==================== design 1
Design 1, wiring heat map:
(3 px per µm) 23 x 23 tiles, from dark blue (low) to red (high), scaled to the fullest tile. Values are wire area over tile area, all layers added.
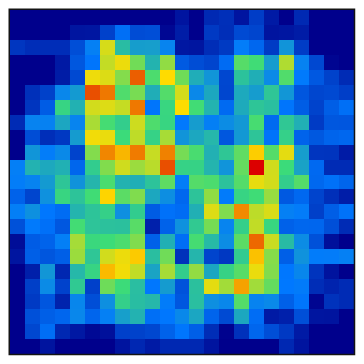

**config.mk**
```make
export PLATFORM = sky130hd
export DESIGN_NAME = axis_frame_sink
export DESIGN_NICKNAME = d
export VERILOG_FILES = /design/src/rtl/axis_frame_sink_pkg.sv /design/src/rtl/axis_frame_sink_lfsr16.sv /design/src/rtl/axis_frame_sink.sv
export SDC_FILE = /design/constraint.sdc
export NUM_CORES = 1
export LEC_CHECK = 0
export CAP_MARGIN = 20
export CORE_MARGIN = 5
export CORE_UTILIZATION = 57
export DETAILED_ROUTE_END_ITERATION = 8
export HOLD_SLACK_MARGIN = 0.12
export PLACE_DENSITY = 0.8
export SYNTH_ARGS = -nofsm -noshare
export SYNTH_HDL_FRONTEND = slang
export SYNTH_SLANG_ARGS = --single-unit
```
**constraint.sdc**
```tcl
create_clock -name clk -period 3.8 [get_ports clk]
set_input_delay 0.76 -clock clk [delete_from_list [all_inputs] [get_ports clk]]
set_output_delay 0.76 -clock clk [all_outputs]
set_load 0.02 [all_outputs]
```
**src/rtl/axis_frame_sink_pkg.sv**
```systemverilog
// Shared definitions for the AXI-Stream frame sink: FSM encoding and
// the constants of the pseudo-random backpressure generator.
package axis_frame_sink_pkg;

    // Frame tracking states.
    typedef enum logic {
        WAIT_SOF = 1'b0,
        IN_FRAME = 1'b1
    } sink_state_t;

    // Backpressure LFSR: 16-bit Fibonacci, polynomial taps 16,14,13,11.
    localparam int          LFSR_WIDTH = 16;
    localparam logic [15:0] LFSR_SEED  = 16'hACE1;

    // Tap positions (1-based, as in the polynomial).
    localparam int LFSR_TAP_A = 16;
    localparam int LFSR_TAP_B = 14;
    localparam int LFSR_TAP_C = 13;
    localparam int LFSR_TAP_D = 11;

    // Mask of the register bits feeding the XOR (bit index = tap - 1).
    localparam logic [15:0] LFSR_TAPS = 16'hB400;

    // Zero-extend a pixel of up to 32 bits into the 32-bit checksum domain.
    function automatic logic [31:0] pix_zext(input logic [31:0] pix);
        return pix;
    endfunction

endpackage : axis_frame_sink_pkg

```
**src/rtl/axis_frame_sink_lfsr16.sv**
```systemverilog
// 16-bit Fibonacci LFSR, steps every clock, loads the seed on reset.
module lfsr16
    import axis_frame_sink_pkg::*;
(
    input  logic        clk,
    input  logic        resetn,
    output logic [15:0] q
);

    logic [15:0] q_reg;
    logic [15:0] q_next;
    logic        feedback;

    // XOR of the tapped bits shifts in at the bottom.
    assign feedback = ^(q_reg & LFSR_TAPS);
    assign q_next[0] = feedback;

    genvar gi;
    generate
        for (gi = 1; gi < LFSR_WIDTH; gi++) begin : g_shift
            assign q_next[gi] = q_reg[gi-1];
        end
    endgenerate

    // Shift register with asynchronous seed load.
    always_ff @(posedge clk or negedge resetn) begin
        if (!resetn) begin
            q_reg <= LFSR_SEED;
        end else begin
            q_reg <= q_next;
        end
    end

    assign q = q_reg;

endmodule : lfsr16

```
**src/rtl/axis_frame_sink.sv**
```systemverilog
// AXI-Stream video frame sink: tracks SOF/EOL framing, counts complete
// frames, checksums each frame and flags framing errors. Optional
// pseudo-random backpressure from an LFSR.
module axis_frame_sink
    import axis_frame_sink_pkg::*;
#(
    parameter int DATA_WIDTH = 8,
    parameter int IMG_WIDTH  = 2560,
    parameter int IMG_HEIGHT = 1440
) (
    input  logic                  clk,
    input  logic                  resetn,
    input  logic [DATA_WIDTH-1:0] s_axis_tdata,
    input  logic                  s_axis_tvalid,
    output logic                  s_axis_tready,
    input  logic                  s_axis_tuser,
    input  logic                  s_axis_tlast,
    input  logic                  throttle_en,
    output logic                  frame_done,
    output logic [15:0]           frame_cnt,
    output logic [31:0]           checksum,
    output logic                  err_short,
    output logic                  err_long,
    output logic                  err_sof
);

    localparam int XW = (IMG_WIDTH  > 1) ? $clog2(IMG_WIDTH)  : 1;
    localparam int YW = (IMG_HEIGHT > 1) ? $clog2(IMG_HEIGHT) : 1;
    localparam logic [XW-1:0] X_LAST = XW'(IMG_WIDTH - 1);
    localparam logic [YW-1:0] Y_LAST = YW'(IMG_HEIGHT - 1);

    sink_state_t   state_reg, state_next;
    logic [XW-1:0] x_reg, x_next;
    logic [YW-1:0] y_reg, y_next;
    logic [31:0]   acc_reg, acc_next;
    logic [31:0]   checksum_reg, checksum_next;
    logic [15:0]   frame_cnt_reg, frame_cnt_next;
    logic          frame_done_reg, frame_done_next;
    logic          err_short_reg, err_short_next;
    logic          err_long_reg, err_long_next;
    logic          err_sof_reg, err_sof_next;
    logic          tready_reg, tready_next;

    logic [15:0]   lfsr_q;
    logic          xfer;

    // Per-transfer working values.
    logic          take;
    logic [XW-1:0] line_x;
    logic [YW-1:0] line_y;
    logic [31:0]   acc_sum;
    logic          last_col;
    logic          line_end;

    lfsr16 u_lfsr (
        .clk    (clk),
        .resetn (resetn),
        .q      (lfsr_q)
    );

    assign xfer = s_axis_tvalid & tready_reg;

    // tready is a pure register of throttle/LFSR so it never depends on tvalid.
    always_comb begin
        tready_next = throttle_en ? lfsr_q[0] : 1'b1;
    end

    // Framing FSM, counters, accumulator and sticky error flags.
    always_comb begin
        state_next      = state_reg;
        x_next          = x_reg;
        y_next          = y_reg;
        acc_next        = acc_reg;
        checksum_next   = checksum_reg;
        frame_cnt_next  = frame_cnt_reg;
        frame_done_next = 1'b0;
        err_short_next  = err_short_reg;
        err_long_next   = err_long_reg;
        err_sof_next    = err_sof_reg;

        take     = 1'b0;
        line_x   = x_reg;
        line_y   = y_reg;
        acc_sum  = acc_reg + pix_zext(32'(s_axis_tdata));
        last_col = 1'b0;
        line_end = 1'b0;

        if (xfer) begin
            if (s_axis_tuser) begin
                // SOF always (re)starts a frame at pixel 0,0 with a fresh sum;
                // mid-frame it abandons the current frame.
                take    = 1'b1;
                line_x  = '0;
                line_y  = '0;
                acc_sum = pix_zext(32'(s_axis_tdata));
                if (state_reg == IN_FRAME) begin
                    err_sof_next = 1'b1;
                end
            end else if (state_reg == IN_FRAME) begin
                take = 1'b1;
            end
        end

        if (take) begin
            last_col   = (line_x == X_LAST);
            line_end   = s_axis_tlast | last_col;
            acc_next   = acc_sum;
            state_next = IN_FRAME;

            if (s_axis_tlast && !last_col) begin
                err_short_next = 1'b1;
            end
            if (!s_axis_tlast && last_col) begin
                err_long_next = 1'b1;
            end

            if (line_end) begin
                x_next = '0;
                if (line_y == Y_LAST) begin
                    state_next      = WAIT_SOF;
                    y_next          = '0;
                    acc_next        = '0;
                    checksum_next   = acc_sum;
                    frame_cnt_next  = frame_cnt_reg + 16'd1;
                    frame_done_next = 1'b1;
                end else begin
                    y_next = line_y + YW'(1);
                end
            end else begin
                x_next = line_x + XW'(1);
                y_next = line_y;
            end
        end
    end

    // State registers with asynchronous clear; reset abandons any partial frame.
    always_ff @(posedge clk or negedge resetn) begin
        if (!resetn) begin
            state_reg      <= WAIT_SOF;
            x_reg          <= '0;
            y_reg          <= '0;
            acc_reg        <= '0;
            checksum_reg   <= '0;
            frame_cnt_reg  <= '0;
            frame_done_reg <= 1'b0;
            err_short_reg  <= 1'b0;
            err_long_reg   <= 1'b0;
            err_sof_reg    <= 1'b0;
            tready_reg     <= 1'b0;
        end else begin
            state_reg      <= state_next;
            x_reg          <= x_next;
            y_reg          <= y_next;
            acc_reg        <= acc_next;
            checksum_reg   <= checksum_next;
            frame_cnt_reg  <= frame_cnt_next;
            frame_done_reg <= frame_done_next;
            err_short_reg  <= err_short_next;
            err_long_reg   <= err_long_next;
            err_sof_reg    <= err_sof_next;
            tready_reg     <= tready_next;
        end
    end

    assign s_axis_tready = tready_reg;
    assign frame_done    = frame_done_reg;
    assign frame_cnt     = frame_cnt_reg;
    assign checksum      = checksum_reg;
    assign err_short     = err_short_reg;
    assign err_long      = err_long_reg;
    assign err_sof       = err_sof_reg;

endmodule : axis_frame_sink
```
==================== design 2
[src/rtl/cdc_serial_deserializer.sv]
// -----------------------------------------------------------------------------
// cdc_serial_deserializer
//   Recovers words from a foreign serial link (TXClk/TXData/TXValid) that is
//   oversampled by the local RXClk. No phase or frequency relationship between
//   the two clocks is assumed. Bits are taken on synchronised falling TXClk
//   edges. They are assembled into WIDTH-bit words, either LSB first or MSB
//   first. Each word is offered on a valid/ready interface that has a
//   one-deep holding register.
//
// Parameters:
//   WIDTH        bits per word (2..64)
//   SYNC_STAGES  synchroniser depth per asynchronous input (2..4)
//   LSB_FIRST    1: first bit received -> RXWord[0]; 0: -> RXWord[WIDTH-1]
//
// Ports:
//   RXClk     in   local clock, all flops rising edge
//   Reset     in   asynchronous active-high reset
//   TXClk     in   foreign serial clock, sampled as data
//   TXData    in   serial data, changes on TXClk rise
//   TXValid   in   high while a word is being sent
//   RXWord    out  received word, held while RXValid && !RXReady
//   RXValid   out  word available
//   RXReady   in   consumer takes the word when RXValid && RXReady
//   Overflow  out  one-cycle pulse: a completed word was dropped
//   FrameErr  out  one-cycle pulse: a partial word was discarded
//   BitCount  out  bits collected so far in the current word
//   ErrCount  out  (only with CDC_DESER_ERRCNT_EN) saturating 8-bit count of
//                  Overflow + FrameErr pulses
//
// Optional feature macro: CDC_DESER_ERRCNT_EN
// -----------------------------------------------------------------------------
module cdc_serial_deserializer #(
  parameter int WIDTH       = 32,
  parameter int SYNC_STAGES = 2,
  parameter bit LSB_FIRST   = 1'b1
) (
  input  logic                       RXClk,
  input  logic                       Reset,
  input  logic                       TXClk,
  input  logic                       TXData,
  input  logic                       TXValid,
  output logic [WIDTH-1:0]           RXWord,
  output logic                       RXValid,
  input  logic                       RXReady,
  output logic                       Overflow,
  output logic                       FrameErr,
  output logic [$clog2(WIDTH+1)-1:0] BitCount
`ifdef CDC_DESER_ERRCNT_EN
  ,
  output logic [7:0]                 ErrCount
`endif
);

  localparam int CW = $clog2(WIDTH + 1);

  // Three identical chains keep TXClk, TXData and TXValid aligned to each other.
  logic [SYNC_STAGES-1:0] clk_sync_r;
  logic [SYNC_STAGES-1:0] data_sync_r;
  logic [SYNC_STAGES-1:0] valid_sync_r;
  logic                   clk_prev_r;

  logic [WIDTH-1:0] sr_r;
  logic [WIDTH-1:0] sr_next_s;

  logic clk_s;
  logic data_s;
  logic valid_s;
  logic fall_s;
  logic shift_en_s;
  logic complete_s;
  logic frame_set_s;
  logic hold_free_s;
  logic load_s;
  logic ovf_set_s;

  assign clk_s   = clk_sync_r[SYNC_STAGES-1];
  assign data_s  = data_sync_r[SYNC_STAGES-1];
  assign valid_s = valid_sync_r[SYNC_STAGES-1];

  // Synchroniser chains plus the previous-TXClk flop used for edge detection.
  always_ff @(posedge RXClk or posedge Reset) begin
    if (Reset) begin
      clk_sync_r   <= {SYNC_STAGES{1'b0}};
      data_sync_r  <= {SYNC_STAGES{1'b0}};
      valid_sync_r <= {SYNC_STAGES{1'b0}};
      // Resetting to 0 means a TXClk held high through reset release
      // cannot produce a false fall.
      clk_prev_r   <= 1'b0;
    end else begin
      clk_sync_r   <= {clk_sync_r[SYNC_STAGES-2:0], TXClk};
      data_sync_r  <= {data_sync_r[SYNC_STAGES-2:0], TXData};
      valid_sync_r <= {valid_sync_r[SYNC_STAGES-2:0], TXValid};
      clk_prev_r   <= clk_s;
    end
  end

  // Edge detection, next shift value and word-completion decisions.
  always_comb begin
    fall_s      = clk_prev_r & ~clk_s;
    shift_en_s  = fall_s & valid_s;
    complete_s  = shift_en_s && (BitCount == CW'(WIDTH - 1));
    frame_set_s = fall_s && !valid_s && (BitCount != {CW{1'b0}});
    // The holding register is free if it is empty, or if it empties on this edge.
    hold_free_s = !RXValid || RXReady;
    load_s      = complete_s && hold_free_s;
    ovf_set_s   = complete_s && !hold_free_s;
    if (LSB_FIRST) begin
      sr_next_s = {data_s, sr_r[WIDTH-1:1]};
    end else begin
      sr_next_s = {sr_r[WIDTH-2:0], data_s};
    end
  end

  // Shift register and bit counter.
  always_ff @(posedge RXClk or posedge Reset) begin
    if (Reset) begin
      sr_r     <= {WIDTH{1'b0}};
      BitCount <= {CW{1'b0}};
    end else begin
      if (shift_en_s) begin
        sr_r <= sr_next_s;
      end else begin
        sr_r <= sr_r;
      end
      if (complete_s || frame_set_s) begin
        BitCount <= {CW{1'b0}};
      end else if (shift_en_s) begin
        BitCount <= BitCount + {{(CW-1){1'b0}}, 1'b1};
      end else begin
        BitCount <= BitCount;
      end
    end
  end

  // Holding register, handshake and error pulses. A completed word takes
  // priority over the handshake drop, so loads can run back to back.
  always_ff @(posedge RXClk or posedge Reset) begin
    if (Reset) begin
      RXWord   <= {WIDTH{1'b0}};
      RXValid  <= 1'b0;
      Overflow <= 1'b0;
      FrameErr <= 1'b0;
    end else begin
      if (load_s) begin
        RXWord  <= sr_next_s;
        RXValid <= 1'b1;
      end else if (RXValid && RXReady) begin
        RXWord  <= RXWord;
        RXValid <= 1'b0;
      end else begin
        RXWord  <= RXWord;
        RXValid <= RXValid;
      end
      Overflow <= ovf_set_s;
      FrameErr <= frame_set_s;
    end
  end

`ifdef CDC_DESER_ERRCNT_EN
  // Saturating error counter. Overflow and FrameErr never coincide, so the
  // counter steps by at most one per cycle.
  always_ff @(posedge RXClk or posedge Reset) begin
    if (Reset) begin
      ErrCount <= 8'h00;
    end else if ((ovf_set_s || frame_set_s) && (ErrCount != 8'hFF)) begin
      ErrCount <= ErrCount + 8'h01;
    end else begin
      ErrCount <= ErrCount;
    end
  end
`endif

endmodule
[config.mk]
export PLATFORM = sky130hd
export DESIGN_NAME = cdc_serial_deserializer
export DESIGN_NICKNAME = d
export VERILOG_FILES = /design/src/rtl/cdc_serial_deserializer.sv
export SDC_FILE = /design/constraint.sdc
export NUM_CORES = 1
export LEC_CHECK = 0
export ABC_CLOCK_PERIOD_IN_PS = 3600
export CORE_AREA = 2 2 78 80
export CTS_BUF_LIST = sky130_fd_sc_hd__clkbuf_2
export DETAILED_ROUTE_END_ITERATION = 8
export DIE_AREA = 0 0 80 82
export GPL_ROUTABILITY_DRIVEN = 0
export PLACE_DENSITY = 0.81
export SYNTH_ARGS = -nofsm -noshare
export SYNTH_HDL_FRONTEND = slang
export SYNTH_SLANG_ARGS = --single-unit
export TNS_END_PERCENT = 100
[constraint.sdc]
create_clock -name RXClk -period 3.6 [get_ports RXClk]
set_clock_uncertainty 0.2 [all_clocks]
set_input_delay 0.72 -clock RXClk [delete_from_list [all_inputs] [get_ports RXClk]]
set_output_delay 0.72 -clock RXClk [all_outputs]
set_load 0.01 [all_outputs]
==================== design 3
`src/rtl/instruction_fetch_pkg.sv`:
```
`default_nettype none
// ============================================================================
//  Module      : instruction_fetch_pkg
//  Description : Shared constants and FSM state encoding for instruction fetch.
//  Revision    : 1.0 - initial release
// ============================================================================
package instruction_fetch_pkg;

    localparam logic [31:0] c_RESET_VECTOR = 32'h0100_0000;
    localparam logic [31:0] c_INSTR_BYTES  = 32'd4;

    localparam int          c_STATE_W      = 2;
    localparam logic [1:0]  c_ST_IDLE      = 2'd0;
    localparam logic [1:0]  c_ST_WAIT      = 2'd1;
    localparam logic [1:0]  c_ST_HOLD      = 2'd2;
    localparam logic [1:0]  c_ST_FAULT     = 2'd3;

endpackage
`default_nettype wire

```
`src/rtl/instruction_fetch.sv`:
```
`default_nettype none
// ============================================================================
//  Module      : instruction_fetch
//  Description : Single-outstanding instruction fetch FSM with redirect/squash.
//  Revision    : 1.0 - initial release
// ============================================================================
module instruction_fetch
    import instruction_fetch_pkg::*;
#(
    parameter logic [31:0] RESET_VECTOR = c_RESET_VECTOR
) (
    input  logic        clk,
    input  logic        rst,
    input  logic [31:0] pc_in,
    output logic [31:0] pc_next,
    output logic        pc_en,
    input  logic        redirect_valid,
    input  logic [31:0] redirect_pc,
    output logic        imem_req,
    output logic [31:0] imem_addr,
    input  logic        imem_ack,
    input  logic [31:0] imem_rdata,
    output logic        ir_valid,
    output logic [31:0] ir_data,
    output logic [31:0] ir_pc,
    input  logic        ir_ready,
    output logic        fetch_fault
);

    logic [c_STATE_W-1:0] r_state;
    logic                 r_req;
    logic [31:0]          r_addr;
    logic                 r_ir_valid;
    logic [31:0]          r_ir_data;
    logic [31:0]          r_ir_pc;
    logic                 r_squash;
    logic                 r_fault;

    logic [c_STATE_W-1:0] w_state_nxt;
    logic                 w_req_nxt;
    logic [31:0]          w_addr_nxt;
    logic                 w_ir_valid_nxt;
    logic [31:0]          w_ir_data_nxt;
    logic [31:0]          w_ir_pc_nxt;
    logic                 w_squash_nxt;
    logic                 w_fault_nxt;
    logic                 w_pc_en;
    logic [31:0]          w_pc_next;
    logic                 w_misaligned;

    assign w_misaligned = |pc_in[1:0];

    always_comb begin
        w_state_nxt    = r_state;
        w_req_nxt      = r_req;
        w_addr_nxt     = r_addr;
        w_ir_valid_nxt = r_ir_valid;
        w_ir_data_nxt  = r_ir_data;
        w_ir_pc_nxt    = r_ir_pc;
        w_squash_nxt   = r_squash;
        w_fault_nxt    = r_fault;
        w_pc_en        = 1'b0;
        w_pc_next      = pc_in;

        // PC update priority: reset, then redirect, then a live (unsquashed) ack
        if (rst) begin
            w_pc_en   = 1'b1;
            w_pc_next = RESET_VECTOR;
        end else if (redirect_valid) begin
            w_pc_en   = 1'b1;
            w_pc_next = redirect_pc;
        end else if ((r_state == c_ST_WAIT) && imem_ack && !r_squash) begin
            w_pc_en   = 1'b1;
            w_pc_next = r_addr + c_INSTR_BYTES;
        end

        case (r_state)
            c_ST_IDLE: begin
                if (!redirect_valid) begin
                    if (w_misaligned) begin
                        w_fault_nxt = 1'b1;
                        w_state_nxt = c_ST_FAULT;
                    end else begin
                        w_addr_nxt  = pc_in;
                        w_req_nxt   = 1'b1;
                        w_state_nxt = c_ST_WAIT;
                    end
                end
            end
            c_ST_WAIT: begin
                if (imem_ack) begin
                    w_req_nxt = 1'b0;
                    if (redirect_valid || r_squash) begin
                        w_squash_nxt = 1'b0;
                        w_state_nxt  = c_ST_IDLE;
                    end else begin
                        w_ir_data_nxt  = imem_rdata;
                        w_ir_pc_nxt    = r_addr;
                        w_ir_valid_nxt = 1'b1;
                        w_state_nxt    = c_ST_HOLD;
                    end
                end else if (redirect_valid) begin
                    // Request already on the bus; let it complete and drop its data
                    w_squash_nxt = 1'b1;
                end
            end
            c_ST_HOLD: begin
                if (redirect_valid || ir_ready) begin
                    w_ir_valid_nxt = 1'b0;
                    w_state_nxt    = c_ST_IDLE;
                end
            end
            c_ST_FAULT: begin
                if (redirect_valid) begin
                    w_state_nxt = c_ST_IDLE;
                end
            end
            default: begin
                w_state_nxt = c_ST_IDLE;
            end
        endcase

        if (redirect_valid) begin
            w_ir_valid_nxt = 1'b0;
            w_fault_nxt    = 1'b0;
        end
    end

    always_ff @(posedge clk) begin
        if (rst) begin
            r_state    <= c_ST_IDLE;
            r_req      <= 1'b0;
            r_addr     <= 32'h0;
            r_ir_valid <= 1'b0;
            r_ir_data  <= 32'h0;
            r_ir_pc    <= 32'h0;
            r_squash   <= 1'b0;
            r_fault    <= 1'b0;
        end else begin
            r_state    <= w_state_nxt;
            r_req      <= w_req_nxt;
            r_addr     <= w_addr_nxt;
            r_ir_valid <= w_ir_valid_nxt;
            r_ir_data  <= w_ir_data_nxt;
            r_ir_pc    <= w_ir_pc_nxt;
            r_squash   <= w_squash_nxt;
            r_fault    <= w_fault_nxt;
        end
    end

    assign pc_en       = w_pc_en;
    assign pc_next     = w_pc_next;
    assign imem_req    = r_req;
    assign imem_addr   = r_addr;
    assign ir_valid    = r_ir_valid;
    assign ir_data     = r_ir_data;
    assign ir_pc       = r_ir_pc;
    assign fetch_fault = r_fault;

endmodule
`default_nettype wire

```
`config.mk`:
```
export PLATFORM = sky130hd
export DESIGN_NAME = instruction_fetch
export DESIGN_NICKNAME = d
export VERILOG_FILES = /design/src/rtl/instruction_fetch_pkg.sv /design/src/rtl/instruction_fetch.sv
export SDC_FILE = /design/constraint.sdc
export NUM_CORES = 1
export LEC_CHECK = 0
export CAP_MARGIN = 20
export CORE_ASPECT_RATIO = 0.9
export CORE_MARGIN = 5
export CORE_UTILIZATION = 37
export CTS_CLUSTER_SIZE = 24
export DETAILED_ROUTE_END_ITERATION = 16
export PLACE_DENSITY = 0.86
export REMOVE_ABC_BUFFERS = 1
export SYNTH_ARGS = -nofsm -noshare
export SYNTH_HDL_FRONTEND = slang
export SYNTH_SLANG_ARGS = --single-unit
export TNS_END_PERCENT = 50
```
`constraint.sdc`:
```
create_clock -name clk -period 1.5 [get_ports clk]
set_input_delay 0.15 -clock clk [delete_from_list [all_inputs] [get_ports clk]]
set_output_delay 0.15 -clock clk [all_outputs]
set_load 0.02 [all_outputs]
```
Design 1, routed metal, one colour a layer:
(3 px per µm) Two of the layers only.
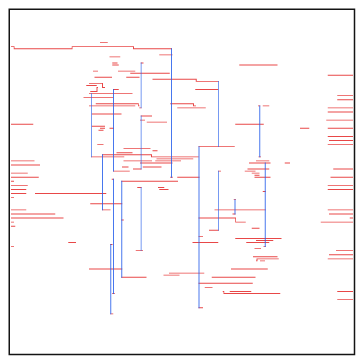
legend:
  metal 4:
    colour: blue
    wire_length: 401 µm
  metal 3:
    colour: red
    wire_length: 968 µm

About 'wiring heat map' of design 1:
mean over tiles: 0.19
fullest tile: 0.64
nearly empty tiles: 13%
tiles over half the peak: 21%
densest ninth of the die: centre

==> changes_impl.md, design 1 <==
### Physical design

- Outcome: completed
- Worst min-delay path startpoint: u_lfsr.q[3]
- Worst VDD drop: 0.000286 V
- Top post-synthesis cells by count: 117 x dfrtp_1, 102 x nand2_1, 63 x o21ai_0
- Worst hold slack: 0.352 ns
- Final Instance Area: 7710 µm²
- Number of CTS-inserted buffers: 17
- GRT overflow: 0
- Count leader, synth: dfrtp_1
- RSZ-0062 raised after global routing: false
- Setup slack, reg-to-reg: 0.80 ns
- Worst setup path class: in -> reg
- Main area contributors: dfrtp_1 47%, nand2_1 6.1%, o21ai_0 5.1%
- Leakage: 3.27 nW
- Fin crit share: 86.1%
- Post-Synthesis Net Count: 676
- Initial core utilization: 57.7%
[design 1: stage by stage]
step / total power, mW / utilization (%)
final: 3.98 / 71.5
after global routing: 4.16 / 71.5
after CTS: 3.99 / 71.5
after detailed placement: 2.25 / 65.6
after global placement: 2.21 / 65.6
after floorplan: 2.04 / -
[design 1: kinds of logic after synthesis]
group	Yosys count
AOI/OAI and AO/OA	175
xor gates and xnor gates	46
adders and majority gates	12
buffers and inverters	42
DFF	125
muxes	3
and+or+nand+nor	247
[design 1: per-layer routing]
metal,global-route usage [%],vias up
met5,0,-
met2,40.8,236
li1,-,2474
met1,31.2,2601
met3,5.18,42
met4,10.5,0
[design 1: cell type report]
class / instances / area, µm² / share of cell area [%]
Sequential cell: 125 / 3140 / 40.7
Multi-Input combinational cell: 483 / 2900 / 37.6
Timing Repair Buffer: 88 / 836 / 10.8
Clock buffer: 22 / 473 / 6.13
Tap cell: 140 / 175 / 2.27
Clock inverter: 10 / 159 / 2.06
Inverter: 8 / 30.0 / 0.389
[design 1: worst max-delay path: cells and delay by family]
family	cells	cell delay (ns)
AND-OR/OR-AND	2	0.61
adder cells (fa/ha/maj)	1	0.22
buffers and inverters	2	0.73
AND/OR/NAND/NOR	5	1.34
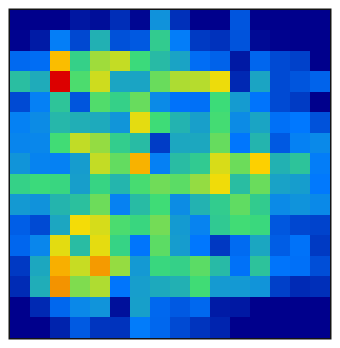
Design 2: wiring heat map
(4 px per µm) 16 x 16 tiles, from dark blue (low) to red (high), scaled to the fullest tile. Values are wire area over tile area, all layers added.
nearly empty tiles: 11%
mean over tiles: 0.12
emptiest ninth of the die: north-east
fullest tile: 0.37
tiles over half the peak: 20%

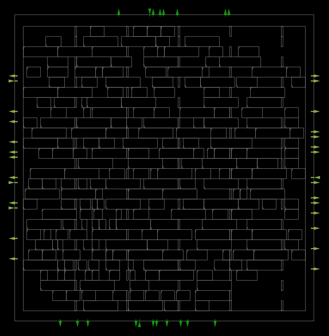
Design 2: placement view
Tap Count: 75
fin util: 66.4%
Layout fillers: 426
sequential cell area share: 51.8%

==> changes_impl.md, design 2 <==
### Physical design

- Outcome: completed
- Post-synthesis cell type count: 30
- DRC violations left: 0
- Routed len/inst: 15.1 µm
- Iteration-0 DRC Markers: 50
- Max cap viols: 0
- PnR worst setup slack: 1.08 ns
- Setup bufs post-CTS: 0
- CP max stage delay: 0.59 ns
- Async SR Flop Fraction: 100%
- Max Used Layer: met4
- Mapped Area: 3150 µm²
- Initial core utilization: 54.8%
- Worst hold slack: 0.175 ns
- First-pass GRT wire length: 8.15 mm
- Latency at later pin: 0.49 ns
- Crit Path Max Fanout: 7
- Clock Root Buffer: clkbuf_2
- Die Wd: 80 µm
- Fin crit share: 69.9%
- NumNets Final: 249
- Critical path buffer and inverter count: 1
- Cts repair resizes: 0
- Top-area cell share: 62.8%
- Total Routing Usage GR: 16.9%
- Worst r2r dst: RXWord[5]
- Worst VDD drop: 0.000277 V
## design 2: logic make-up (layout without fill, tap and decap cells)
group | count (synthesis) | in the layout | synth area share (%)
simple gates | 22 | 22 | 4.57
xor+xnor | 1 | 1 | 0.278
buf+inv | 11 | 69 | 3.26
compound gates | 9 | 9 | 1.91
mux | 64 | 64 | 26.4
fa+ha+maj | 2 | 2 | 0.794
flops | 79 | 79 | 62.8
## design 2: per-stage QoR
| step | cells | power, mW |
|---|---|---|
| 2_1_floorplan | 188 | 1.11 |
| 3_3_place_gp | 305 | 1.17 |
| 5_1_grt | 321 | 1.83 |
| 3_5_place_dp | 305 | 1.18 |
| 4_1_cts | 321 | 1.77 |
| 6_report | 321 | 1.75 |
## design 2: area by class of cell
cell class                      count  area share, %
Clock buffer                        9           1.18
Clock inverter                      7           2.92
Inverter                            3          0.328
Multi-Input combinational cell     98           28.1
Sequential cell                    79           51.8
Tap cell                           75           2.46
Timing Repair Buffer               50           13.2
## design 2: report_power, final
group          total (mW)  switching, mW  internal [mW]
Clock               0.587          0.292          0.295
Combinational       0.156         0.0674         0.0890
Sequential           1.01         0.0596          0.947
Total                1.75          0.419           1.33
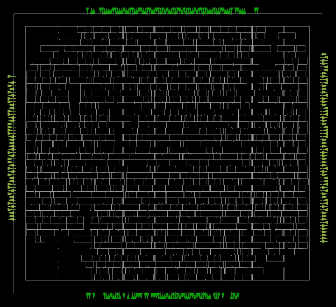
Design 3: placement view
Layout Cells excl Fill: 1203
core area: 13200 µm²
Layout fillers: 947
fin util: 73.9%
std cell rows: 40

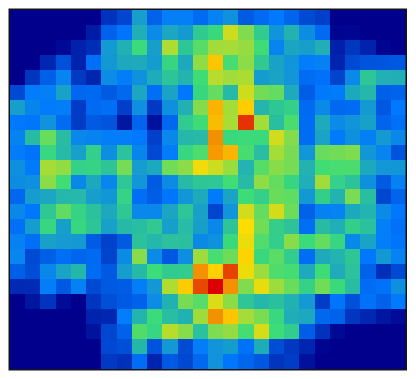
Design 3: wiring heat map
(3 px per µm) 26 x 24 tiles, from dark blue (low) to red (high), scaled to the fullest tile. Values are wire area over tile area, all layers added.
nearly empty tiles: 11%
mean over tiles: 0.24
fullest tile: 0.75
emptiest ninth of the die: south-west

==> changes_impl.md, design 3 <==
### Physical design

- Outcome: finished with violations
- Failing checks: negative setup slack
- MI comb cells: 520
- Multi-input logic area: 3340 µm²
- Initial core utilization: 37.4%
- Leakage: 4.04 nW
- PnR worst setup slack: -0.736 ns
- Count of non-CTS buffers in the layout: 390
- DRC violations left: 0
- Critical-path top delay cell: dfxtp_2
- Post-synthesis chip area from yosys: 4940 µm²
- Dpl cells: 1155
- Setup violators final: 109
- Crit Path Max Fanout: 5
- CP cell instances: ha_4 -> and3_4 -> nand4_1 -> nor3_2 -> xnor2_1 -> a211oi_1 -> buf_4
- Worst VDD drop: 0.000478 V
- Area leader, netlist: dfxtp_1
- Metal2 WL: 11.1 mm
- Seq_cells: 102
- Hold Vio Cnt, Final: 0
- Worst hold path type: in -> reg
- Rel. slew slack: 72.9%
[design 3: metrics by stage]
step	power [mW]	setup WS, ns
global placement	4.11	-0.923
global route	6.88	-0.821
floorplan	3.27	-3.18
finish	6.65	-0.736
detailed placement	4.12	-0.973
CTS	6.56	-0.644
[design 3: per-layer routing]
metal	GRT usage, %	up-vias
met2	43.1	337
met5	0	-
met3	5.28	78
met1	31.3	2973
li1	-	3007
met4	9.58	0
[design 3: timing repair]
item	in CTS	in global routing
pin swaps	83	58
cloned	6	2
endpoints found under the setup margin	160	137
buffers inserted	13	22
gates resized	345	142
[design 3: power breakdown]
group / internal [mW] / switching (mW) / total (mW)
Combinational: 0.745 / 0.710 / 1.46
Sequential: 2.76 / 0.0383 / 2.80
Clock: 1.38 / 1.02 / 2.40
Total: 4.88 / 1.77 / 6.65
[design 3: worst max path at each step]
stage / startpoint / end
final: imem_addr[3] / pc_next[28]
after global routing: imem_addr[2] / pc_next[28]
after CTS: imem_addr[2] / pc_next[14]
after detailed placement: imem_ack / pc_next[18]
after global placement: imem_ack / pc_next[29]
after floorplan: r_state[0] / pc_next[19]

==================== design 4
Design 4, routed metal, one colour a layer:
(3 px per µm) Two of the layers only.
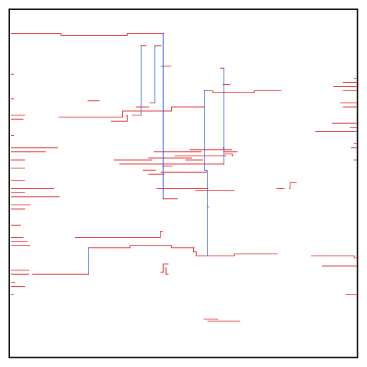

==> config.mk <==
export PLATFORM = sky130hd
export DESIGN_NAME = tex_stream_sequencer_flat
export DESIGN_NICKNAME = d
export VERILOG_FILES = /design/src/rtl/tex_stream_sequencer_if.sv /design/src/rtl/tex_stream_sequencer.sv /design/src/flat_wrapper.sv
export SDC_FILE = /design/constraint.sdc
export NUM_CORES = 1
export LEC_CHECK = 0
export CAP_MARGIN = 15
export CORE_UTILIZATION = 42
export DETAILED_ROUTE_END_ITERATION = 12
export GPL_ROUTABILITY_DRIVEN = 1
export PLACE_DENSITY_LB_ADDON = 0.3
export REMOVE_ABC_BUFFERS = 1
export SLEW_MARGIN = 5
export SYNTH_ARGS = -nofsm -noshare
export SYNTH_HDL_FRONTEND = slang
export SYNTH_SLANG_ARGS = --single-unit
==> constraint.sdc <==
create_clock -name clk -period 7.3 [get_ports clk]
set_input_delay 1.095 -clock clk [delete_from_list [all_inputs] [get_ports clk]]
set_output_delay 1.095 -clock clk [all_outputs]
set_load 0.02 [all_outputs]
==> src/rtl/tex_stream_sequencer_if.sv <==
// Memory and line_mapper side of tex_stream_sequencer: line index out, start pointers in,
// word address out, registered 16-bit read data in.
interface tex_stream_sequencer_if;
    logic [5:0]  ptr_line;
    logic [7:0]  lhs_ptr;
    logic [7:0]  rhs_ptr;
    logic [7:0]  mem_addr;
    logic [15:0] mem_dout;

    modport master (
        output ptr_line,
        output mem_addr,
        input  lhs_ptr,
        input  rhs_ptr,
        input  mem_dout
    );

    modport slave (
        input  ptr_line,
        input  mem_addr,
        output lhs_ptr,
        output rhs_ptr,
        output mem_dout
    );
endinterface

==> src/rtl/tex_stream_sequencer.sv <==
// Streams the LHS/RHS packed-ASCII strings of one transform line, one character pair per paced tick.
// Optional feature macro: TEX_BEACON_EN (adds beacon_i, streams a fixed call-sign string instead of memory).
//
// state   | meaning
// IDLE    | waiting for start
// PTR     | line_mapper pointers valid, capture start addresses
// FETCH_L | present LHS word address
// FETCH_R | present RHS word address, capture LHS word
// CAP_R   | capture RHS word, load tick divider
// WAIT_HI | pacing wait before the high-byte slot
// EMIT_HI | emit high-byte character pair
// WAIT_LO | pacing wait before the low-byte slot
// EMIT_LO | emit low-byte character pair, advance word
// DONE    | stream finished, outputs hold last pair
module tex_stream_sequencer #(
    parameter int MAX_WORDS = 32,
    parameter int DIV_W     = 16
) (
    input  logic                   clk,
    input  logic                   rst_n,
    input  logic                   start_i,
    input  logic [5:0]             line_i,
    input  logic [1:0]             div_sel_i,
`ifdef TEX_BEACON_EN
    input  logic                   beacon_i,
`endif
    tex_stream_sequencer_if.master mem_if,
    output logic [7:0]             lhs_o,
    output logic [7:0]             rhs_o,
    output logic                   char_valid_o,
    output logic                   busy_o,
    output logic                   done_o,
    output logic                   overflow_o
);
    localparam int WCNT_W = $clog2(MAX_WORDS + 1);

    typedef enum logic [3:0] {
        IDLE, PTR, FETCH_L, FETCH_R, CAP_R, WAIT_HI, EMIT_HI, WAIT_LO, EMIT_LO, DONE
    } state_e;

    state_e            state_q, state_d;
    logic [5:0]        ptr_line_q, ptr_line_d;
    logic [7:0]        l_addr_q, l_addr_d, r_addr_q, r_addr_d;
    logic [7:0]        mem_addr_q, mem_addr_d;
    logic [15:0]       l_word_q, l_word_d, r_word_q, r_word_d;
    logic [7:0]        lhs_q, lhs_d, rhs_q, rhs_d;
    logic [DIV_W-1:0]  div_q, div_d, div_load;
    logic [WCNT_W-1:0] wcnt_q, wcnt_d;
    logic              term_l_q, term_l_d, term_r_q, term_r_d;
    logic              overflow_q, overflow_d;
    logic              beacon_mode;
    logic [15:0]       beacon_word;
    logic              emit_hi;
    logic [7:0]        l_c, r_c;

`ifdef TEX_BEACON_EN
    logic beacon_q, beacon_d;

    always_ff @(posedge clk or negedge rst_n) begin
        if (!rst_n) beacon_q <= 1'b0;
        else        beacon_q <= beacon_d;
    end

    always_comb begin
        beacon_d = beacon_q;
        if ((state_q == IDLE || state_q == DONE) && start_i) beacon_d = beacon_i;
    end

    // "CQ DE KC1GPW", high byte first; the word after the last reads as NUL to end the stream
    always_comb begin
        case (int'(wcnt_q))
            0:       beacon_word = 16'h4351;
            1:       beacon_word = 16'h2044;
            2:       beacon_word = 16'h4520;
            3:       beacon_word = 16'h4B43;
            4:       beacon_word = 16'h3147;
            5:       beacon_word = 16'h5057;
            default: beacon_word = 16'h0000;
        endcase
    end

    assign beacon_mode = beacon_q;
`else
    assign beacon_mode = 1'b0;
    assign beacon_word = 16'h0000;
`endif

    // divider is a down-counter loaded with period-1 on WAIT entry
    always_comb begin
        case (div_sel_i)
            2'd0:    div_load = DIV_W'(0);
            2'd1:    div_load = DIV_W'(15);
            2'd2:    div_load = DIV_W'(255);
            default: div_load = DIV_W'(65535);
        endcase
    end

    assign emit_hi = (state_q == EMIT_HI);
    assign l_c = term_l_q ? 8'h00 : (emit_hi ? l_word_q[15:8] : l_word_q[7:0]);
    assign r_c = term_r_q ? 8'h00 : (emit_hi ? r_word_q[15:8] : r_word_q[7:0]);

    always_ff @(posedge clk or negedge rst_n) begin
        if (!rst_n) begin
            state_q    <= IDLE;
            ptr_line_q <= '0;
            l_addr_q   <= '0;
            r_addr_q   <= '0;
            mem_addr_q <= '0;
            l_word_q   <= '0;
            r_word_q   <= '0;
            lhs_q      <= '0;
            rhs_q      <= '0;
            div_q      <= '0;
            wcnt_q     <= '0;
            term_l_q   <= 1'b0;
            term_r_q   <= 1'b0;
            overflow_q <= 1'b0;
        end else begin
            state_q    <= state_d;
            ptr_line_q <= ptr_line_d;
            l_addr_q   <= l_addr_d;
            r_addr_q   <= r_addr_d;
            mem_addr_q <= mem_addr_d;
            l_word_q   <= l_word_d;
            r_word_q   <= r_word_d;
            lhs_q      <= lhs_d;
            rhs_q      <= rhs_d;
            div_q      <= div_d;
            wcnt_q     <= wcnt_d;
            term_l_q   <= term_l_d;
            term_r_q   <= term_r_d;
            overflow_q <= overflow_d;
        end
    end

    always_comb begin
        state_d      = state_q;
        ptr_line_d   = ptr_line_q;
        l_addr_d     = l_addr_q;
        r_addr_d     = r_addr_q;
        mem_addr_d   = mem_addr_q;
        l_word_d     = l_word_q;
        r_word_d     = r_word_q;
        lhs_d        = lhs_q;
        rhs_d        = rhs_q;
        div_d        = div_q;
        wcnt_d       = wcnt_q;
        term_l_d     = term_l_q;
        term_r_d     = term_r_q;
        overflow_d   = overflow_q;
        char_valid_o = 1'b0;

        case (state_q)
            IDLE, DONE: begin
                if (start_i) begin
                    ptr_line_d = line_i;
                    overflow_d = 1'b0;
                    term_l_d   = 1'b0;
                    term_r_d   = 1'b0;
                    wcnt_d     = '0;
                    state_d    = PTR;
                end
            end
            PTR: begin
                l_addr_d = mem_if.lhs_ptr;
                r_addr_d = mem_if.rhs_ptr;
                state_d  = FETCH_L;
            end
            FETCH_L: begin
                if (!beacon_mode) mem_addr_d = l_addr_q;
                state_d = FETCH_R;
            end
            FETCH_R: begin
                if (!beacon_mode) mem_addr_d = r_addr_q;
                l_word_d = beacon_mode ? beacon_word : mem_if.mem_dout;
                state_d  = CAP_R;
            end
            CAP_R: begin
                r_word_d = beacon_mode ? 16'h0000 : mem_if.mem_dout;
                div_d    = div_load;
                state_d  = WAIT_HI;
            end
            WAIT_HI, WAIT_LO: begin
                if (div_q == '0) state_d = (state_q == WAIT_HI) ? EMIT_HI : EMIT_LO;
                else             div_d   = div_q - DIV_W'(1);
            end
            EMIT_HI, EMIT_LO: begin
                if (l_c == 8'h00 && r_c == 8'h00) begin
                    state_d = DONE;
                end else begin
                    lhs_d        = l_c;
                    rhs_d        = r_c;
                    char_valid_o = 1'b1;
                    term_l_d     = term_l_q | (l_c == 8'h00);
                    term_r_d     = term_r_q | (r_c == 8'h00);
                    if (emit_hi) begin
                        div_d   = div_load;
                        state_d = WAIT_LO;
                    end else begin
                        wcnt_d = wcnt_q + WCNT_W'(1);
                        if (!term_l_d) l_addr_d = l_addr_q + 8'd1;
                        if (!term_r_d) r_addr_d = r_addr_q + 8'd1;
                        if (wcnt_d == WCNT_W'(MAX_WORDS)) begin
                            overflow_d = 1'b1;
                            state_d    = DONE;
                        end else begin
                            state_d = FETCH_L;
                        end
                    end
                end
            end
            default: state_d = IDLE;
        endcase
    end

    assign mem_if.ptr_line = ptr_line_q;
    assign mem_if.mem_addr = mem_addr_d;
    assign lhs_o           = lhs_d;
    assign rhs_o           = rhs_d;
    assign busy_o          = (state_q != IDLE) && (state_q != DONE);
    assign done_o          = (state_q == DONE);
    assign overflow_o      = overflow_q;
endmodule

==> src/flat_wrapper.sv <==
// flat-port wrapper written by rule: the top's interface ports become plain ports
module tex_stream_sequencer_flat 
#(
    parameter int MAX_WORDS = 32,
    parameter int DIV_W     = 16
)
  (clk, rst_n, start_i, line_i, div_sel_i, lhs_o, rhs_o, char_valid_o, busy_o, done_o, overflow_o, mem_if_ptr_line, mem_if_mem_addr, mem_if_lhs_ptr, mem_if_rhs_ptr, mem_if_mem_dout);
  tex_stream_sequencer_if mem_if_i ();
  input  logic clk;
  input  logic rst_n;
  input  logic start_i;
  input  logic [5:0] line_i;
  input  logic [1:0] div_sel_i;
  output logic [7:0] lhs_o;
  output logic [7:0] rhs_o;
  output logic char_valid_o;
  output logic busy_o;
  output logic done_o;
  output logic overflow_o;
  output wire logic [$bits(mem_if_i.ptr_line)-1:0] mem_if_ptr_line;
  output wire logic [$bits(mem_if_i.mem_addr)-1:0] mem_if_mem_addr;
  input wire logic [$bits(mem_if_i.lhs_ptr)-1:0] mem_if_lhs_ptr;
  input wire logic [$bits(mem_if_i.rhs_ptr)-1:0] mem_if_rhs_ptr;
  input wire logic [$bits(mem_if_i.mem_dout)-1:0] mem_if_mem_dout;
  assign mem_if_ptr_line = mem_if_i.ptr_line;
  assign mem_if_mem_addr = mem_if_i.mem_addr;
  assign mem_if_i.lhs_ptr = mem_if_lhs_ptr;
  assign mem_if_i.rhs_ptr = mem_if_rhs_ptr;
  assign mem_if_i.mem_dout = mem_if_mem_dout;
  tex_stream_sequencer #(.MAX_WORDS(MAX_WORDS), .DIV_W(DIV_W)) u_core (.clk(clk), .rst_n(rst_n), .start_i(start_i), .line_i(line_i), .div_sel_i(div_sel_i), .mem_if(mem_if_i), .lhs_o(lhs_o), .rhs_o(rhs_o), .char_valid_o(char_valid_o), .busy_o(busy_o), .done_o(done_o), .overflow_o(overflow_o));
endmodule
==================== design 5
$ cat config.mk
export PLATFORM = sky130hd
export DESIGN_NAME = add_arbiter
export DESIGN_NICKNAME = d
export VERILOG_FILES = /design/src/rtl/add_arbiter_pkg.sv /design/src/rtl/add_arbiter_add_circuit.sv /design/src/rtl/add_arbiter.sv
export SDC_FILE = /design/constraint.sdc
export NUM_CORES = 1
export LEC_CHECK = 0
export ABC_AREA = 0
export CAP_MARGIN = 5
export CORE_MARGIN = 1
export CORE_UTILIZATION = 53
export DETAILED_ROUTE_END_ITERATION = 7
export PLACE_DENSITY = 0.84
export SYNTH_ARGS = -nofsm -noshare
export SYNTH_HDL_FRONTEND = slang
export SYNTH_SLANG_ARGS = --single-unit
$ cat constraint.sdc
create_clock -name clock -period 6 [get_ports clock]
set_clock_uncertainty 0.1 [all_clocks]
set_input_delay 0.6 -clock clock [delete_from_list [all_inputs] [get_ports clock]]
set_output_delay 0.6 -clock clock [all_outputs]
set_load 0.01 [all_outputs]
$ cat src/rtl/add_arbiter_pkg.sv
// Shared definitions for the two-port add/sub arbiter.
//   state_t : FSM encoding used by add_arbiter
//   DW_DEF  : default operand/result width (only 32 is supported)
//   CW_DEF  : default width of the completed-operation counter
package add_arbiter_pkg;

  localparam int DW_DEF = 32;
  localparam int CW_DEF = 16;

  typedef enum logic [1:0] {
    IDLE = 2'd0,
    EXEC = 2'd1,
    RESP = 2'd2
  } state_t;

endpackage

$ cat src/rtl/add_arbiter_add_circuit.sv
// Combinational DW-bit adder/subtractor with signed overflow flag.
//   a, b     : operands
//   sub      : 1 = a - b (computed as a + ~b + 1), 0 = a + b
//   result   : wrapped two's complement result
//   overflow : signed overflow of the operation
module add_circuit
  import add_arbiter_pkg::*;
#(
  parameter int DW = DW_DEF
) (
  input  logic [DW-1:0] a,
  input  logic [DW-1:0] b,
  input  logic          sub,
  output logic [DW-1:0] result,
  output logic          overflow
);

  logic [DW-1:0] b_eff;

  assign b_eff  = sub ? ~b : b;
  assign result = a + b_eff + {{(DW-1){1'b0}}, sub};
  // Overflow judged against the effective (possibly inverted) B operand.
  assign overflow = (a[DW-1] == b_eff[DW-1]) && (result[DW-1] != a[DW-1]);

endmodule

$ cat src/rtl/add_arbiter.sv
// Two requesters share one adder/subtractor through a round-robin arbiter.
// One operation at a time: IDLE (grant) -> EXEC (compute) -> RESP (hand off).
//   clock, reset_n           : clock, async active-low reset
//   reqN_valid/ready         : request handshake, ready only in IDLE for grantee
//   reqN_a/b/sub             : operands and add/sub select
//   rsp_valid/ready          : response handshake
//   rsp_id/result/overflow   : granted port, result, signed overflow
//   busy                     : state is not IDLE
//   ops_done                 : saturating count of handed-off responses
module add_arbiter
  import add_arbiter_pkg::*;
#(
  parameter int DW = DW_DEF,
  parameter int CW = CW_DEF
) (
  input  logic          clock,
  input  logic          reset_n,
  input  logic          req0_valid,
  output logic          req0_ready,
  input  logic [DW-1:0] req0_a,
  input  logic [DW-1:0] req0_b,
  input  logic          req0_sub,
  input  logic          req1_valid,
  output logic          req1_ready,
  input  logic [DW-1:0] req1_a,
  input  logic [DW-1:0] req1_b,
  input  logic          req1_sub,
  output logic          rsp_valid,
  input  logic          rsp_ready,
  output logic          rsp_id,
  output logic [DW-1:0] rsp_result,
  output logic          rsp_overflow,
  output logic          busy,
  output logic [CW-1:0] ops_done
);

  state_t        state, state_nxt;
  logic          last_grant;
  logic          grant_any, grant_id;
  logic [DW-1:0] op_a, op_b;
  logic          op_sub, op_id;
  logic [DW-1:0] sum;
  logic          sum_ovf;

  add_circuit #(.DW(DW)) u_add (
    .a        (op_a),
    .b        (op_b),
    .sub      (op_sub),
    .result   (sum),
    .overflow (sum_ovf)
  );

  always_comb begin
    state_nxt = state;
    grant_any = 1'b0;
    grant_id  = 1'b0;
    case (state)
      IDLE: begin
        if (req0_valid || req1_valid) begin
          grant_any = 1'b1;
          // Contention goes to the port that did not win last time.
          grant_id  = (req0_valid && req1_valid) ? ~last_grant : req1_valid;
          state_nxt = EXEC;
        end
      end
      EXEC:    state_nxt = RESP;
      RESP:    if (rsp_ready) state_nxt = IDLE;
      default: state_nxt = IDLE;
    endcase
  end

  // Gated by reset_n so no port looks accepted while reset is held.
  assign req0_ready = reset_n && grant_any && !grant_id;
  assign req1_ready = reset_n && grant_any &&  grant_id;
  assign rsp_valid  = (state == RESP);
  assign busy       = (state != IDLE);

  always_ff @(posedge clock or negedge reset_n) begin
    if (!reset_n) begin
      state        <= IDLE;
      last_grant   <= 1'b1;
      op_a         <= '0;
      op_b         <= '0;
      op_sub       <= 1'b0;
      op_id        <= 1'b0;
      rsp_id       <= 1'b0;
      rsp_result   <= '0;
      rsp_overflow <= 1'b0;
      ops_done     <= '0;
    end else begin
      state <= state_nxt;
      if (grant_any) begin
        last_grant <= grant_id;
        op_id      <= grant_id;
        op_a       <= grant_id ? req1_a   : req0_a;
        op_b       <= grant_id ? req1_b   : req0_b;
        op_sub     <= grant_id ? req1_sub : req0_sub;
      end
      if (state == EXEC) begin
        rsp_id       <= op_id;
        rsp_result   <= sum;
        rsp_overflow <= sum_ovf;
      end
      if (state == RESP && rsp_ready && ops_done != {CW{1'b1}})
        ops_done <= ops_done + 1'b1;
    end
  end

endmodule

==================== design 6
File: config.mk
export PLATFORM = sky130hd
export DESIGN_NAME = ps2_scancode_sequencer
export DESIGN_NICKNAME = d
export VERILOG_FILES = /design/src/rtl/ps2_scancode_sequencer.sv
export SDC_FILE = /design/constraint.sdc
export NUM_CORES = 1
export LEC_CHECK = 0
export ABC_CLOCK_PERIOD_IN_PS = 3300
export CAP_MARGIN = 20
export CORE_ASPECT_RATIO = 0.75
export CORE_UTILIZATION = 40
export DETAILED_ROUTE_END_ITERATION = 8
export GPL_ROUTABILITY_DRIVEN = 0
export PLACE_DENSITY = 0.62
export SLEW_MARGIN = 20
export SYNTH_ARGS = -nofsm -noshare
export SYNTH_HDL_FRONTEND = slang
export SYNTH_SLANG_ARGS = --single-unit
File: constraint.sdc
create_clock -name clk -period 3.3 [get_ports clk]
set_input_delay 0.66 -clock clk [delete_from_list [all_inputs] [get_ports clk]]
set_output_delay 0.66 -clock clk [all_outputs]
set_load 0.01 [all_outputs]
File: src/rtl/ps2_scancode_sequencer.sv
// Turns the PS/2 set-2 byte stream into {ext, brk, code} key events, tracks
// shift/caps-lock, and queues events in a show-ahead FIFO for the consumer.
module ps2_scancode_sequencer #(
  parameter int TIMEOUT_CYCLES = 50000,
  parameter int FIFO_DEPTH     = 4
) (
  input  logic       clk,
  input  logic       rst_n,
  input  logic [7:0] rx_data,
  input  logic       rx_strb,
  output logic [7:0] evt_code,
  output logic       evt_ext,
  output logic       evt_break,
  output logic       evt_valid,
  input  logic       evt_ready,
  output logic       shift_held,
  output logic       caps_lock,
  output logic       overflow,
  input  logic       clr_overflow,
  output logic       seq_abort
);

  localparam int TW = $clog2(TIMEOUT_CYCLES);
  localparam int AW = $clog2(FIFO_DEPTH);
  localparam int CW = AW + 1;
  localparam logic [TW-1:0] TIMER_MAX = TW'(TIMEOUT_CYCLES - 1);
  localparam logic [CW-1:0] FULL_COUNT = CW'(FIFO_DEPTH);

  typedef enum logic [1:0] {IDLE, EXT, BRK, EXT_BRK} state_t;

  state_t        state, state_next;
  logic [TW-1:0] timer;
  logic          expire;
  logic          emit, emit_ext, emit_brk, abort_next;
  logic          lshift, rshift, caps_down;

  logic [9:0]    mem [FIFO_DEPTH];
  logic [AW-1:0] rd_ptr, wr_ptr;
  logic [CW-1:0] count;
  logic          pop, push_ok, drop;
  logic [9:0]    head;

  assign expire = (state != IDLE) && (timer == TIMER_MAX);

  always_ff @(posedge clk or negedge rst_n) begin
    if (!rst_n) begin
      state     <= IDLE;
      seq_abort <= 1'b0;
    end else begin
      state     <= state_next;
      seq_abort <= abort_next;
    end
  end

  // A strobe always takes priority over a watchdog expiry in the same cycle.
  always_comb begin
    state_next = state;
    emit       = 1'b0;
    emit_ext   = 1'b0;
    emit_brk   = 1'b0;
    abort_next = 1'b0;
    if (rx_strb) begin
      if (rx_data == 8'h00 || rx_data == 8'hFF) begin
        state_next = IDLE;
        abort_next = (state != IDLE);
      end else begin
        unique case (state)
          IDLE: begin
            if (rx_data == 8'hE0)      state_next = EXT;
            else if (rx_data == 8'hF0) state_next = BRK;
            else                       emit = 1'b1;
          end
          EXT: begin
            if (rx_data == 8'hF0) state_next = EXT_BRK;
            else if (rx_data != 8'hE0) begin
              emit       = 1'b1;
              emit_ext   = 1'b1;
              state_next = IDLE;
            end
          end
          BRK, EXT_BRK: begin
            state_next = IDLE;
            if (rx_data == 8'hE0 || rx_data == 8'hF0) begin
              abort_next = 1'b1;
            end else begin
              emit     = 1'b1;
              emit_ext = (state == EXT_BRK);
              emit_brk = 1'b1;
            end
          end
          default: state_next = IDLE;
        endcase
      end
    end else if (expire) begin
      state_next = IDLE;
      abort_next = 1'b1;
    end
  end

  always_ff @(posedge clk or negedge rst_n) begin
    if (!rst_n)                               timer <= '0;
    else if (rx_strb || state == IDLE || expire) timer <= '0;
    else                                      timer <= timer + 1'b1;
  end

  // Modifiers follow every emitted non-extended event, even ones the FIFO drops.
  always_ff @(posedge clk or negedge rst_n) begin
    if (!rst_n) begin
      lshift    <= 1'b0;
      rshift    <= 1'b0;
      caps_down <= 1'b0;
      caps_lock <= 1'b0;
    end else if (emit && !emit_ext) begin
      if (rx_data == 8'h12) lshift <= !emit_brk;
      if (rx_data == 8'h59) rshift <= !emit_brk;
      if (rx_data == 8'h58) begin
        if (emit_brk) begin
          caps_down <= 1'b0;
        end else if (!caps_down) begin
          caps_down <= 1'b1;
          caps_lock <= !caps_lock;
        end
      end
    end
  end

  assign shift_held = lshift | rshift;

  assign pop     = evt_ready && (count != '0);
  assign push_ok = emit && ((count < FULL_COUNT) || pop);
  assign drop    = emit && !push_ok;

  always_ff @(posedge clk) begin
    if (push_ok) mem[wr_ptr] <= {emit_ext, emit_brk, rx_data};
  end

  always_ff @(posedge clk or negedge rst_n) begin
    if (!rst_n) begin
      rd_ptr   <= '0;
      wr_ptr   <= '0;
      count    <= '0;
      overflow <= 1'b0;
    end else begin
      if (push_ok) wr_ptr <= wr_ptr + 1'b1;
      if (pop)     rd_ptr <= rd_ptr + 1'b1;
      unique case ({push_ok, pop})
        2'b10:   count <= count + 1'b1;
        2'b01:   count <= count - 1'b1;
        default: count <= count;
      endcase
      if (drop)              overflow <= 1'b1;
      else if (clr_overflow) overflow <= 1'b0;
    end
  end

  assign head = mem[rd_ptr];

  always_comb begin
    evt_valid = (count != '0);
    evt_code  = 8'h00;
    evt_ext   = 1'b0;
    evt_break = 1'b0;
    if (evt_valid) begin
      evt_code  = head[7:0];
      evt_ext   = head[9];
      evt_break = head[8];
    end
  end

endmodule


==> layout pictures side by side <==
Placement view.
panel A
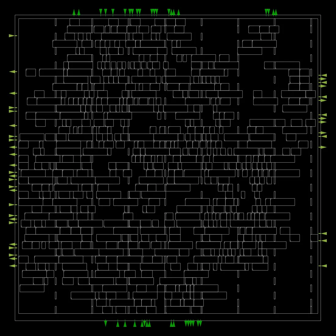
panel B
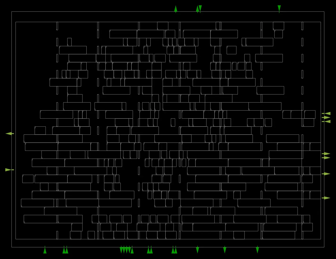
panel C
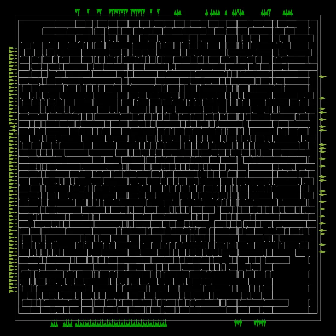
The one with the fewest sequential cells is panel B.
| from | picture |
|---|---|
| design 6 | panel B |
| design 5 | panel C |
| design 4 | panel A |

Design 4, wiring heat map:
(3 px per µm) 23 x 23 tiles, from dark blue (low) to red (high), scaled to the fullest tile. Values are wire area over tile area, all layers added.
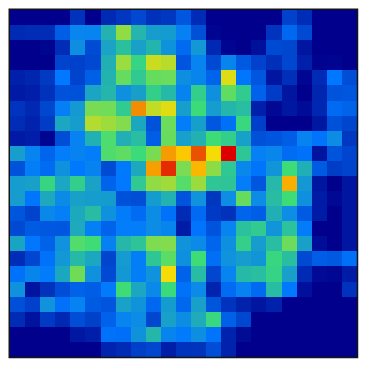
tiles over half the peak: 9.8%
nearly empty tiles: 16%
emptiest ninth of the die: north-east
fullest tile: 0.65
mean over tiles: 0.16

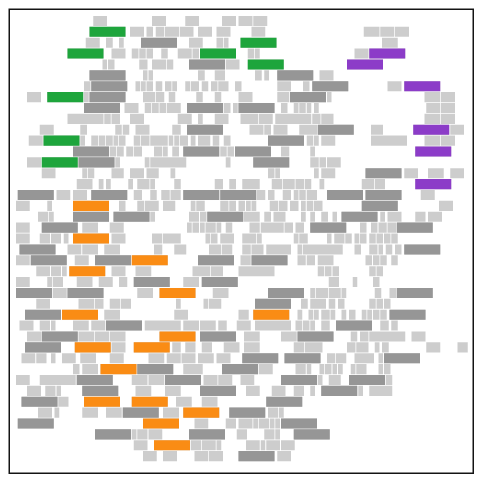
Design 4: register map, names as in the netlist
(4 px per µm) Other sequential cells in the stronger grey, the rest of the logic in the fainter grey.
legend:
  u_core.mem_if.ptr_line:
    colour: purple
    flops: 6
    where: north-east
  u_core.l_word_q:
    colour: orange
    flops: 16
  u_core.mem_addr_q:
    colour: green
    flops: 8
    where: north-west
not coloured: 77

Notes on 'routed metal, one colour a layer' of design 4 above:
legend:
  metal 4:
    colour: blue
    wire_length: 194 µm
  metal 3:
    colour: red
    wire_length: 708 µm

==> changes_impl.md, design 4 <==
### Physical design

- PwrDens: 446 nW/µm²
- DRT Pass-1 Iters: 5
- Latency at later pin: 0.36 ns
- AO/OA Area Share: 18.1%
- Sequential cell area: 2680 µm²
- Outcome: completed
- Iteration-0 DRC Markers: 290
- Leakage: 2.82 nW
- Top post-synthesis cells by count: 107 x dfrtp_1, 45 x nand2_1, 44 x nor2_1
- Die area: 13400 µm²
- Total Routing Usage GR: 21.2%
- Vias per inst: 5.63
- DIE HEIGHT: 116 µm
- Routed len/inst: 17.0 µm
- Met3 Wirelength: 707 µm
- Top-area cell share: 49.4%
- Slew Limit Fails: 0
- And+or+nand+nor area frac: 14.9%
- Layout fillers: 1179
[design 4: kinds of logic after synthesis]
kind of cell,count (synthesis)
and+or+nand+nor,163
AOI/OAI and AO/OA,150
DFF,107
muxes,68
buffers and inverters,39
adders and majority gates,4
[design 4: per-stage QoR]
stage	area [µm²]	instances
6_report	6600	771
5_1_grt	6600	771
4_1_cts	6600	771
3_5_place_dp	6300	755
3_3_place_gp	6300	755
2_1_floorplan	5280	502
[design 4: per-layer routing]
layer,GRT usage [%],vias up
met3,6.07,15
li1,-,2079
met4,6.15,0
met2,35.5,110
met5,0,-
met1,26.7,2140
[design 4: state kept, by name (all words and copies together), names as in the netlist, 6 cells and up]
| register | count |
|---|---|
| u_core.div_q | 16 |
| u_core.l_addr_q | 8 |
| u_core.l_word_q | 16 |
| u_core.lhs_q | 8 |
| u_core.mem_addr_q | 8 |
| u_core.mem_if.ptr_line | 6 |
| u_core.r_addr_q | 8 |
| u_core.r_word_q | 16 |
| u_core.rhs_q | 8 |
| u_core.wcnt_q | 6 |
[design 4: cell type report]
cell class                 count  area share [%]
sequential                   107            40.6
multi-input combinational    385            39.0
clock inverter                 6           0.891
inverter                      10           0.569
tap                          172            3.26
timing repair buffer          81            12.1
clock buffer                  10            3.62
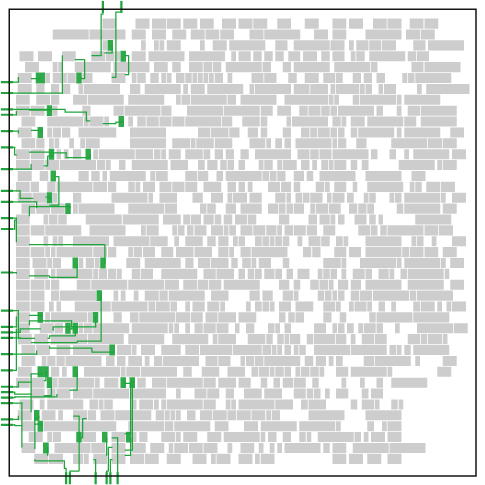
Design 5: port wiring
(4 px per µm)
legend:
  req0_b:
    colour: green
    direction: input
    end_cells: 32
    buffers: 32
    wire: 569 µm

==> changes_impl.md, design 5 <==
### Physical design

- Layer with the highest usage: met2
- Outcome: completed
- Yosys reg bits: 119
- Mapped Area: 6920 µm²
- Worst setup EP type: register
- Seq_cells: 119
- Post-synthesis chip area from yosys: 6920 µm²
- Worst R2R Start: op_sub
- Initial core utilization: 54.6%
- Worst VDD drop: 0.000403 V
- Worst setup SP type: register
- Met1 Use GR: 43.4%
- MI comb cells: 619
- Post-DP HPWL: 14.3 mm
- Io pins: 189
- Post-Synthesis Net Count: 957
==> design 5: cells by family (layout without fill, tap and decap cells) <==
kind of cell | count (synthesis) | after routing
and+or+nand+nor | 292 | 292
AOI/OAI and AO/OA | 218 | 218
DFF | 119 | 119
xor gates and xnor gates | 73 | 73
buffers and inverters | 52 | 233
adders and majority gates | 32 | 32
muxes | 4 | 4
==> design 5: where the power goes <==
group / switching (mW) / internal [mW]
Combinational: 2.74 / 1.94
Sequential: 0.323 / 1.19
Clock: 0.367 / 0.631
==> design 5: sequential cells by signal, summed over array words and instances (netlist names) <==
| register | flops |
|---|---|
| ops_done | 16 |
| rsp_result | 32 |
| op_sub | 1 |
| rsp_overflow | 1 |
| state | 2 |
| rsp_id | 1 |
| op_id | 1 |
| last_grant | 1 |
| op_a | 32 |
| op_b | 32 |
==> design 5: how the worst max path moves through the flow <==
stage,endpoint,slack [ns],cells after the start
floorplan,rsp_result[28],3.06,10
global placement,rsp_result[23],2.72,10
detailed placement,rsp_overflow,2.62,10
CTS,rsp_overflow,2.59,10
global route,rsp_overflow,2.17,10
finish,rsp_overflow,2.57,10
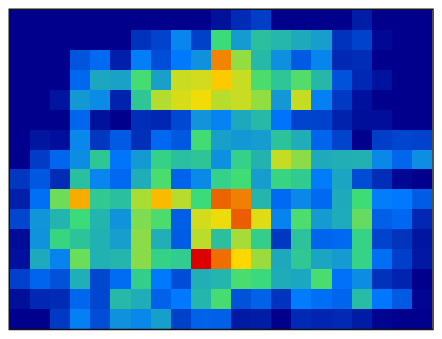
Design 6: wiring heat map
(4 px per µm) 21 x 16 tiles, from dark blue (low) to red (high), scaled to the fullest tile. Values are wire area over tile area, all layers added.
emptiest ninth of the die: north-west
fullest tile: 0.43
tiles over half the peak: 15%
nearly empty tiles: 18%

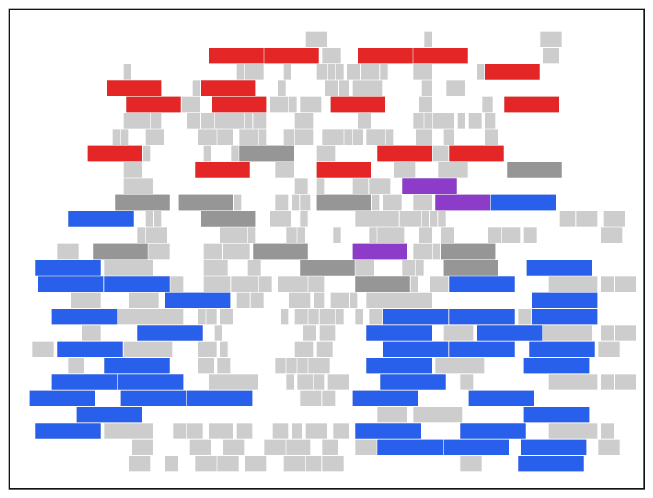
Design 6: register map, names as in the netlist
(6 px per µm) Other sequential cells in the stronger grey, the rest of the logic in the fainter grey.
legend:
  mem:
    colour: blue
    flops: 40
  timer:
    colour: red
    flops: 16
  count:
    colour: purple
    flops: 3

==> changes_impl.md, design 6 <==
### Physical design

- Outcome: completed
- Initial antenna violation count: 0
- Hold buffer count at CTS: 0
- Final Instance Area: 3900 µm²
- Area leader, netlist: edfxtp_1
- Placed instance area: 3680 µm²
- Worst-Margin Slew: 0.669 ns
- Tmin final: 2.80 ns
- CP max stage delay: 0.54 ns
- CP Capture Point: evt_code[7]
- Sequential cell area: 1980 µm²
- Layout Cells excl Fill: 390
- Layout fillers: 666
- Cell depth of the worst flop-to-flop path: 8
- CTS tree: built
- Via count: 1997
- Worst hold path endpoint: timer[0]
- Dpl cells: 374
- Diodes inserted: 0
- Post-synthesis chip area from yosys: 3220 µm²
==> design 6: power groups by stage <==
stage / registers, mW / clock network (mW) / logic (mW)
finish: 1.16 / 0.759 / 0.814
global route: 1.18 / 0.813 / 0.891
CTS: 1.17 / 0.780 / 0.834
detailed placement: 1.18 / 0 / 0.832
global placement: 1.18 / 0 / 0.825
floorplan: 1.15 / 0 / 0.504
==> design 6: cell type report <==
class | instances | area share, %
well taps | 101 | 3.24
clock inverters | 7 | 2.47
inverters | 16 | 1.54
clock buffers | 9 | 3.18
repair buffers | 39 | 9.24
multi-input cells | 147 | 29.6
flip-flops and latches | 71 | 50.7
==> design 6: metal layers <==
| metal | vias to the layer above | share of wire (%) | GRT usage (%) |
|---|---|---|---|
| met5 | - | 0 | 0 |
| met4 | 0 | 1.4 | 6.67 |
| met3 | 11 | 3.7 | 4.49 |
| met2 | 37 | 44 | 25.4 |
| met1 | 992 | 51 | 24.2 |
| li1 | 957 | - | - |
==> design 6: critical path: cells and delay by family, from the launching register on <==
family / cells / cell delay, ns
buffers and inverters: 2 / 0.73
DFF: 1 / 0.33
and+or+nand+nor: 1 / 0.18
muxes: 1 / 0.54

==================== design 7
Design 7, placement view:
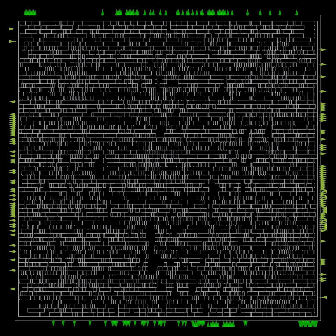

**config.mk**
```make
export PLATFORM = sky130hd
export DESIGN_NAME = class_overlay_gen
export DESIGN_NICKNAME = d
export VERILOG_FILES = /design/src/rtl/overlay_pkg.sv /design/src/rtl/stream_skid_buf.sv /design/src/rtl/class_overlay_gen.sv
export SDC_FILE = /design/constraint.sdc
export NUM_CORES = 1
export LEC_CHECK = 0
export ABC_AREA = 1
export CORE_MARGIN = 2
export CORE_UTILIZATION = 60
export DETAILED_ROUTE_END_ITERATION = 6
export GPL_TIMING_DRIVEN = 1
export PLACE_DENSITY = 0.8
export REMOVE_ABC_BUFFERS = 1
export SLEW_MARGIN = 25
export SYNTH_ARGS = -nofsm -noshare
export SYNTH_HDL_FRONTEND = slang
export SYNTH_SLANG_ARGS = --single-unit
```
**constraint.sdc**
```tcl
create_clock -name clk -period 9.3 [get_ports clk]
set_input_delay 0.93 -clock clk [delete_from_list [all_inputs] [get_ports clk]]
set_output_delay 0.93 -clock clk [all_outputs]
set_load 0.05 [all_outputs]
```
**src/rtl/overlay_pkg.sv**
```systemverilog
// Shared types, class colour table and overlay colour mapping for the class overlay stream.
package overlay_pkg;

  localparam int OV_PIX_W       = 24;
  localparam int OV_CLASS_W     = 3;
  localparam int OV_NUM_CLASSES = 8;

  typedef enum logic [1:0] {
    OV_PASS    = 2'd0,
    OV_REPLACE = 2'd1,
    OV_BLEND   = 2'd2
  } ov_mode_e;

  typedef enum logic {
    ST_IDLE     = 1'b0,
    ST_IN_FRAME = 1'b1
  } ov_state_e;

  // Display colour for each class; class 0 is background and is never painted.
  localparam logic [23:0] CLASS_RGB [OV_NUM_CLASSES] = '{
    24'h000000, 24'hFF0000, 24'h00FF00, 24'h0000FF,
    24'hFFFF00, 24'hFF00FF, 24'h00FFFF, 24'hFFFFFF
  };

  // The unused mode code 3 behaves as pass-through.
  function automatic ov_mode_e decode_mode(input logic [1:0] m);
    ov_mode_e res;
    case (m)
      2'd1:    res = OV_REPLACE;
      2'd2:    res = OV_BLEND;
      default: res = OV_PASS;
    endcase
    return res;
  endfunction

  // Blend halves both operands before adding so each channel stays within 8 bits.
  function automatic logic [23:0] overlay_pixel(input logic [23:0] pix,
                                                input logic [2:0]  cls,
                                                input ov_mode_e    m);
    logic [23:0] col;
    logic [23:0] res;
    col = CLASS_RGB[cls];
    res = pix;
    if (cls != 3'd0) begin
      case (m)
        OV_REPLACE: res = col;
        OV_BLEND: begin
          res[23:16] = (pix[23:16] >> 1) + (col[23:16] >> 1);
          res[15:8]  = (pix[15:8]  >> 1) + (col[15:8]  >> 1);
          res[7:0]   = (pix[7:0]   >> 1) + (col[7:0]   >> 1);
        end
        default: res = pix;
      endcase
    end
    return res;
  endfunction

endpackage

```
**src/rtl/stream_skid_buf.sv**
```systemverilog
// Output register plus one-entry skid slot; in_ready is the registered "skid empty" flag.
module stream_skid_buf #(
  parameter int W = 26
) (
  input  logic         clk,
  input  logic         rst,
  input  logic         in_valid,
  output logic         in_ready,
  input  logic [W-1:0] in_data,
  output logic         out_valid,
  input  logic         out_ready,
  output logic [W-1:0] out_data
);

  logic         skid_valid;
  logic [W-1:0] skid_data;

  assign in_ready = !skid_valid;

  // Refill the output register from the skid first so order is kept; park a beat in the skid when stalled.
  always_ff @(posedge clk) begin
    if (rst) begin
      out_valid  <= 1'b0;
      out_data   <= '0;
      skid_valid <= 1'b0;
      skid_data  <= '0;
    end else if (!out_valid || out_ready) begin
      if (skid_valid) begin
        out_data   <= skid_data;
        out_valid  <= 1'b1;
        skid_valid <= 1'b0;
      end else begin
        out_valid <= in_valid;
        if (in_valid) begin
          out_data <= in_data;
        end
      end
    end else if (in_valid && !skid_valid) begin
      skid_valid <= 1'b1;
      skid_data  <= in_data;
    end
  end

endmodule

```
**src/rtl/class_overlay_gen.sv**
```systemverilog
// Overlays class colours on the classified pixel stream and publishes per-class pixel counts per frame.
module class_overlay_gen
  import overlay_pkg::*;
#(
  parameter int PIX_W   = 24,
  parameter int CLASS_W = 3,
  parameter int CNT_W   = 20
) (
  input  logic               clk,
  input  logic               rst,
  input  logic [1:0]         mode,
  input  logic               in_valid,
  output logic               in_ready,
  input  logic [PIX_W-1:0]   in_pixel,
  input  logic [CLASS_W-1:0] in_class,
  input  logic               in_sop,
  input  logic               in_eop,
  output logic               out_valid,
  input  logic               out_ready,
  output logic [PIX_W-1:0]   out_pixel,
  output logic               out_sop,
  output logic               out_eop,
  output logic [8*CNT_W-1:0] class_count,
  output logic               count_valid
);

  localparam logic [CNT_W-1:0] CNT_MAX = {CNT_W{1'b1}};

  ov_state_e        state;
  ov_mode_e         active_mode;
  ov_mode_e         beat_mode;
  logic             in_fire;
  logic             counting;
  logic [PIX_W-1:0] mapped_pixel;
  logic [PIX_W+1:0] out_payload;
  logic [CNT_W-1:0] cnt      [8];
  logic [CNT_W-1:0] cnt_next [8];

  assign in_fire  = in_valid && in_ready;
  assign counting = in_sop || (state == ST_IN_FRAME);

  // A start-of-frame beat already uses the newly requested mode; beats outside a frame pass through.
  always_comb begin
    beat_mode = OV_PASS;
    if (in_sop) begin
      beat_mode = decode_mode(mode);
    end else if (state == ST_IN_FRAME) begin
      beat_mode = active_mode;
    end
  end

  assign mapped_pixel = overlay_pixel(in_pixel, in_class, beat_mode);

  // Counter values after this beat: a new frame starts from zero, and counts stick at all-ones.
  always_comb begin
    for (int k = 0; k < 8; k++) begin
      cnt_next[k] = in_sop ? '0 : cnt[k];
      if ((in_class == CLASS_W'(k)) && (cnt_next[k] != CNT_MAX)) begin
        cnt_next[k] = cnt_next[k] + CNT_W'(1);
      end
    end
  end

  // Frame tracking and counting on input acceptance, independent of output backpressure.
  always_ff @(posedge clk) begin
    if (rst) begin
      state       <= ST_IDLE;
      active_mode <= OV_PASS;
      class_count <= '0;
      count_valid <= 1'b0;
      for (int k = 0; k < 8; k++) begin
        cnt[k] <= '0;
      end
    end else begin
      count_valid <= 1'b0;
      if (in_fire && counting) begin
        for (int k = 0; k < 8; k++) begin
          cnt[k] <= cnt_next[k];
        end
        if (in_eop) begin
          state       <= ST_IDLE;
          active_mode <= OV_PASS;
          count_valid <= 1'b1;
          for (int k = 0; k < 8; k++) begin
            class_count[k*CNT_W +: CNT_W] <= cnt_next[k];
          end
        end else begin
          state <= ST_IN_FRAME;
          if (in_sop) begin
            active_mode <= decode_mode(mode);
          end
        end
      end
    end
  end

  stream_skid_buf #(
    .W(PIX_W + 2)
  ) u_skid (
    .clk       (clk),
    .rst       (rst),
    .in_valid  (in_valid),
    .in_ready  (in_ready),
    .in_data   ({in_sop, in_eop, mapped_pixel}),
    .out_valid (out_valid),
    .out_ready (out_ready),
    .out_data  (out_payload)
  );

  assign out_sop   = out_payload[PIX_W+1];
  assign out_eop   = out_payload[PIX_W];
  assign out_pixel = out_payload[PIX_W-1:0];

endmodule

```
==================== design 8
`src/rtl/uart_pkg.sv`:
```
// Shared UART definitions: state encoding, data width and default line settings.
// Used by the transmitter today and the receiver later.
package uart_pkg;

    localparam int UART_DATA_W      = 8;
    localparam int DEFAULT_CLK_FREQ = 50_000_000;
    localparam int DEFAULT_BAUD     = 9600;

    typedef enum logic [2:0] {
        IDLE   = 3'd0,
        START  = 3'd1,
        DATA   = 3'd2,
        PARITY = 3'd3,
        STOP   = 3'd4,
        DONE   = 3'd5
    } uart_state_t;

    // Clocks per bit for a given system clock and line rate.
    function automatic int calc_div(input int clk_freq, input int baud);
        return clk_freq / baud;
    endfunction

endpackage

```
`src/rtl/uart_tx_if.sv`:
```
// Request/response bundle between the upload controller (master) and the
// UART transmitter (slave). The serial pin itself is not part of the bundle.
interface uart_tx_if;
    import uart_pkg::*;

    logic                   tx_en;
    logic [UART_DATA_W-1:0] tx_data;
    logic                   tx_stop;
    logic                   busy;

    modport master (
        output tx_en,
        output tx_data,
        input  tx_stop,
        input  busy
    );

    modport slave (
        input  tx_en,
        input  tx_data,
        output tx_stop,
        output busy
    );

endinterface

```
`src/rtl/baud_tick_gen.sv`:
```
// Bit-period timer: counts 0..DIV-1 and flags the terminal count with a
// one-cycle tick. A synchronous clear holds the count at zero so the owner
// can align the first bit period to a frame start.
module baud_tick_gen #(
    parameter int DIV = 5208
) (
    input  logic clk,
    input  logic rst,
    input  logic clear,
    output logic tick
);

    localparam logic [15:0] TERMINAL = 16'(DIV - 1);

    logic [15:0] count;

    assign tick = !clear && (count == TERMINAL);

    // Free-running bit counter that wraps on every tick and parks at zero while cleared.
    always_ff @(posedge clk or negedge rst) begin
        if (!rst) begin
            count <= '0;
        end else if (clear || tick) begin
            count <= '0;
        end else begin
            count <= count + 16'd1;
        end
    end

endmodule

```
`src/rtl/uart_tx.sv`:
```
// UART transmitter: takes a level-held byte request and sends it LSB-first as
// an 8N1 frame on txd, then pulses tx_stop for one cycle so the controller can
// drop its request. Defining UART_TX_PARITY_EN inserts an even-parity bit
// between the data bits and the stop bit (8E1).
module uart_tx
    import uart_pkg::*;
#(
    parameter int CLK_FREQ = DEFAULT_CLK_FREQ,
    parameter int BAUD     = DEFAULT_BAUD,
    parameter int DIV      = calc_div(CLK_FREQ, BAUD)
) (
    input  logic      clk,
    input  logic      rst,
    uart_tx_if.slave  bus,
    output logic      txd
);

    uart_state_t            state;
    logic [UART_DATA_W-1:0] shift_reg;
    logic [2:0]             bit_idx;
    logic                   baud_clear;
    logic                   baud_tick;
`ifdef UART_TX_PARITY_EN
    logic                   parity_bit;
`endif

    // The bit timer only runs while a frame is on the line, so every frame's
    // start bit begins with a fresh count.
    assign baud_clear = (state == IDLE) || (state == DONE);

    baud_tick_gen #(
        .DIV   (DIV)
    ) u_baud_tick_gen (
        .clk   (clk),
        .rst   (rst),
        .clear (baud_clear),
        .tick  (baud_tick)
    );

`ifdef UART_TX_PARITY_EN
    // Even parity of the byte captured at frame start.
    always_ff @(posedge clk or negedge rst) begin
        if (!rst) begin
            parity_bit <= 1'b0;
        end else if (state == IDLE && bus.tx_en) begin
            parity_bit <= ^bus.tx_data;
        end
    end
`endif

    // Frame sequencer; txd, busy and tx_stop are registered here so the pin never glitches.
    always_ff @(posedge clk or negedge rst) begin
        if (!rst) begin
            state       <= IDLE;
            shift_reg   <= '0;
            bit_idx     <= '0;
            txd         <= 1'b1;
            bus.tx_stop <= 1'b0;
            bus.busy    <= 1'b0;
        end else begin
            bus.tx_stop <= 1'b0;
            case (state)
                IDLE: begin
                    txd      <= 1'b1;
                    bus.busy <= 1'b0;
                    if (bus.tx_en) begin
                        shift_reg <= bus.tx_data;
                        bit_idx   <= '0;
                        txd       <= 1'b0;
                        bus.busy  <= 1'b1;
                        state     <= START;
                    end
                end
                START: begin
                    if (baud_tick) begin
                        txd     <= shift_reg[0];
                        bit_idx <= '0;
                        state   <= DATA;
                    end
                end
                DATA: begin
                    if (baud_tick) begin
                        if (bit_idx == 3'd7) begin
`ifdef UART_TX_PARITY_EN
                            txd   <= parity_bit;
                            state <= PARITY;
`else
                            txd   <= 1'b1;
                            state <= STOP;
`endif
                        end else begin
                            shift_reg <= shift_reg >> 1;
                            txd       <= shift_reg[1];
                            bit_idx   <= bit_idx + 3'd1;
                        end
                    end
                end
                PARITY: begin
                    if (baud_tick) begin
                        txd   <= 1'b1;
                        state <= STOP;
                    end
                end
                STOP: begin
                    if (baud_tick) begin
                        txd         <= 1'b1;
                        bus.tx_stop <= 1'b1;
                        state       <= DONE;
                    end
                end
                DONE: begin
                    txd      <= 1'b1;
                    bus.busy <= 1'b0;
                    state    <= IDLE;
                end
                default: begin
                    txd      <= 1'b1;
                    bus.busy <= 1'b0;
                    state    <= IDLE;
                end
            endcase
        end
    end

endmodule

```
`src/flat_wrapper.sv`:
```
// flat-port wrapper written by rule: the top's interface ports become plain ports
module uart_tx_flat import uart_pkg::*;
#(
    parameter int CLK_FREQ = DEFAULT_CLK_FREQ,
    parameter int BAUD     = DEFAULT_BAUD,
    parameter int DIV      = calc_div(CLK_FREQ, BAUD)
)
  (clk, rst, txd, bus_tx_en, bus_tx_data, bus_tx_stop, bus_busy);
  uart_tx_if bus_i ();
  input  logic clk;
  input  logic rst;
  output logic txd;
  input wire logic [$bits(bus_i.tx_en)-1:0] bus_tx_en;
  input wire logic [$bits(bus_i.tx_data)-1:0] bus_tx_data;
  output wire logic [$bits(bus_i.tx_stop)-1:0] bus_tx_stop;
  output wire logic [$bits(bus_i.busy)-1:0] bus_busy;
  assign bus_i.tx_en = bus_tx_en;
  assign bus_i.tx_data = bus_tx_data;
  assign bus_tx_stop = bus_i.tx_stop;
  assign bus_busy = bus_i.busy;
  uart_tx #(.CLK_FREQ(CLK_FREQ), .BAUD(BAUD), .DIV(DIV)) u_core (.clk(clk), .rst(rst), .bus(bus_i), .txd(txd));
endmodule
```
`config.mk`:
```
export PLATFORM = sky130hd
export DESIGN_NAME = uart_tx_flat
export DESIGN_NICKNAME = d
export VERILOG_FILES = /design/src/rtl/uart_pkg.sv /design/src/rtl/uart_tx_if.sv /design/src/rtl/baud_tick_gen.sv /design/src/rtl/uart_tx.sv /design/src/flat_wrapper.sv
export SDC_FILE = /design/constraint.sdc
export NUM_CORES = 1
export LEC_CHECK = 0
export ABC_CLOCK_PERIOD_IN_PS = 2300
export CELL_PAD_IN_SITES_DETAIL_PLACEMENT = 1
export CELL_PAD_IN_SITES_GLOBAL_PLACEMENT = 2
export CORE_ASPECT_RATIO = 0.6
export CORE_MARGIN = 2
export CORE_UTILIZATION = 38
export CTS_CLUSTER_DIAMETER = 120
export CTS_CLUSTER_SIZE = 14
export DETAILED_ROUTE_END_ITERATION = 10
export GPL_ROUTABILITY_DRIVEN = 0
export PLACE_DENSITY_LB_ADDON = 0.15
export SYNTH_ARGS = -nofsm -noshare
export SYNTH_HDL_FRONTEND = slang
export SYNTH_SLANG_ARGS = --single-unit
export TNS_END_PERCENT = 1
```
`constraint.sdc`:
```
create_clock -name clk -period 2.3 [get_ports clk]
set_input_delay 0.575 -clock clk [delete_from_list [all_inputs] [get_ports clk]]
set_output_delay 0.575 -clock clk [all_outputs]
set_load 0.01 [all_outputs]
```
==================== design 9
[src/rtl/wr_sbuf_pkg.sv]
// wr_sbuf_pkg: command/status encodings and FSM states shared by the write store-buffer controller
package wr_sbuf_pkg;
  localparam logic [1:0] LK_LOOKUP = 2'd0;
  localparam logic [1:0] LK_ALLOC = 2'd1;
  localparam logic [1:0] LK_UPDATE = 2'd2;
  localparam logic [2:0] ST_MISS = 3'd0;
  localparam logic [2:0] ST_HIT = 3'd1;
  localparam logic [2:0] ST_BUSY = 3'd4;
  localparam logic [1:0] FC_FILL = 2'd0;
  localparam logic [1:0] FC_WB_FILL = 2'd1;
  localparam int BACKOFF_CYCLES = 4;
  typedef enum logic [2:0] {
    S_IDLE, S_LOOKUP, S_BACKOFF, S_ALLOC, S_FETCH, S_FWAIT, S_MEM_WR, S_UPDATE
  } state_t;
endpackage

[src/rtl/wr_sbuf_ctrl_fifo.sv]
// wr_sbuf_fifo: store-buffer storage with pointers/count; SBUF_COALESCE_EN merges same-word pushes into the tail
module wr_sbuf_fifo #(
  parameter int ADDR_W = 32,
  parameter int DATA_W = 32,
  parameter int SB_DEPTH = 4
) (
  input  logic              clk,
  input  logic              rst,
  input  logic              push_valid,
  input  logic [ADDR_W-1:0] push_addr,
  input  logic [DATA_W-1:0] push_data,
  input  logic [DATA_W/8-1:0] push_strb,
  output logic              push_ready,
  input  logic              pop,
  output logic [ADDR_W-1:0] head_addr,
  output logic [DATA_W-1:0] head_data,
  output logic [DATA_W/8-1:0] head_strb,
  output logic              empty
);
  localparam int SB_W = $clog2(SB_DEPTH);
  localparam int S = DATA_W / 8;
  localparam int B = $clog2(S);
  logic [ADDR_W-1:0] addr_q [SB_DEPTH];
  logic [DATA_W-1:0] data_q [SB_DEPTH];
  logic [S-1:0] strb_q [SB_DEPTH];
  logic [SB_W-1:0] rptr, wptr;
  logic [SB_W:0] count;
  logic merge, push, alloc;
`ifdef SBUF_COALESCE_EN
  logic [SB_W-1:0] tail;
  assign tail = wptr - 1'b1;
  // only merge when the tail is not also the head currently being drained
  assign merge = |count[SB_W:1] && addr_q[tail][ADDR_W-1:B] == push_addr[ADDR_W-1:B];
`else
  assign merge = 1'b0;
`endif
  assign empty = count == '0;
  assign push_ready = !rst && (!count[SB_W] || merge);
  assign push = push_valid && push_ready;
  assign alloc = push && !merge;
  assign head_addr = addr_q[rptr];
  assign head_data = data_q[rptr];
  assign head_strb = strb_q[rptr];
  always_ff @(posedge clk) begin
    if (rst) begin
      rptr <= '0;
      wptr <= '0;
      count <= '0;
    end else begin
      wptr <= wptr + SB_W'(alloc);
      rptr <= rptr + SB_W'(pop);
      count <= count + (SB_W+1)'(alloc) - (SB_W+1)'(pop);
    end
  end
  always_ff @(posedge clk) begin
    if (alloc) begin
      addr_q[wptr] <= push_addr;
      data_q[wptr] <= push_data;
      strb_q[wptr] <= push_strb;
    end
`ifdef SBUF_COALESCE_EN
    else if (push) begin
      for (int i = 0; i < S; i++)
        if (push_strb[i]) data_q[tail][8*i +: 8] <= push_data[8*i +: 8];
      strb_q[tail] <= strb_q[tail] | push_strb;
    end
`endif
  end
endmodule

[src/rtl/wr_sbuf_ctrl.sv]
// wr_sbuf_ctrl: store-buffered cache write controller draining one head entry at a time through lookup/alloc/fetch/write/update
// SBUF_COALESCE_EN: same-word writes merge into the store-buffer tail entry
module wr_sbuf_ctrl
  import wr_sbuf_pkg::*;
#(
  parameter int ADDR_W = 32,
  parameter int DATA_W = 32,
  parameter int LIST_DEPTH = 4,
  parameter int LIST_WIDTH = 32,
  parameter int SB_DEPTH = 4
) (
  input  logic                          clk,
  input  logic                          rst,
  input  logic                          wr_valid,
  output logic                          wr_ready,
  input  logic [ADDR_W-1:0]             wr_addr,
  input  logic [DATA_W-1:0]             wr_data,
  input  logic [DATA_W/8-1:0]           wr_strb,
  output logic                          lk_req,
  input  logic                          lk_gnt,
  output logic [1:0]                    lk_cmd,
  output logic [ADDR_W-1:0]             lk_index,
  output logic [$clog2(LIST_DEPTH)-1:0] lk_tag,
  input  logic [2:0]                    lk_status,
  input  logic [$clog2(LIST_DEPTH)-1:0] lk_rtag,
  input  logic [ADDR_W-1:0]             lk_rindex,
  output logic                          fetch_req,
  input  logic                          fetch_gnt,
  output logic [1:0]                    fetch_cmd,
  output logic [$clog2(LIST_DEPTH)-1:0] fetch_tag,
  output logic [ADDR_W-1:0]             fetch_addr,
  output logic [ADDR_W-1:0]             fetch_wbaddr,
  input  logic                          fetch_done,
  output logic                          mem_wen,
  input  logic                          mem_wready,
  output logic [$clog2(LIST_DEPTH)+$clog2(LIST_WIDTH)-1:0] mem_waddr,
  output logic [DATA_W-1:0]             mem_wdata,
  output logic [DATA_W/8-1:0]           mem_wstrb,
  output logic                          sb_empty
);
  localparam int TAG_W = $clog2(LIST_DEPTH);
  localparam int WOFF_W = $clog2(LIST_WIDTH);
  localparam int B = $clog2(DATA_W / 8);
  localparam int LB = WOFF_W + B;
  localparam int BO_W = $clog2(BACKOFF_CYCLES);
  localparam logic [BO_W-1:0] BO_INIT = BO_W'(BACKOFF_CYCLES - 1);
  state_t state;
  logic [TAG_W-1:0] tag;
  logic [ADDR_W-1:0] vaddr, head_addr;
  logic dirty, miss, empty, unused_lo;
  logic [BO_W-1:0] bo;
  wr_sbuf_fifo #(.ADDR_W(ADDR_W), .DATA_W(DATA_W), .SB_DEPTH(SB_DEPTH)) u_fifo (
    .clk(clk), .rst(rst), .push_valid(wr_valid), .push_addr(wr_addr), .push_data(wr_data),
    .push_strb(wr_strb), .push_ready(wr_ready), .pop(mem_wen && mem_wready),
    .head_addr(head_addr), .head_data(mem_wdata), .head_strb(mem_wstrb), .empty(empty)
  );
  assign unused_lo = ^head_addr[B-1:0];
  always_ff @(posedge clk) begin
    if (rst) begin
      state <= S_IDLE;
      tag <= '0;
      vaddr <= '0;
      dirty <= 1'b0;
      miss <= 1'b0;
      bo <= '0;
    end else begin
      case (state)
        S_IDLE: if (!empty) state <= S_LOOKUP;
        S_LOOKUP: if (lk_gnt) begin
          tag <= lk_rtag;
          miss <= lk_status != ST_HIT;
          bo <= BO_INIT;
          state <= lk_status == ST_HIT ? S_MEM_WR : lk_status == ST_BUSY ? S_BACKOFF : S_ALLOC;
        end
        S_BACKOFF: begin
          bo <= bo - 1'b1;
          if (bo == '0) state <= S_LOOKUP;
        end
        S_ALLOC: if (lk_gnt) begin
          tag <= lk_rtag;
          vaddr <= lk_rindex;
          dirty <= lk_status[1];
          state <= S_FETCH;
        end
        S_FETCH: if (fetch_gnt) state <= S_FWAIT;
        S_FWAIT: if (fetch_done) state <= S_MEM_WR;
        S_MEM_WR: if (mem_wready) state <= miss ? S_UPDATE : S_IDLE;
        S_UPDATE: if (lk_gnt) state <= S_IDLE;
        default: state <= S_IDLE;
      endcase
    end
  end
  // outputs decode the state register only, so they hold steady while a handshake stalls
  assign lk_req = state inside {S_LOOKUP, S_ALLOC, S_UPDATE};
  assign lk_cmd = state == S_ALLOC ? LK_ALLOC : state == S_UPDATE ? LK_UPDATE : LK_LOOKUP;
  assign lk_index = {head_addr[ADDR_W-1:LB], {LB{1'b0}}};
  assign lk_tag = state == S_UPDATE ? tag : '0;
  assign fetch_req = state == S_FETCH;
  assign fetch_cmd = dirty ? FC_WB_FILL : FC_FILL;
  assign fetch_tag = tag;
  assign fetch_addr = lk_index;
  assign fetch_wbaddr = vaddr;
  assign mem_wen = state == S_MEM_WR;
  assign mem_waddr = {tag, head_addr[LB-1:B]};
  assign sb_empty = empty && state == S_IDLE;
endmodule

[config.mk]
export PLATFORM = sky130hd
export DESIGN_NAME = wr_sbuf_ctrl
export DESIGN_NICKNAME = d
export VERILOG_FILES = /design/src/rtl/wr_sbuf_pkg.sv /design/src/rtl/wr_sbuf_ctrl_fifo.sv /design/src/rtl/wr_sbuf_ctrl.sv
export SDC_FILE = /design/constraint.sdc
export NUM_CORES = 1
export LEC_CHECK = 0
export CORE_MARGIN = 2
export CORE_UTILIZATION = 50
export CTS_BUF_LIST = sky130_fd_sc_hd__clkbuf_2 sky130_fd_sc_hd__clkbuf_4 sky130_fd_sc_hd__clkbuf_8
export CTS_CLUSTER_DIAMETER = 60
export CTS_CLUSTER_SIZE = 24
export DETAILED_ROUTE_END_ITERATION = 8
export GPL_TIMING_DRIVEN = 1
export PLACE_DENSITY = 0.79
export SYNTH_ARGS = -nofsm -noshare
export SYNTH_HDL_FRONTEND = slang
export SYNTH_SLANG_ARGS = --single-unit
[constraint.sdc]
create_clock -name clk -period 7.8 [get_ports clk]
set_clock_uncertainty 0.15 [all_clocks]
set_input_delay 0.78 -clock clk [delete_from_list [all_inputs] [get_ports clk]]
set_output_delay 0.78 -clock clk [all_outputs]
set_load 0.1 [all_outputs]
==================== design 10
$ cat src/rtl/mem_bist_pkg.sv
// Shared types for the memory BIST sequencer: FSM states and test phase tags.
package mem_bist_pkg;

  typedef enum logic [2:0] {
    IDLE,
    CLR_WR,
    CLR_RD,
    DA_WR,
    DA_RD,
    DONE
  } bist_state_e;

  typedef enum logic {
    PH_CLR = 1'b0,
    PH_DA  = 1'b1
  } bist_phase_e;

endpackage

$ cat src/rtl/mem_bist_err_log.sv
// Mismatch logger: saturating error counter plus capture of the first failing
// address, read data and phase.
module mem_bist_err_log
  import mem_bist_pkg::*;
#(
  parameter int ADDR_W = 5,
  parameter int DATA_W = 8
) (
  input  logic              clk,
  input  logic              rst_n,
  input  logic              clr,
  input  logic              cmp_en,
  input  logic [DATA_W-1:0] exp,
  input  logic [DATA_W-1:0] got,
  input  logic [ADDR_W-1:0] addr,
  input  logic              phase,
  output logic              mismatch,
  output logic [ADDR_W+1:0] err_count,
  output logic [ADDR_W-1:0] first_err_addr,
  output logic [DATA_W-1:0] first_err_data,
  output logic              first_err_phase
);

  localparam int CNT_W = ADDR_W + 2;

  logic [CNT_W-1:0]  err_count_q, err_count_d;
  logic [ADDR_W-1:0] first_err_addr_q, first_err_addr_d;
  logic [DATA_W-1:0] first_err_data_q, first_err_data_d;
  bist_phase_e       first_err_phase_q, first_err_phase_d;

  assign mismatch = cmp_en && (got != exp);

  always_comb begin
    // NOTE: every signal gets a default before the branches, so no path can infer a latch.
    err_count_d       = err_count_q;
    first_err_addr_d  = first_err_addr_q;
    first_err_data_d  = first_err_data_q;
    first_err_phase_d = first_err_phase_q;
    if (clr) begin
      err_count_d       = '0;
      first_err_addr_d  = '0;
      first_err_data_d  = '0;
      first_err_phase_d = PH_CLR;
    end else if (mismatch) begin
      if (err_count_q != '1) err_count_d = err_count_q + CNT_W'(1);
      // The count only leaves zero on the first mismatch and never wraps.
      if (err_count_q == '0) begin
        first_err_addr_d  = addr;
        first_err_data_d  = got;
        first_err_phase_d = bist_phase_e'(phase);
      end
    end
  end

  always_ff @(posedge clk or negedge rst_n) begin
    // NOTE: state registers use non-blocking assignment so all flops update together at the edge.
    if (!rst_n) begin
      err_count_q       <= '0;
      first_err_addr_q  <= '0;
      first_err_data_q  <= '0;
      first_err_phase_q <= PH_CLR;
    end else begin
      err_count_q       <= err_count_d;
      first_err_addr_q  <= first_err_addr_d;
      first_err_data_q  <= first_err_data_d;
      first_err_phase_q <= first_err_phase_d;
    end
  end

  assign err_count       = err_count_q;
  assign first_err_addr  = first_err_addr_q;
  assign first_err_data  = first_err_data_q;
  assign first_err_phase = first_err_phase_q;

endmodule

$ cat src/rtl/mem_bist_ctrl.sv
// BIST sequencer for a synchronous RAM: CLEAR then DATA=ADDR write/read-back
// phases, with every memory-facing and status output driven from a flop.
module mem_bist_ctrl
  import mem_bist_pkg::*;
#(
  parameter int ADDR_W = 5,
  parameter int DATA_W = 8,
  parameter int RD_LAT = 1
) (
  input  logic              clk,
  input  logic              rst_n,
  input  logic              start,
  output logic              busy,
  output logic              done,
  output logic              pass,
  output logic [ADDR_W+1:0] err_count,
  output logic [ADDR_W-1:0] first_err_addr,
  output logic [DATA_W-1:0] first_err_data,
  output logic              first_err_phase,
  output logic              read,
  output logic              write,
  output logic [ADDR_W-1:0] addr,
  output logic [DATA_W-1:0] data_in,
  input  logic [DATA_W-1:0] data_out
);

  localparam int                LAT_W    = $clog2(RD_LAT + 1);
  localparam logic [ADDR_W-1:0] ADDR_MAX = '1;
  localparam logic [LAT_W-1:0]  LAT_CMP  = LAT_W'(RD_LAT);

  bist_state_e       state_q, state_d;
  logic [ADDR_W-1:0] addr_q, addr_d;
  logic [LAT_W-1:0]  lat_q, lat_d;
  logic              read_q, read_d;
  logic              write_q, write_d;
  logic [DATA_W-1:0] data_in_q, data_in_d;
  logic              busy_q, busy_d;
  logic              done_q, done_d;
  logic              pass_q, pass_d;

  logic              log_clr;
  logic              cmp_en;
  logic              mismatch;
  logic [DATA_W-1:0] exp_data;
  bist_phase_e       cmp_phase;

  // Compare strobe lands RD_LAT cycles after the read issue, on the held address.
  assign cmp_en    = ((state_q == CLR_RD) || (state_q == DA_RD)) && (lat_q == LAT_CMP);
  assign cmp_phase = (state_q == DA_RD) ? PH_DA : PH_CLR;
  assign exp_data  = (state_q == DA_RD) ? DATA_W'(addr_q) : '0;

  always_comb begin
    state_d = state_q;
    addr_d  = addr_q;
    lat_d   = lat_q;
    pass_d  = pass_q;
    log_clr = 1'b0;

    unique case (state_q)
      IDLE: begin
        if (start) begin
          state_d = CLR_WR;
          addr_d  = '0;
          lat_d   = '0;
          pass_d  = 1'b0;
          log_clr = 1'b1;
        end
      end
      CLR_WR, DA_WR: begin
        addr_d = addr_q + ADDR_W'(1);
        if (addr_q == ADDR_MAX) begin
          state_d = (state_q == CLR_WR) ? CLR_RD : DA_RD;
          lat_d   = '0;
        end
      end
      CLR_RD, DA_RD: begin
        if (lat_q == LAT_CMP) begin
          lat_d  = '0;
          addr_d = addr_q + ADDR_W'(1);
          if (addr_q == ADDR_MAX) begin
            if (state_q == CLR_RD) begin
              state_d = DA_WR;
            end else begin
              state_d = DONE;
              // Fold in the final compare, which the counter only sees next edge.
              pass_d  = (err_count == '0) && !mismatch;
            end
          end
        end else begin
          lat_d = lat_q + LAT_W'(1);
        end
      end
      DONE:    state_d = IDLE;
      default: state_d = IDLE;
    endcase

    busy_d    = (state_d == CLR_WR) || (state_d == CLR_RD) ||
                (state_d == DA_WR)  || (state_d == DA_RD);
    done_d    = (state_d == DONE);
    write_d   = (state_d == CLR_WR) || (state_d == DA_WR);
    read_d    = ((state_d == CLR_RD) || (state_d == DA_RD)) && (lat_d == '0);
    data_in_d = (state_d == DA_WR) ? DATA_W'(addr_d) : '0;
  end

  always_ff @(posedge clk or negedge rst_n) begin
    if (!rst_n) begin
      state_q   <= IDLE;
      addr_q    <= '0;
      lat_q     <= '0;
      read_q    <= 1'b0;
      write_q   <= 1'b0;
      data_in_q <= '0;
      busy_q    <= 1'b0;
      done_q    <= 1'b0;
      pass_q    <= 1'b0;
    end else begin
      state_q   <= state_d;
      addr_q    <= addr_d;
      lat_q     <= lat_d;
      read_q    <= read_d;
      write_q   <= write_d;
      data_in_q <= data_in_d;
      busy_q    <= busy_d;
      done_q    <= done_d;
      pass_q    <= pass_d;
    end
  end

  mem_bist_err_log #(
    .ADDR_W (ADDR_W),
    .DATA_W (DATA_W)
  ) u_err_log (
    .clk             (clk),
    .rst_n           (rst_n),
    .clr             (log_clr),
    .cmp_en          (cmp_en),
    .exp             (exp_data),
    .got             (data_out),
    .addr            (addr_q),
    .phase           (cmp_phase),
    .mismatch        (mismatch),
    .err_count       (err_count),
    .first_err_addr  (first_err_addr),
    .first_err_data  (first_err_data),
    .first_err_phase (first_err_phase)
  );

  assign busy    = busy_q;
  assign done    = done_q;
  assign pass    = pass_q;
  assign read    = read_q;
  assign write   = write_q;
  assign addr    = addr_q;
  assign data_in = data_in_q;

endmodule

$ cat config.mk
export PLATFORM = sky130hd
export DESIGN_NAME = mem_bist_ctrl
export DESIGN_NICKNAME = d
export VERILOG_FILES = /design/src/rtl/mem_bist_pkg.sv /design/src/rtl/mem_bist_err_log.sv /design/src/rtl/mem_bist_ctrl.sv
export SDC_FILE = /design/constraint.sdc
export NUM_CORES = 1
export LEC_CHECK = 0
export ABC_AREA = 1
export CORE_ASPECT_RATIO = 1.2
export CORE_UTILIZATION = 40
export CTS_CLUSTER_DIAMETER = 100
export DETAILED_ROUTE_END_ITERATION = 10
export GPL_TIMING_DRIVEN = 0
export PLACE_DENSITY = 0.67
export SLEW_MARGIN = 15
export SYNTH_ARGS = -nofsm -noshare
export SYNTH_HDL_FRONTEND = slang
export SYNTH_SLANG_ARGS = --single-unit
$ cat constraint.sdc
create_clock -name clk -period 3.9 [get_ports clk]
set_input_delay 0.39 -clock clk [delete_from_list [all_inputs] [get_ports clk]]
set_output_delay 0.39 -clock clk [all_outputs]
set_load 0.005 [all_outputs]

==> layout pictures side by side <==
Placement view.
Plate I
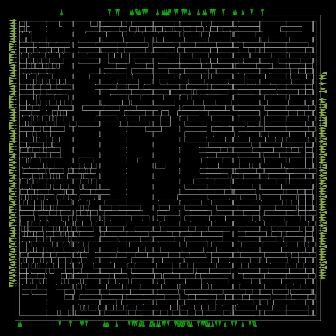
Plate II
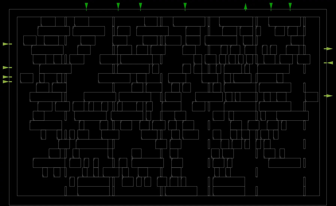
Plate III
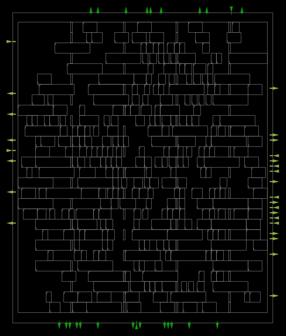
Plate III comes from design 10.
Plate I comes from design 9.
Plate II comes from design 8.
- fewest cells: Plate II
- most cells: Plate I

Design 10, port wiring:
(6 px per µm)
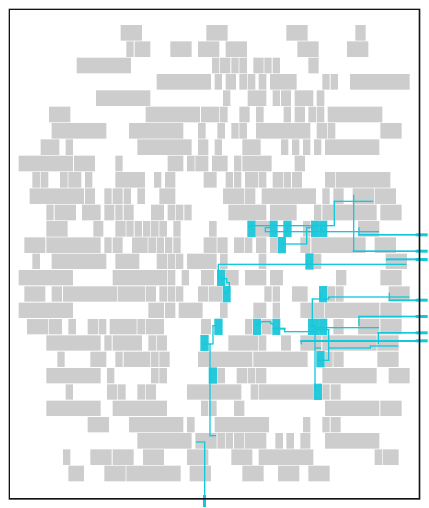
legend:
  data_out:
    colour: cyan
    direction: input
    end_cells: 19
    buffers: 8
    wire: 285 µm

==> changes_impl.md, design 10 <==
### Physical design

- Die area: 5540 µm²
- NumNets Final: 335
- Layer with the highest usage: met2
- Tmin final: 2.05 ns
- Io pins: 50
- WP data arrival: 2.25 ns
- Synth Area in Adders: 2.98%
- Post-synthesis cell type count: 32
- Initial antenna violation count: 0
- Comb pwr share: 32.1%
- CP delay by family, top: flip-flops
- Critical path buffer and inverter count: 2
- CTS Sinks: 40
- Count leader, synth: nand2_1
- Outcome: completed
- Top post-synthesis cells by count: 77 x nand2_1, 40 x dfrtp_1, 35 x inv_1
- Fin util: 55.1%
- Reported net switching power: 0.389 mW
- Pin count of the biggest net entering global routing: 23
- Worst EP required: 4.10 ns
- Worst VDD drop: 0.000290 V
- Initial core utilization: 42.2%
- Worst r2r dst: busy
- Final Instance Area: 2740 µm²
- Routed len/inst: 12.3 µm
- Instance count on the critical path: 11
- Setup bufs post-CTS: 0
## design 10: flip-flops by register name (all words and copies together), names as in the netlist
signal                     flops
u_err_log.first_err_data       8
u_err_log.err_count            7
addr                           5
data_in                        5
u_err_log.first_err_addr       5
state_q                        3
busy                           1
done                           1
lat_q                          1
pass                           1
read                           1
u_err_log.first_err_phase      1
write                          1
## design 10: power by group through the flow
stage / Clock (mW) / Sequential, mW / Combinational, mW
finish: 0.252 / 0.510 / 0.360
detailed placement: 0 / 0.517 / 0.360
global placement: 0 / 0.514 / 0.355
CTS: 0.262 / 0.509 / 0.365
global route: 0.283 / 0.517 / 0.405
floorplan: 0 / 0.507 / 0.215
## design 10: worst max-delay path by stage
stage / endpoint
floorplan: busy
global placement: addr[4]
detailed placement: busy
CTS: busy
global route: busy
finish: busy
## design 10: final cells by class
type	count	area, µm²	share of cell area, %
sequential	40	1000	36.5
multi-input combinational	178	895	32.6
timing repair buffer	47	483	17.6
inverter	37	139	5.07
tap	60	75.1	2.74
clock buffer	6	72.6	2.65
buffer	10	71.3	2.60
clock inverter	1	5.00	0.183
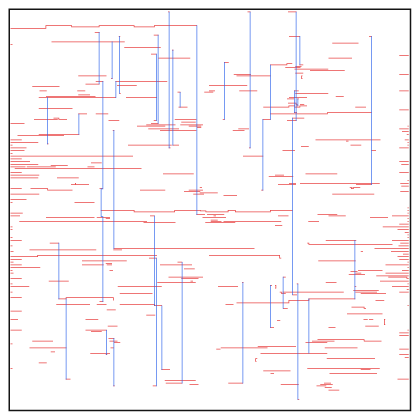
Design 7: routed metal, one colour a layer
(2 px per µm) Two of the layers only.
legend:
  metal 4:
    colour: blue
    wire_length: 1490 µm
  metal 3:
    colour: red
    wire_length: 3300 µm

About 'placement view' of design 7:
core area: 37800 µm²
std cell rows: 71
sequential cell area share: 34.6%
Layout Cells excl Fill: 3909
fin util: 70.2%

==> changes_impl.md, design 7 <==
### Physical design

- Total Routing Usage GR: 29.1%
- Non-clock inverters: 409
- I/O Buffers: 223
- Slew Limit Fails: 0
- Outcome: completed
- Worst-Margin Slew: 1.01 ns
- GPL Wtd Cong: 0.934
- Worst setup SP type: primary input
- Post-synthesis chip area from yosys: 23000 µm²
- Top cells excl fill/tap: 929 x nand2_1, 396 x inv_1, 341 x nor2_1, 236 x nand3_1, 234 x a21oi_1
- Clock-pin slew on the worst setup and hold paths: 0.06 ns
- Final Instance Area: 26500 µm²
- Multi-input logic area: 11500 µm²
- Ys cells: 3227
- M2 GR Usage: 51.2%
## design 7: worst max-delay path, stage by stage
cell and delay [ns]:
buf_6 0.54, buf_4 0.65, buf_4 0.70, nor2_1 0.20, nand2_1 0.12, nor2_1 0.06
nand2_1 0.12, nor2_2 0.07, nand2_1 0.05, nand2_1 0.42, inv_2 0.50, o21ai_0 0.20
a21oi_1 0.15
## design 7: path summary, 6_finish.rpt
kind                  startpoint                  end  slack [ns]  cells after the start
max                       in_sop            cnt[1][6]        4.89                     13
min          u_skid.out_data[14]  u_skid.out_data[14]        0.47                      2
max reg2reg           cnt[1][40]           cnt[1][45]        6.13                     12
min reg2reg  u_skid.out_data[14]  u_skid.out_data[14]        0.47                      2
## design 7: per-stage QoR
| step | setup TNS (ns) | total power, mW | util [%] |
|---|---|---|---|
| floorplan | -374.18 | 2.47 | - |
| global placement | 0 | 2.68 | 66.7 |
| detailed placement | 0 | 2.70 | 66.7 |
| CTS | 0 | 4.29 | 70.1 |
| global route | 0 | 4.42 | 70.2 |
| finish | 0 | 4.27 | 70.2 |
## design 7: where the power goes
part           switching, mW  internal (mW)
sequential            0.0609           1.84
clock                  0.676          0.918
combinational          0.529          0.247
total                   1.27           3.00
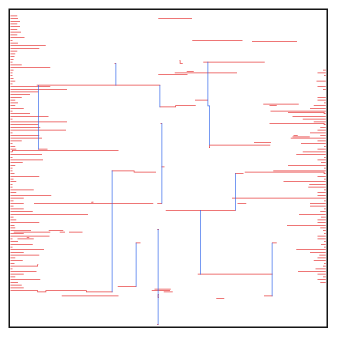
Design 9: routed metal, one colour a layer
(2 px per µm) Two of the layers only.
legend:
  metal 3:
    colour: red
    wire_length: 1960 µm
  metal 4:
    colour: blue
    wire_length: 343 µm

==> changes_impl.md, design 9 <==
### Physical design

- Outcome: completed
- Combinational group power: 0.778 mW
- PnR worst setup slack: 3.16 ns
- F_max: 215 MHz
- Instance count on the critical path: 3
- CTS tree: built
- Worst hold path type: reg -> reg
- CLK BUF: 24
- NumNets Final: 982
- Comb pwr share: 21.6%
- Mapped Area: 11900 µm²
- Worst-Margin Slew: 1.18 ns
- Die area: 25100 µm²
- Internal power: 2.41 mW
- GRT overflow: 0
- And+or+nand+nor area frac: 4.65%
- Crit Path Max Fanout: 35
design 9: layout by cell type, fill, tap and decap left out, types with 2 or more instances in the layout:
| cell | count |
|---|---|
| dfxtp_1 | 46 |
| nand2_1 | 72 |
| mux4_2 | 66 |
| nand2b_1 | 3 |
| mux2i_1 | 6 |
| nand4_1 | 2 |
| nand3b_1 | 2 |
| a21boi_1 | 2 |
| xnor2_1 | 4 |
| inv_12 | 2 |
| inv_1 | 7 |
| inv_8 | 4 |
| buf_4 | 7 |
| a21oi_1 | 35 |
| o21ai_0 | 4 |
| clkbuf_8 | 23 |
| inv_2 | 2 |
| ha_1 | 5 |
| dfxtp_4 | 2 |
| and2_1 | 5 |
| and3_1 | 3 |
| clkdlybuf4s50_1 | 246 |
| conb_1 | 15 |
| clkinv_8 | 5 |
| edfxtp_1 | 264 |
| o21bai_1 | 2 |
| nor2_1 | 14 |
| nor2b_1 | 6 |
| o311ai_1 | 2 |
design 9: metal layers:
metal	vias to the layer above	GRT usage [%]	share of wire (%)
met5	-	0	0
met1	3105	23.6	41
met2	256	31.2	49
met4	0	3.78	1.5
li1	2866	-	-
met3	25	4.65	8.5
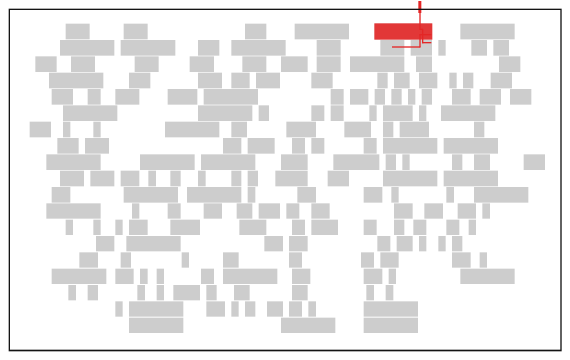
Design 8: port wiring
(6 px per µm)
legend:
  txd:
    colour: red
    direction: output
    end_cells: 1
    buffers: 1
    wire: 15.5 µm

==> changes_impl.md, design 8 <==
### Physical design

- Fin crit share: 90.2%
- Ys cells: 164
- Iteration-0 DRC Markers: 70
- Setup bufs post-CTS: 0
- Most frequent logic cell in the layout: dfrtp_1
- Leakage: 0.867 nW
- Metal2 WL: 1.80 mm
- Outcome: completed
- F_max: 482 MHz
- Die area: 5190 µm²
- Mapped Area: 1750 µm²
- DIE HEIGHT: 56.6 µm
- First-pass GRT wire length: 7.35 mm
- Clock power frac: 40.6%
- Tmin final: 2.07 ns
- Fraction of layout cells with a size suffix above 1: 21.0%
design 8: path summary, 6_finish.rpt:
kind,to,depth (start not counted)
worst max register to register,u_core.shift_reg[6],5
min in group asynchronous,u_core.bus.busy,2
worst min-delay path,u_core.bit_idx[1],1
worst min register to register,u_core.bit_idx[1],1
max in group asynchronous,u_core.txd,2
worst max-delay path,u_core.shift_reg[6],5
design 8: cell families after synthesis:
| family | share of synthesized area, % |
|---|---|
| multiplexers | 10.2 |
| adder cells (fa/ha/maj) | 2.14 |
| AND/OR/NAND/NOR | 21.3 |
| buffers and inverters | 4.14 |
| AND-OR/OR-AND | 7.13 |
| XOR/XNOR | 7.99 |
| flip-flops | 47.1 |
design 8: cell type report:
cell class	instances	area, µm²
repair buffers	21	190
flip-flops and latches	33	827
inverters	8	30.0
well taps	63	78.8
multi-input cells	116	860
clock buffers	5	68.8
clock inverters	3	17.5
fillers	510	2440
design 8: repair_timing:
| item | CTS | global route |
|---|---|---|
| setup endpoints to repair | 0 | 1 |
| endpoints found under the hold margin | 0 | 0 |
| resized | 0 | 1 |


==> screenshots <==
Port wiring.
image #1
(6 px per µm)
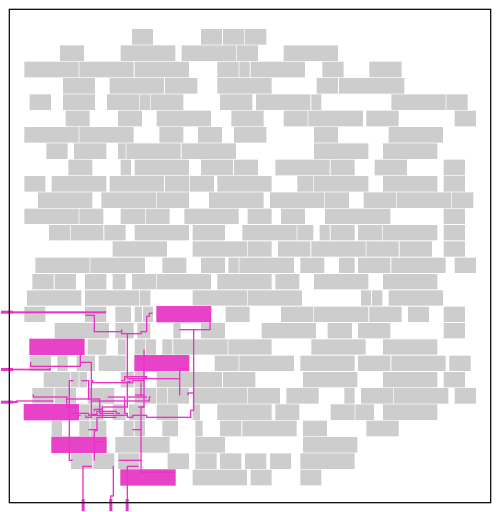
image #2
(3 px per µm)
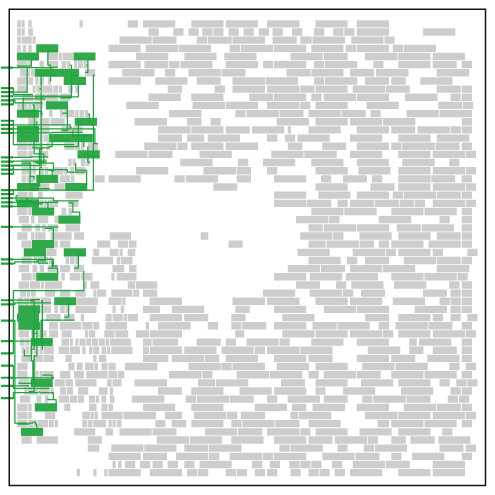
image #3
(2 px per µm)
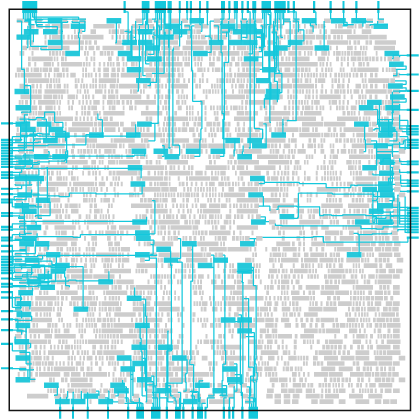
image #4
(4 px per µm)
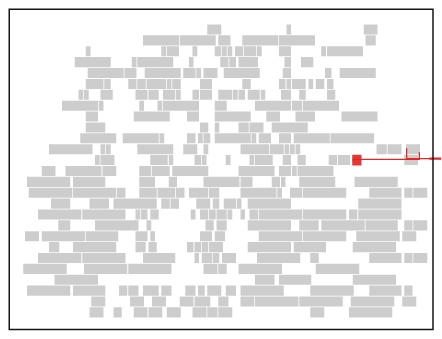
image #5
(4 px per µm)
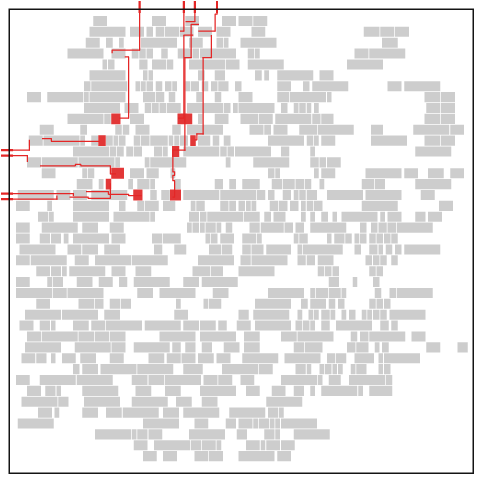
image #6
(4 px per µm)
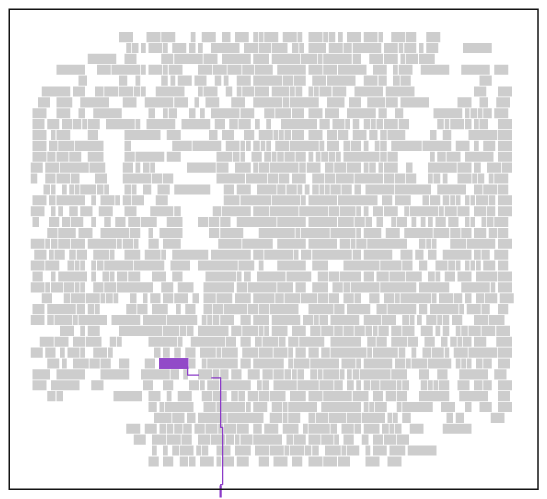
image #3: design 7
image #6: design 3
image #2: design 9
image #5: design 4
image #4: design 6
image #1: design 2
- largest die: image #3
- smallest die: image #1


## Gallery

Routed metal, one colour a layer.
shot_01.png
(3 px per µm) Two of the layers only.
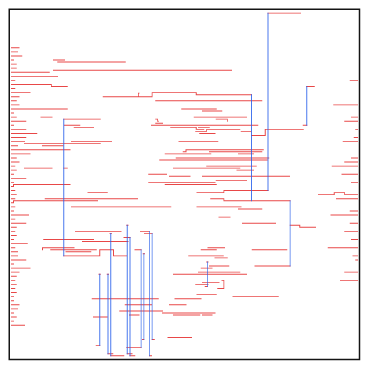
shot_02.png
(4 px per µm) Two of the layers only.
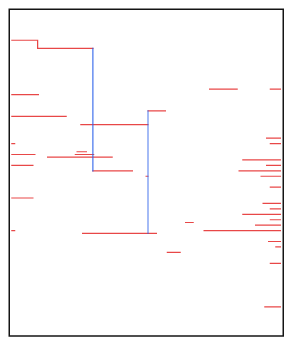
shot_03.png
(3 px per µm) Two of the layers only.
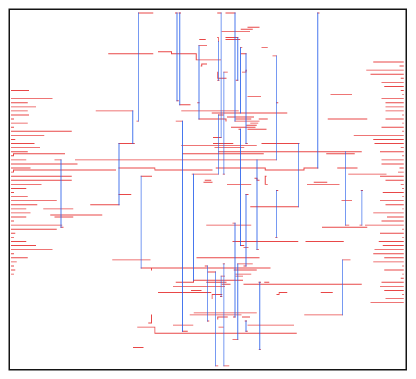
shot_04.png
(6 px per µm) Two of the layers only.
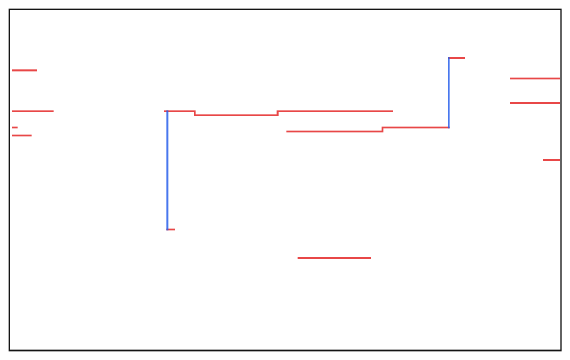
shot_05.png
(4 px per µm) Two of the layers only.
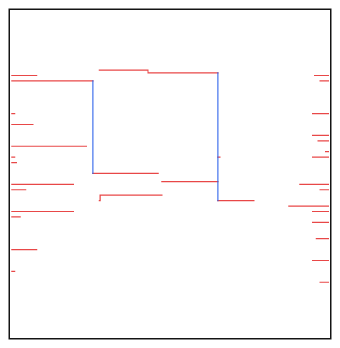
shot_06.png
(4 px per µm) Two of the layers only.
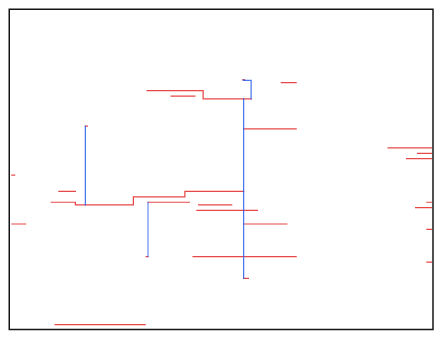
shot_02.png -> design 10
shot_03.png -> design 3
shot_01.png -> design 5
shot_04.png -> design 8
shot_05.png -> design 2
shot_06.png -> design 6
Of these, largest die: shot_03.png

Key to shot_02.png:
legend:
  metal 4:
    colour: blue
    wire_length: 61.2 µm
  metal 3:
    colour: red
    wire_length: 239 µm

Power is estimated from default activity; no workload was simulated.
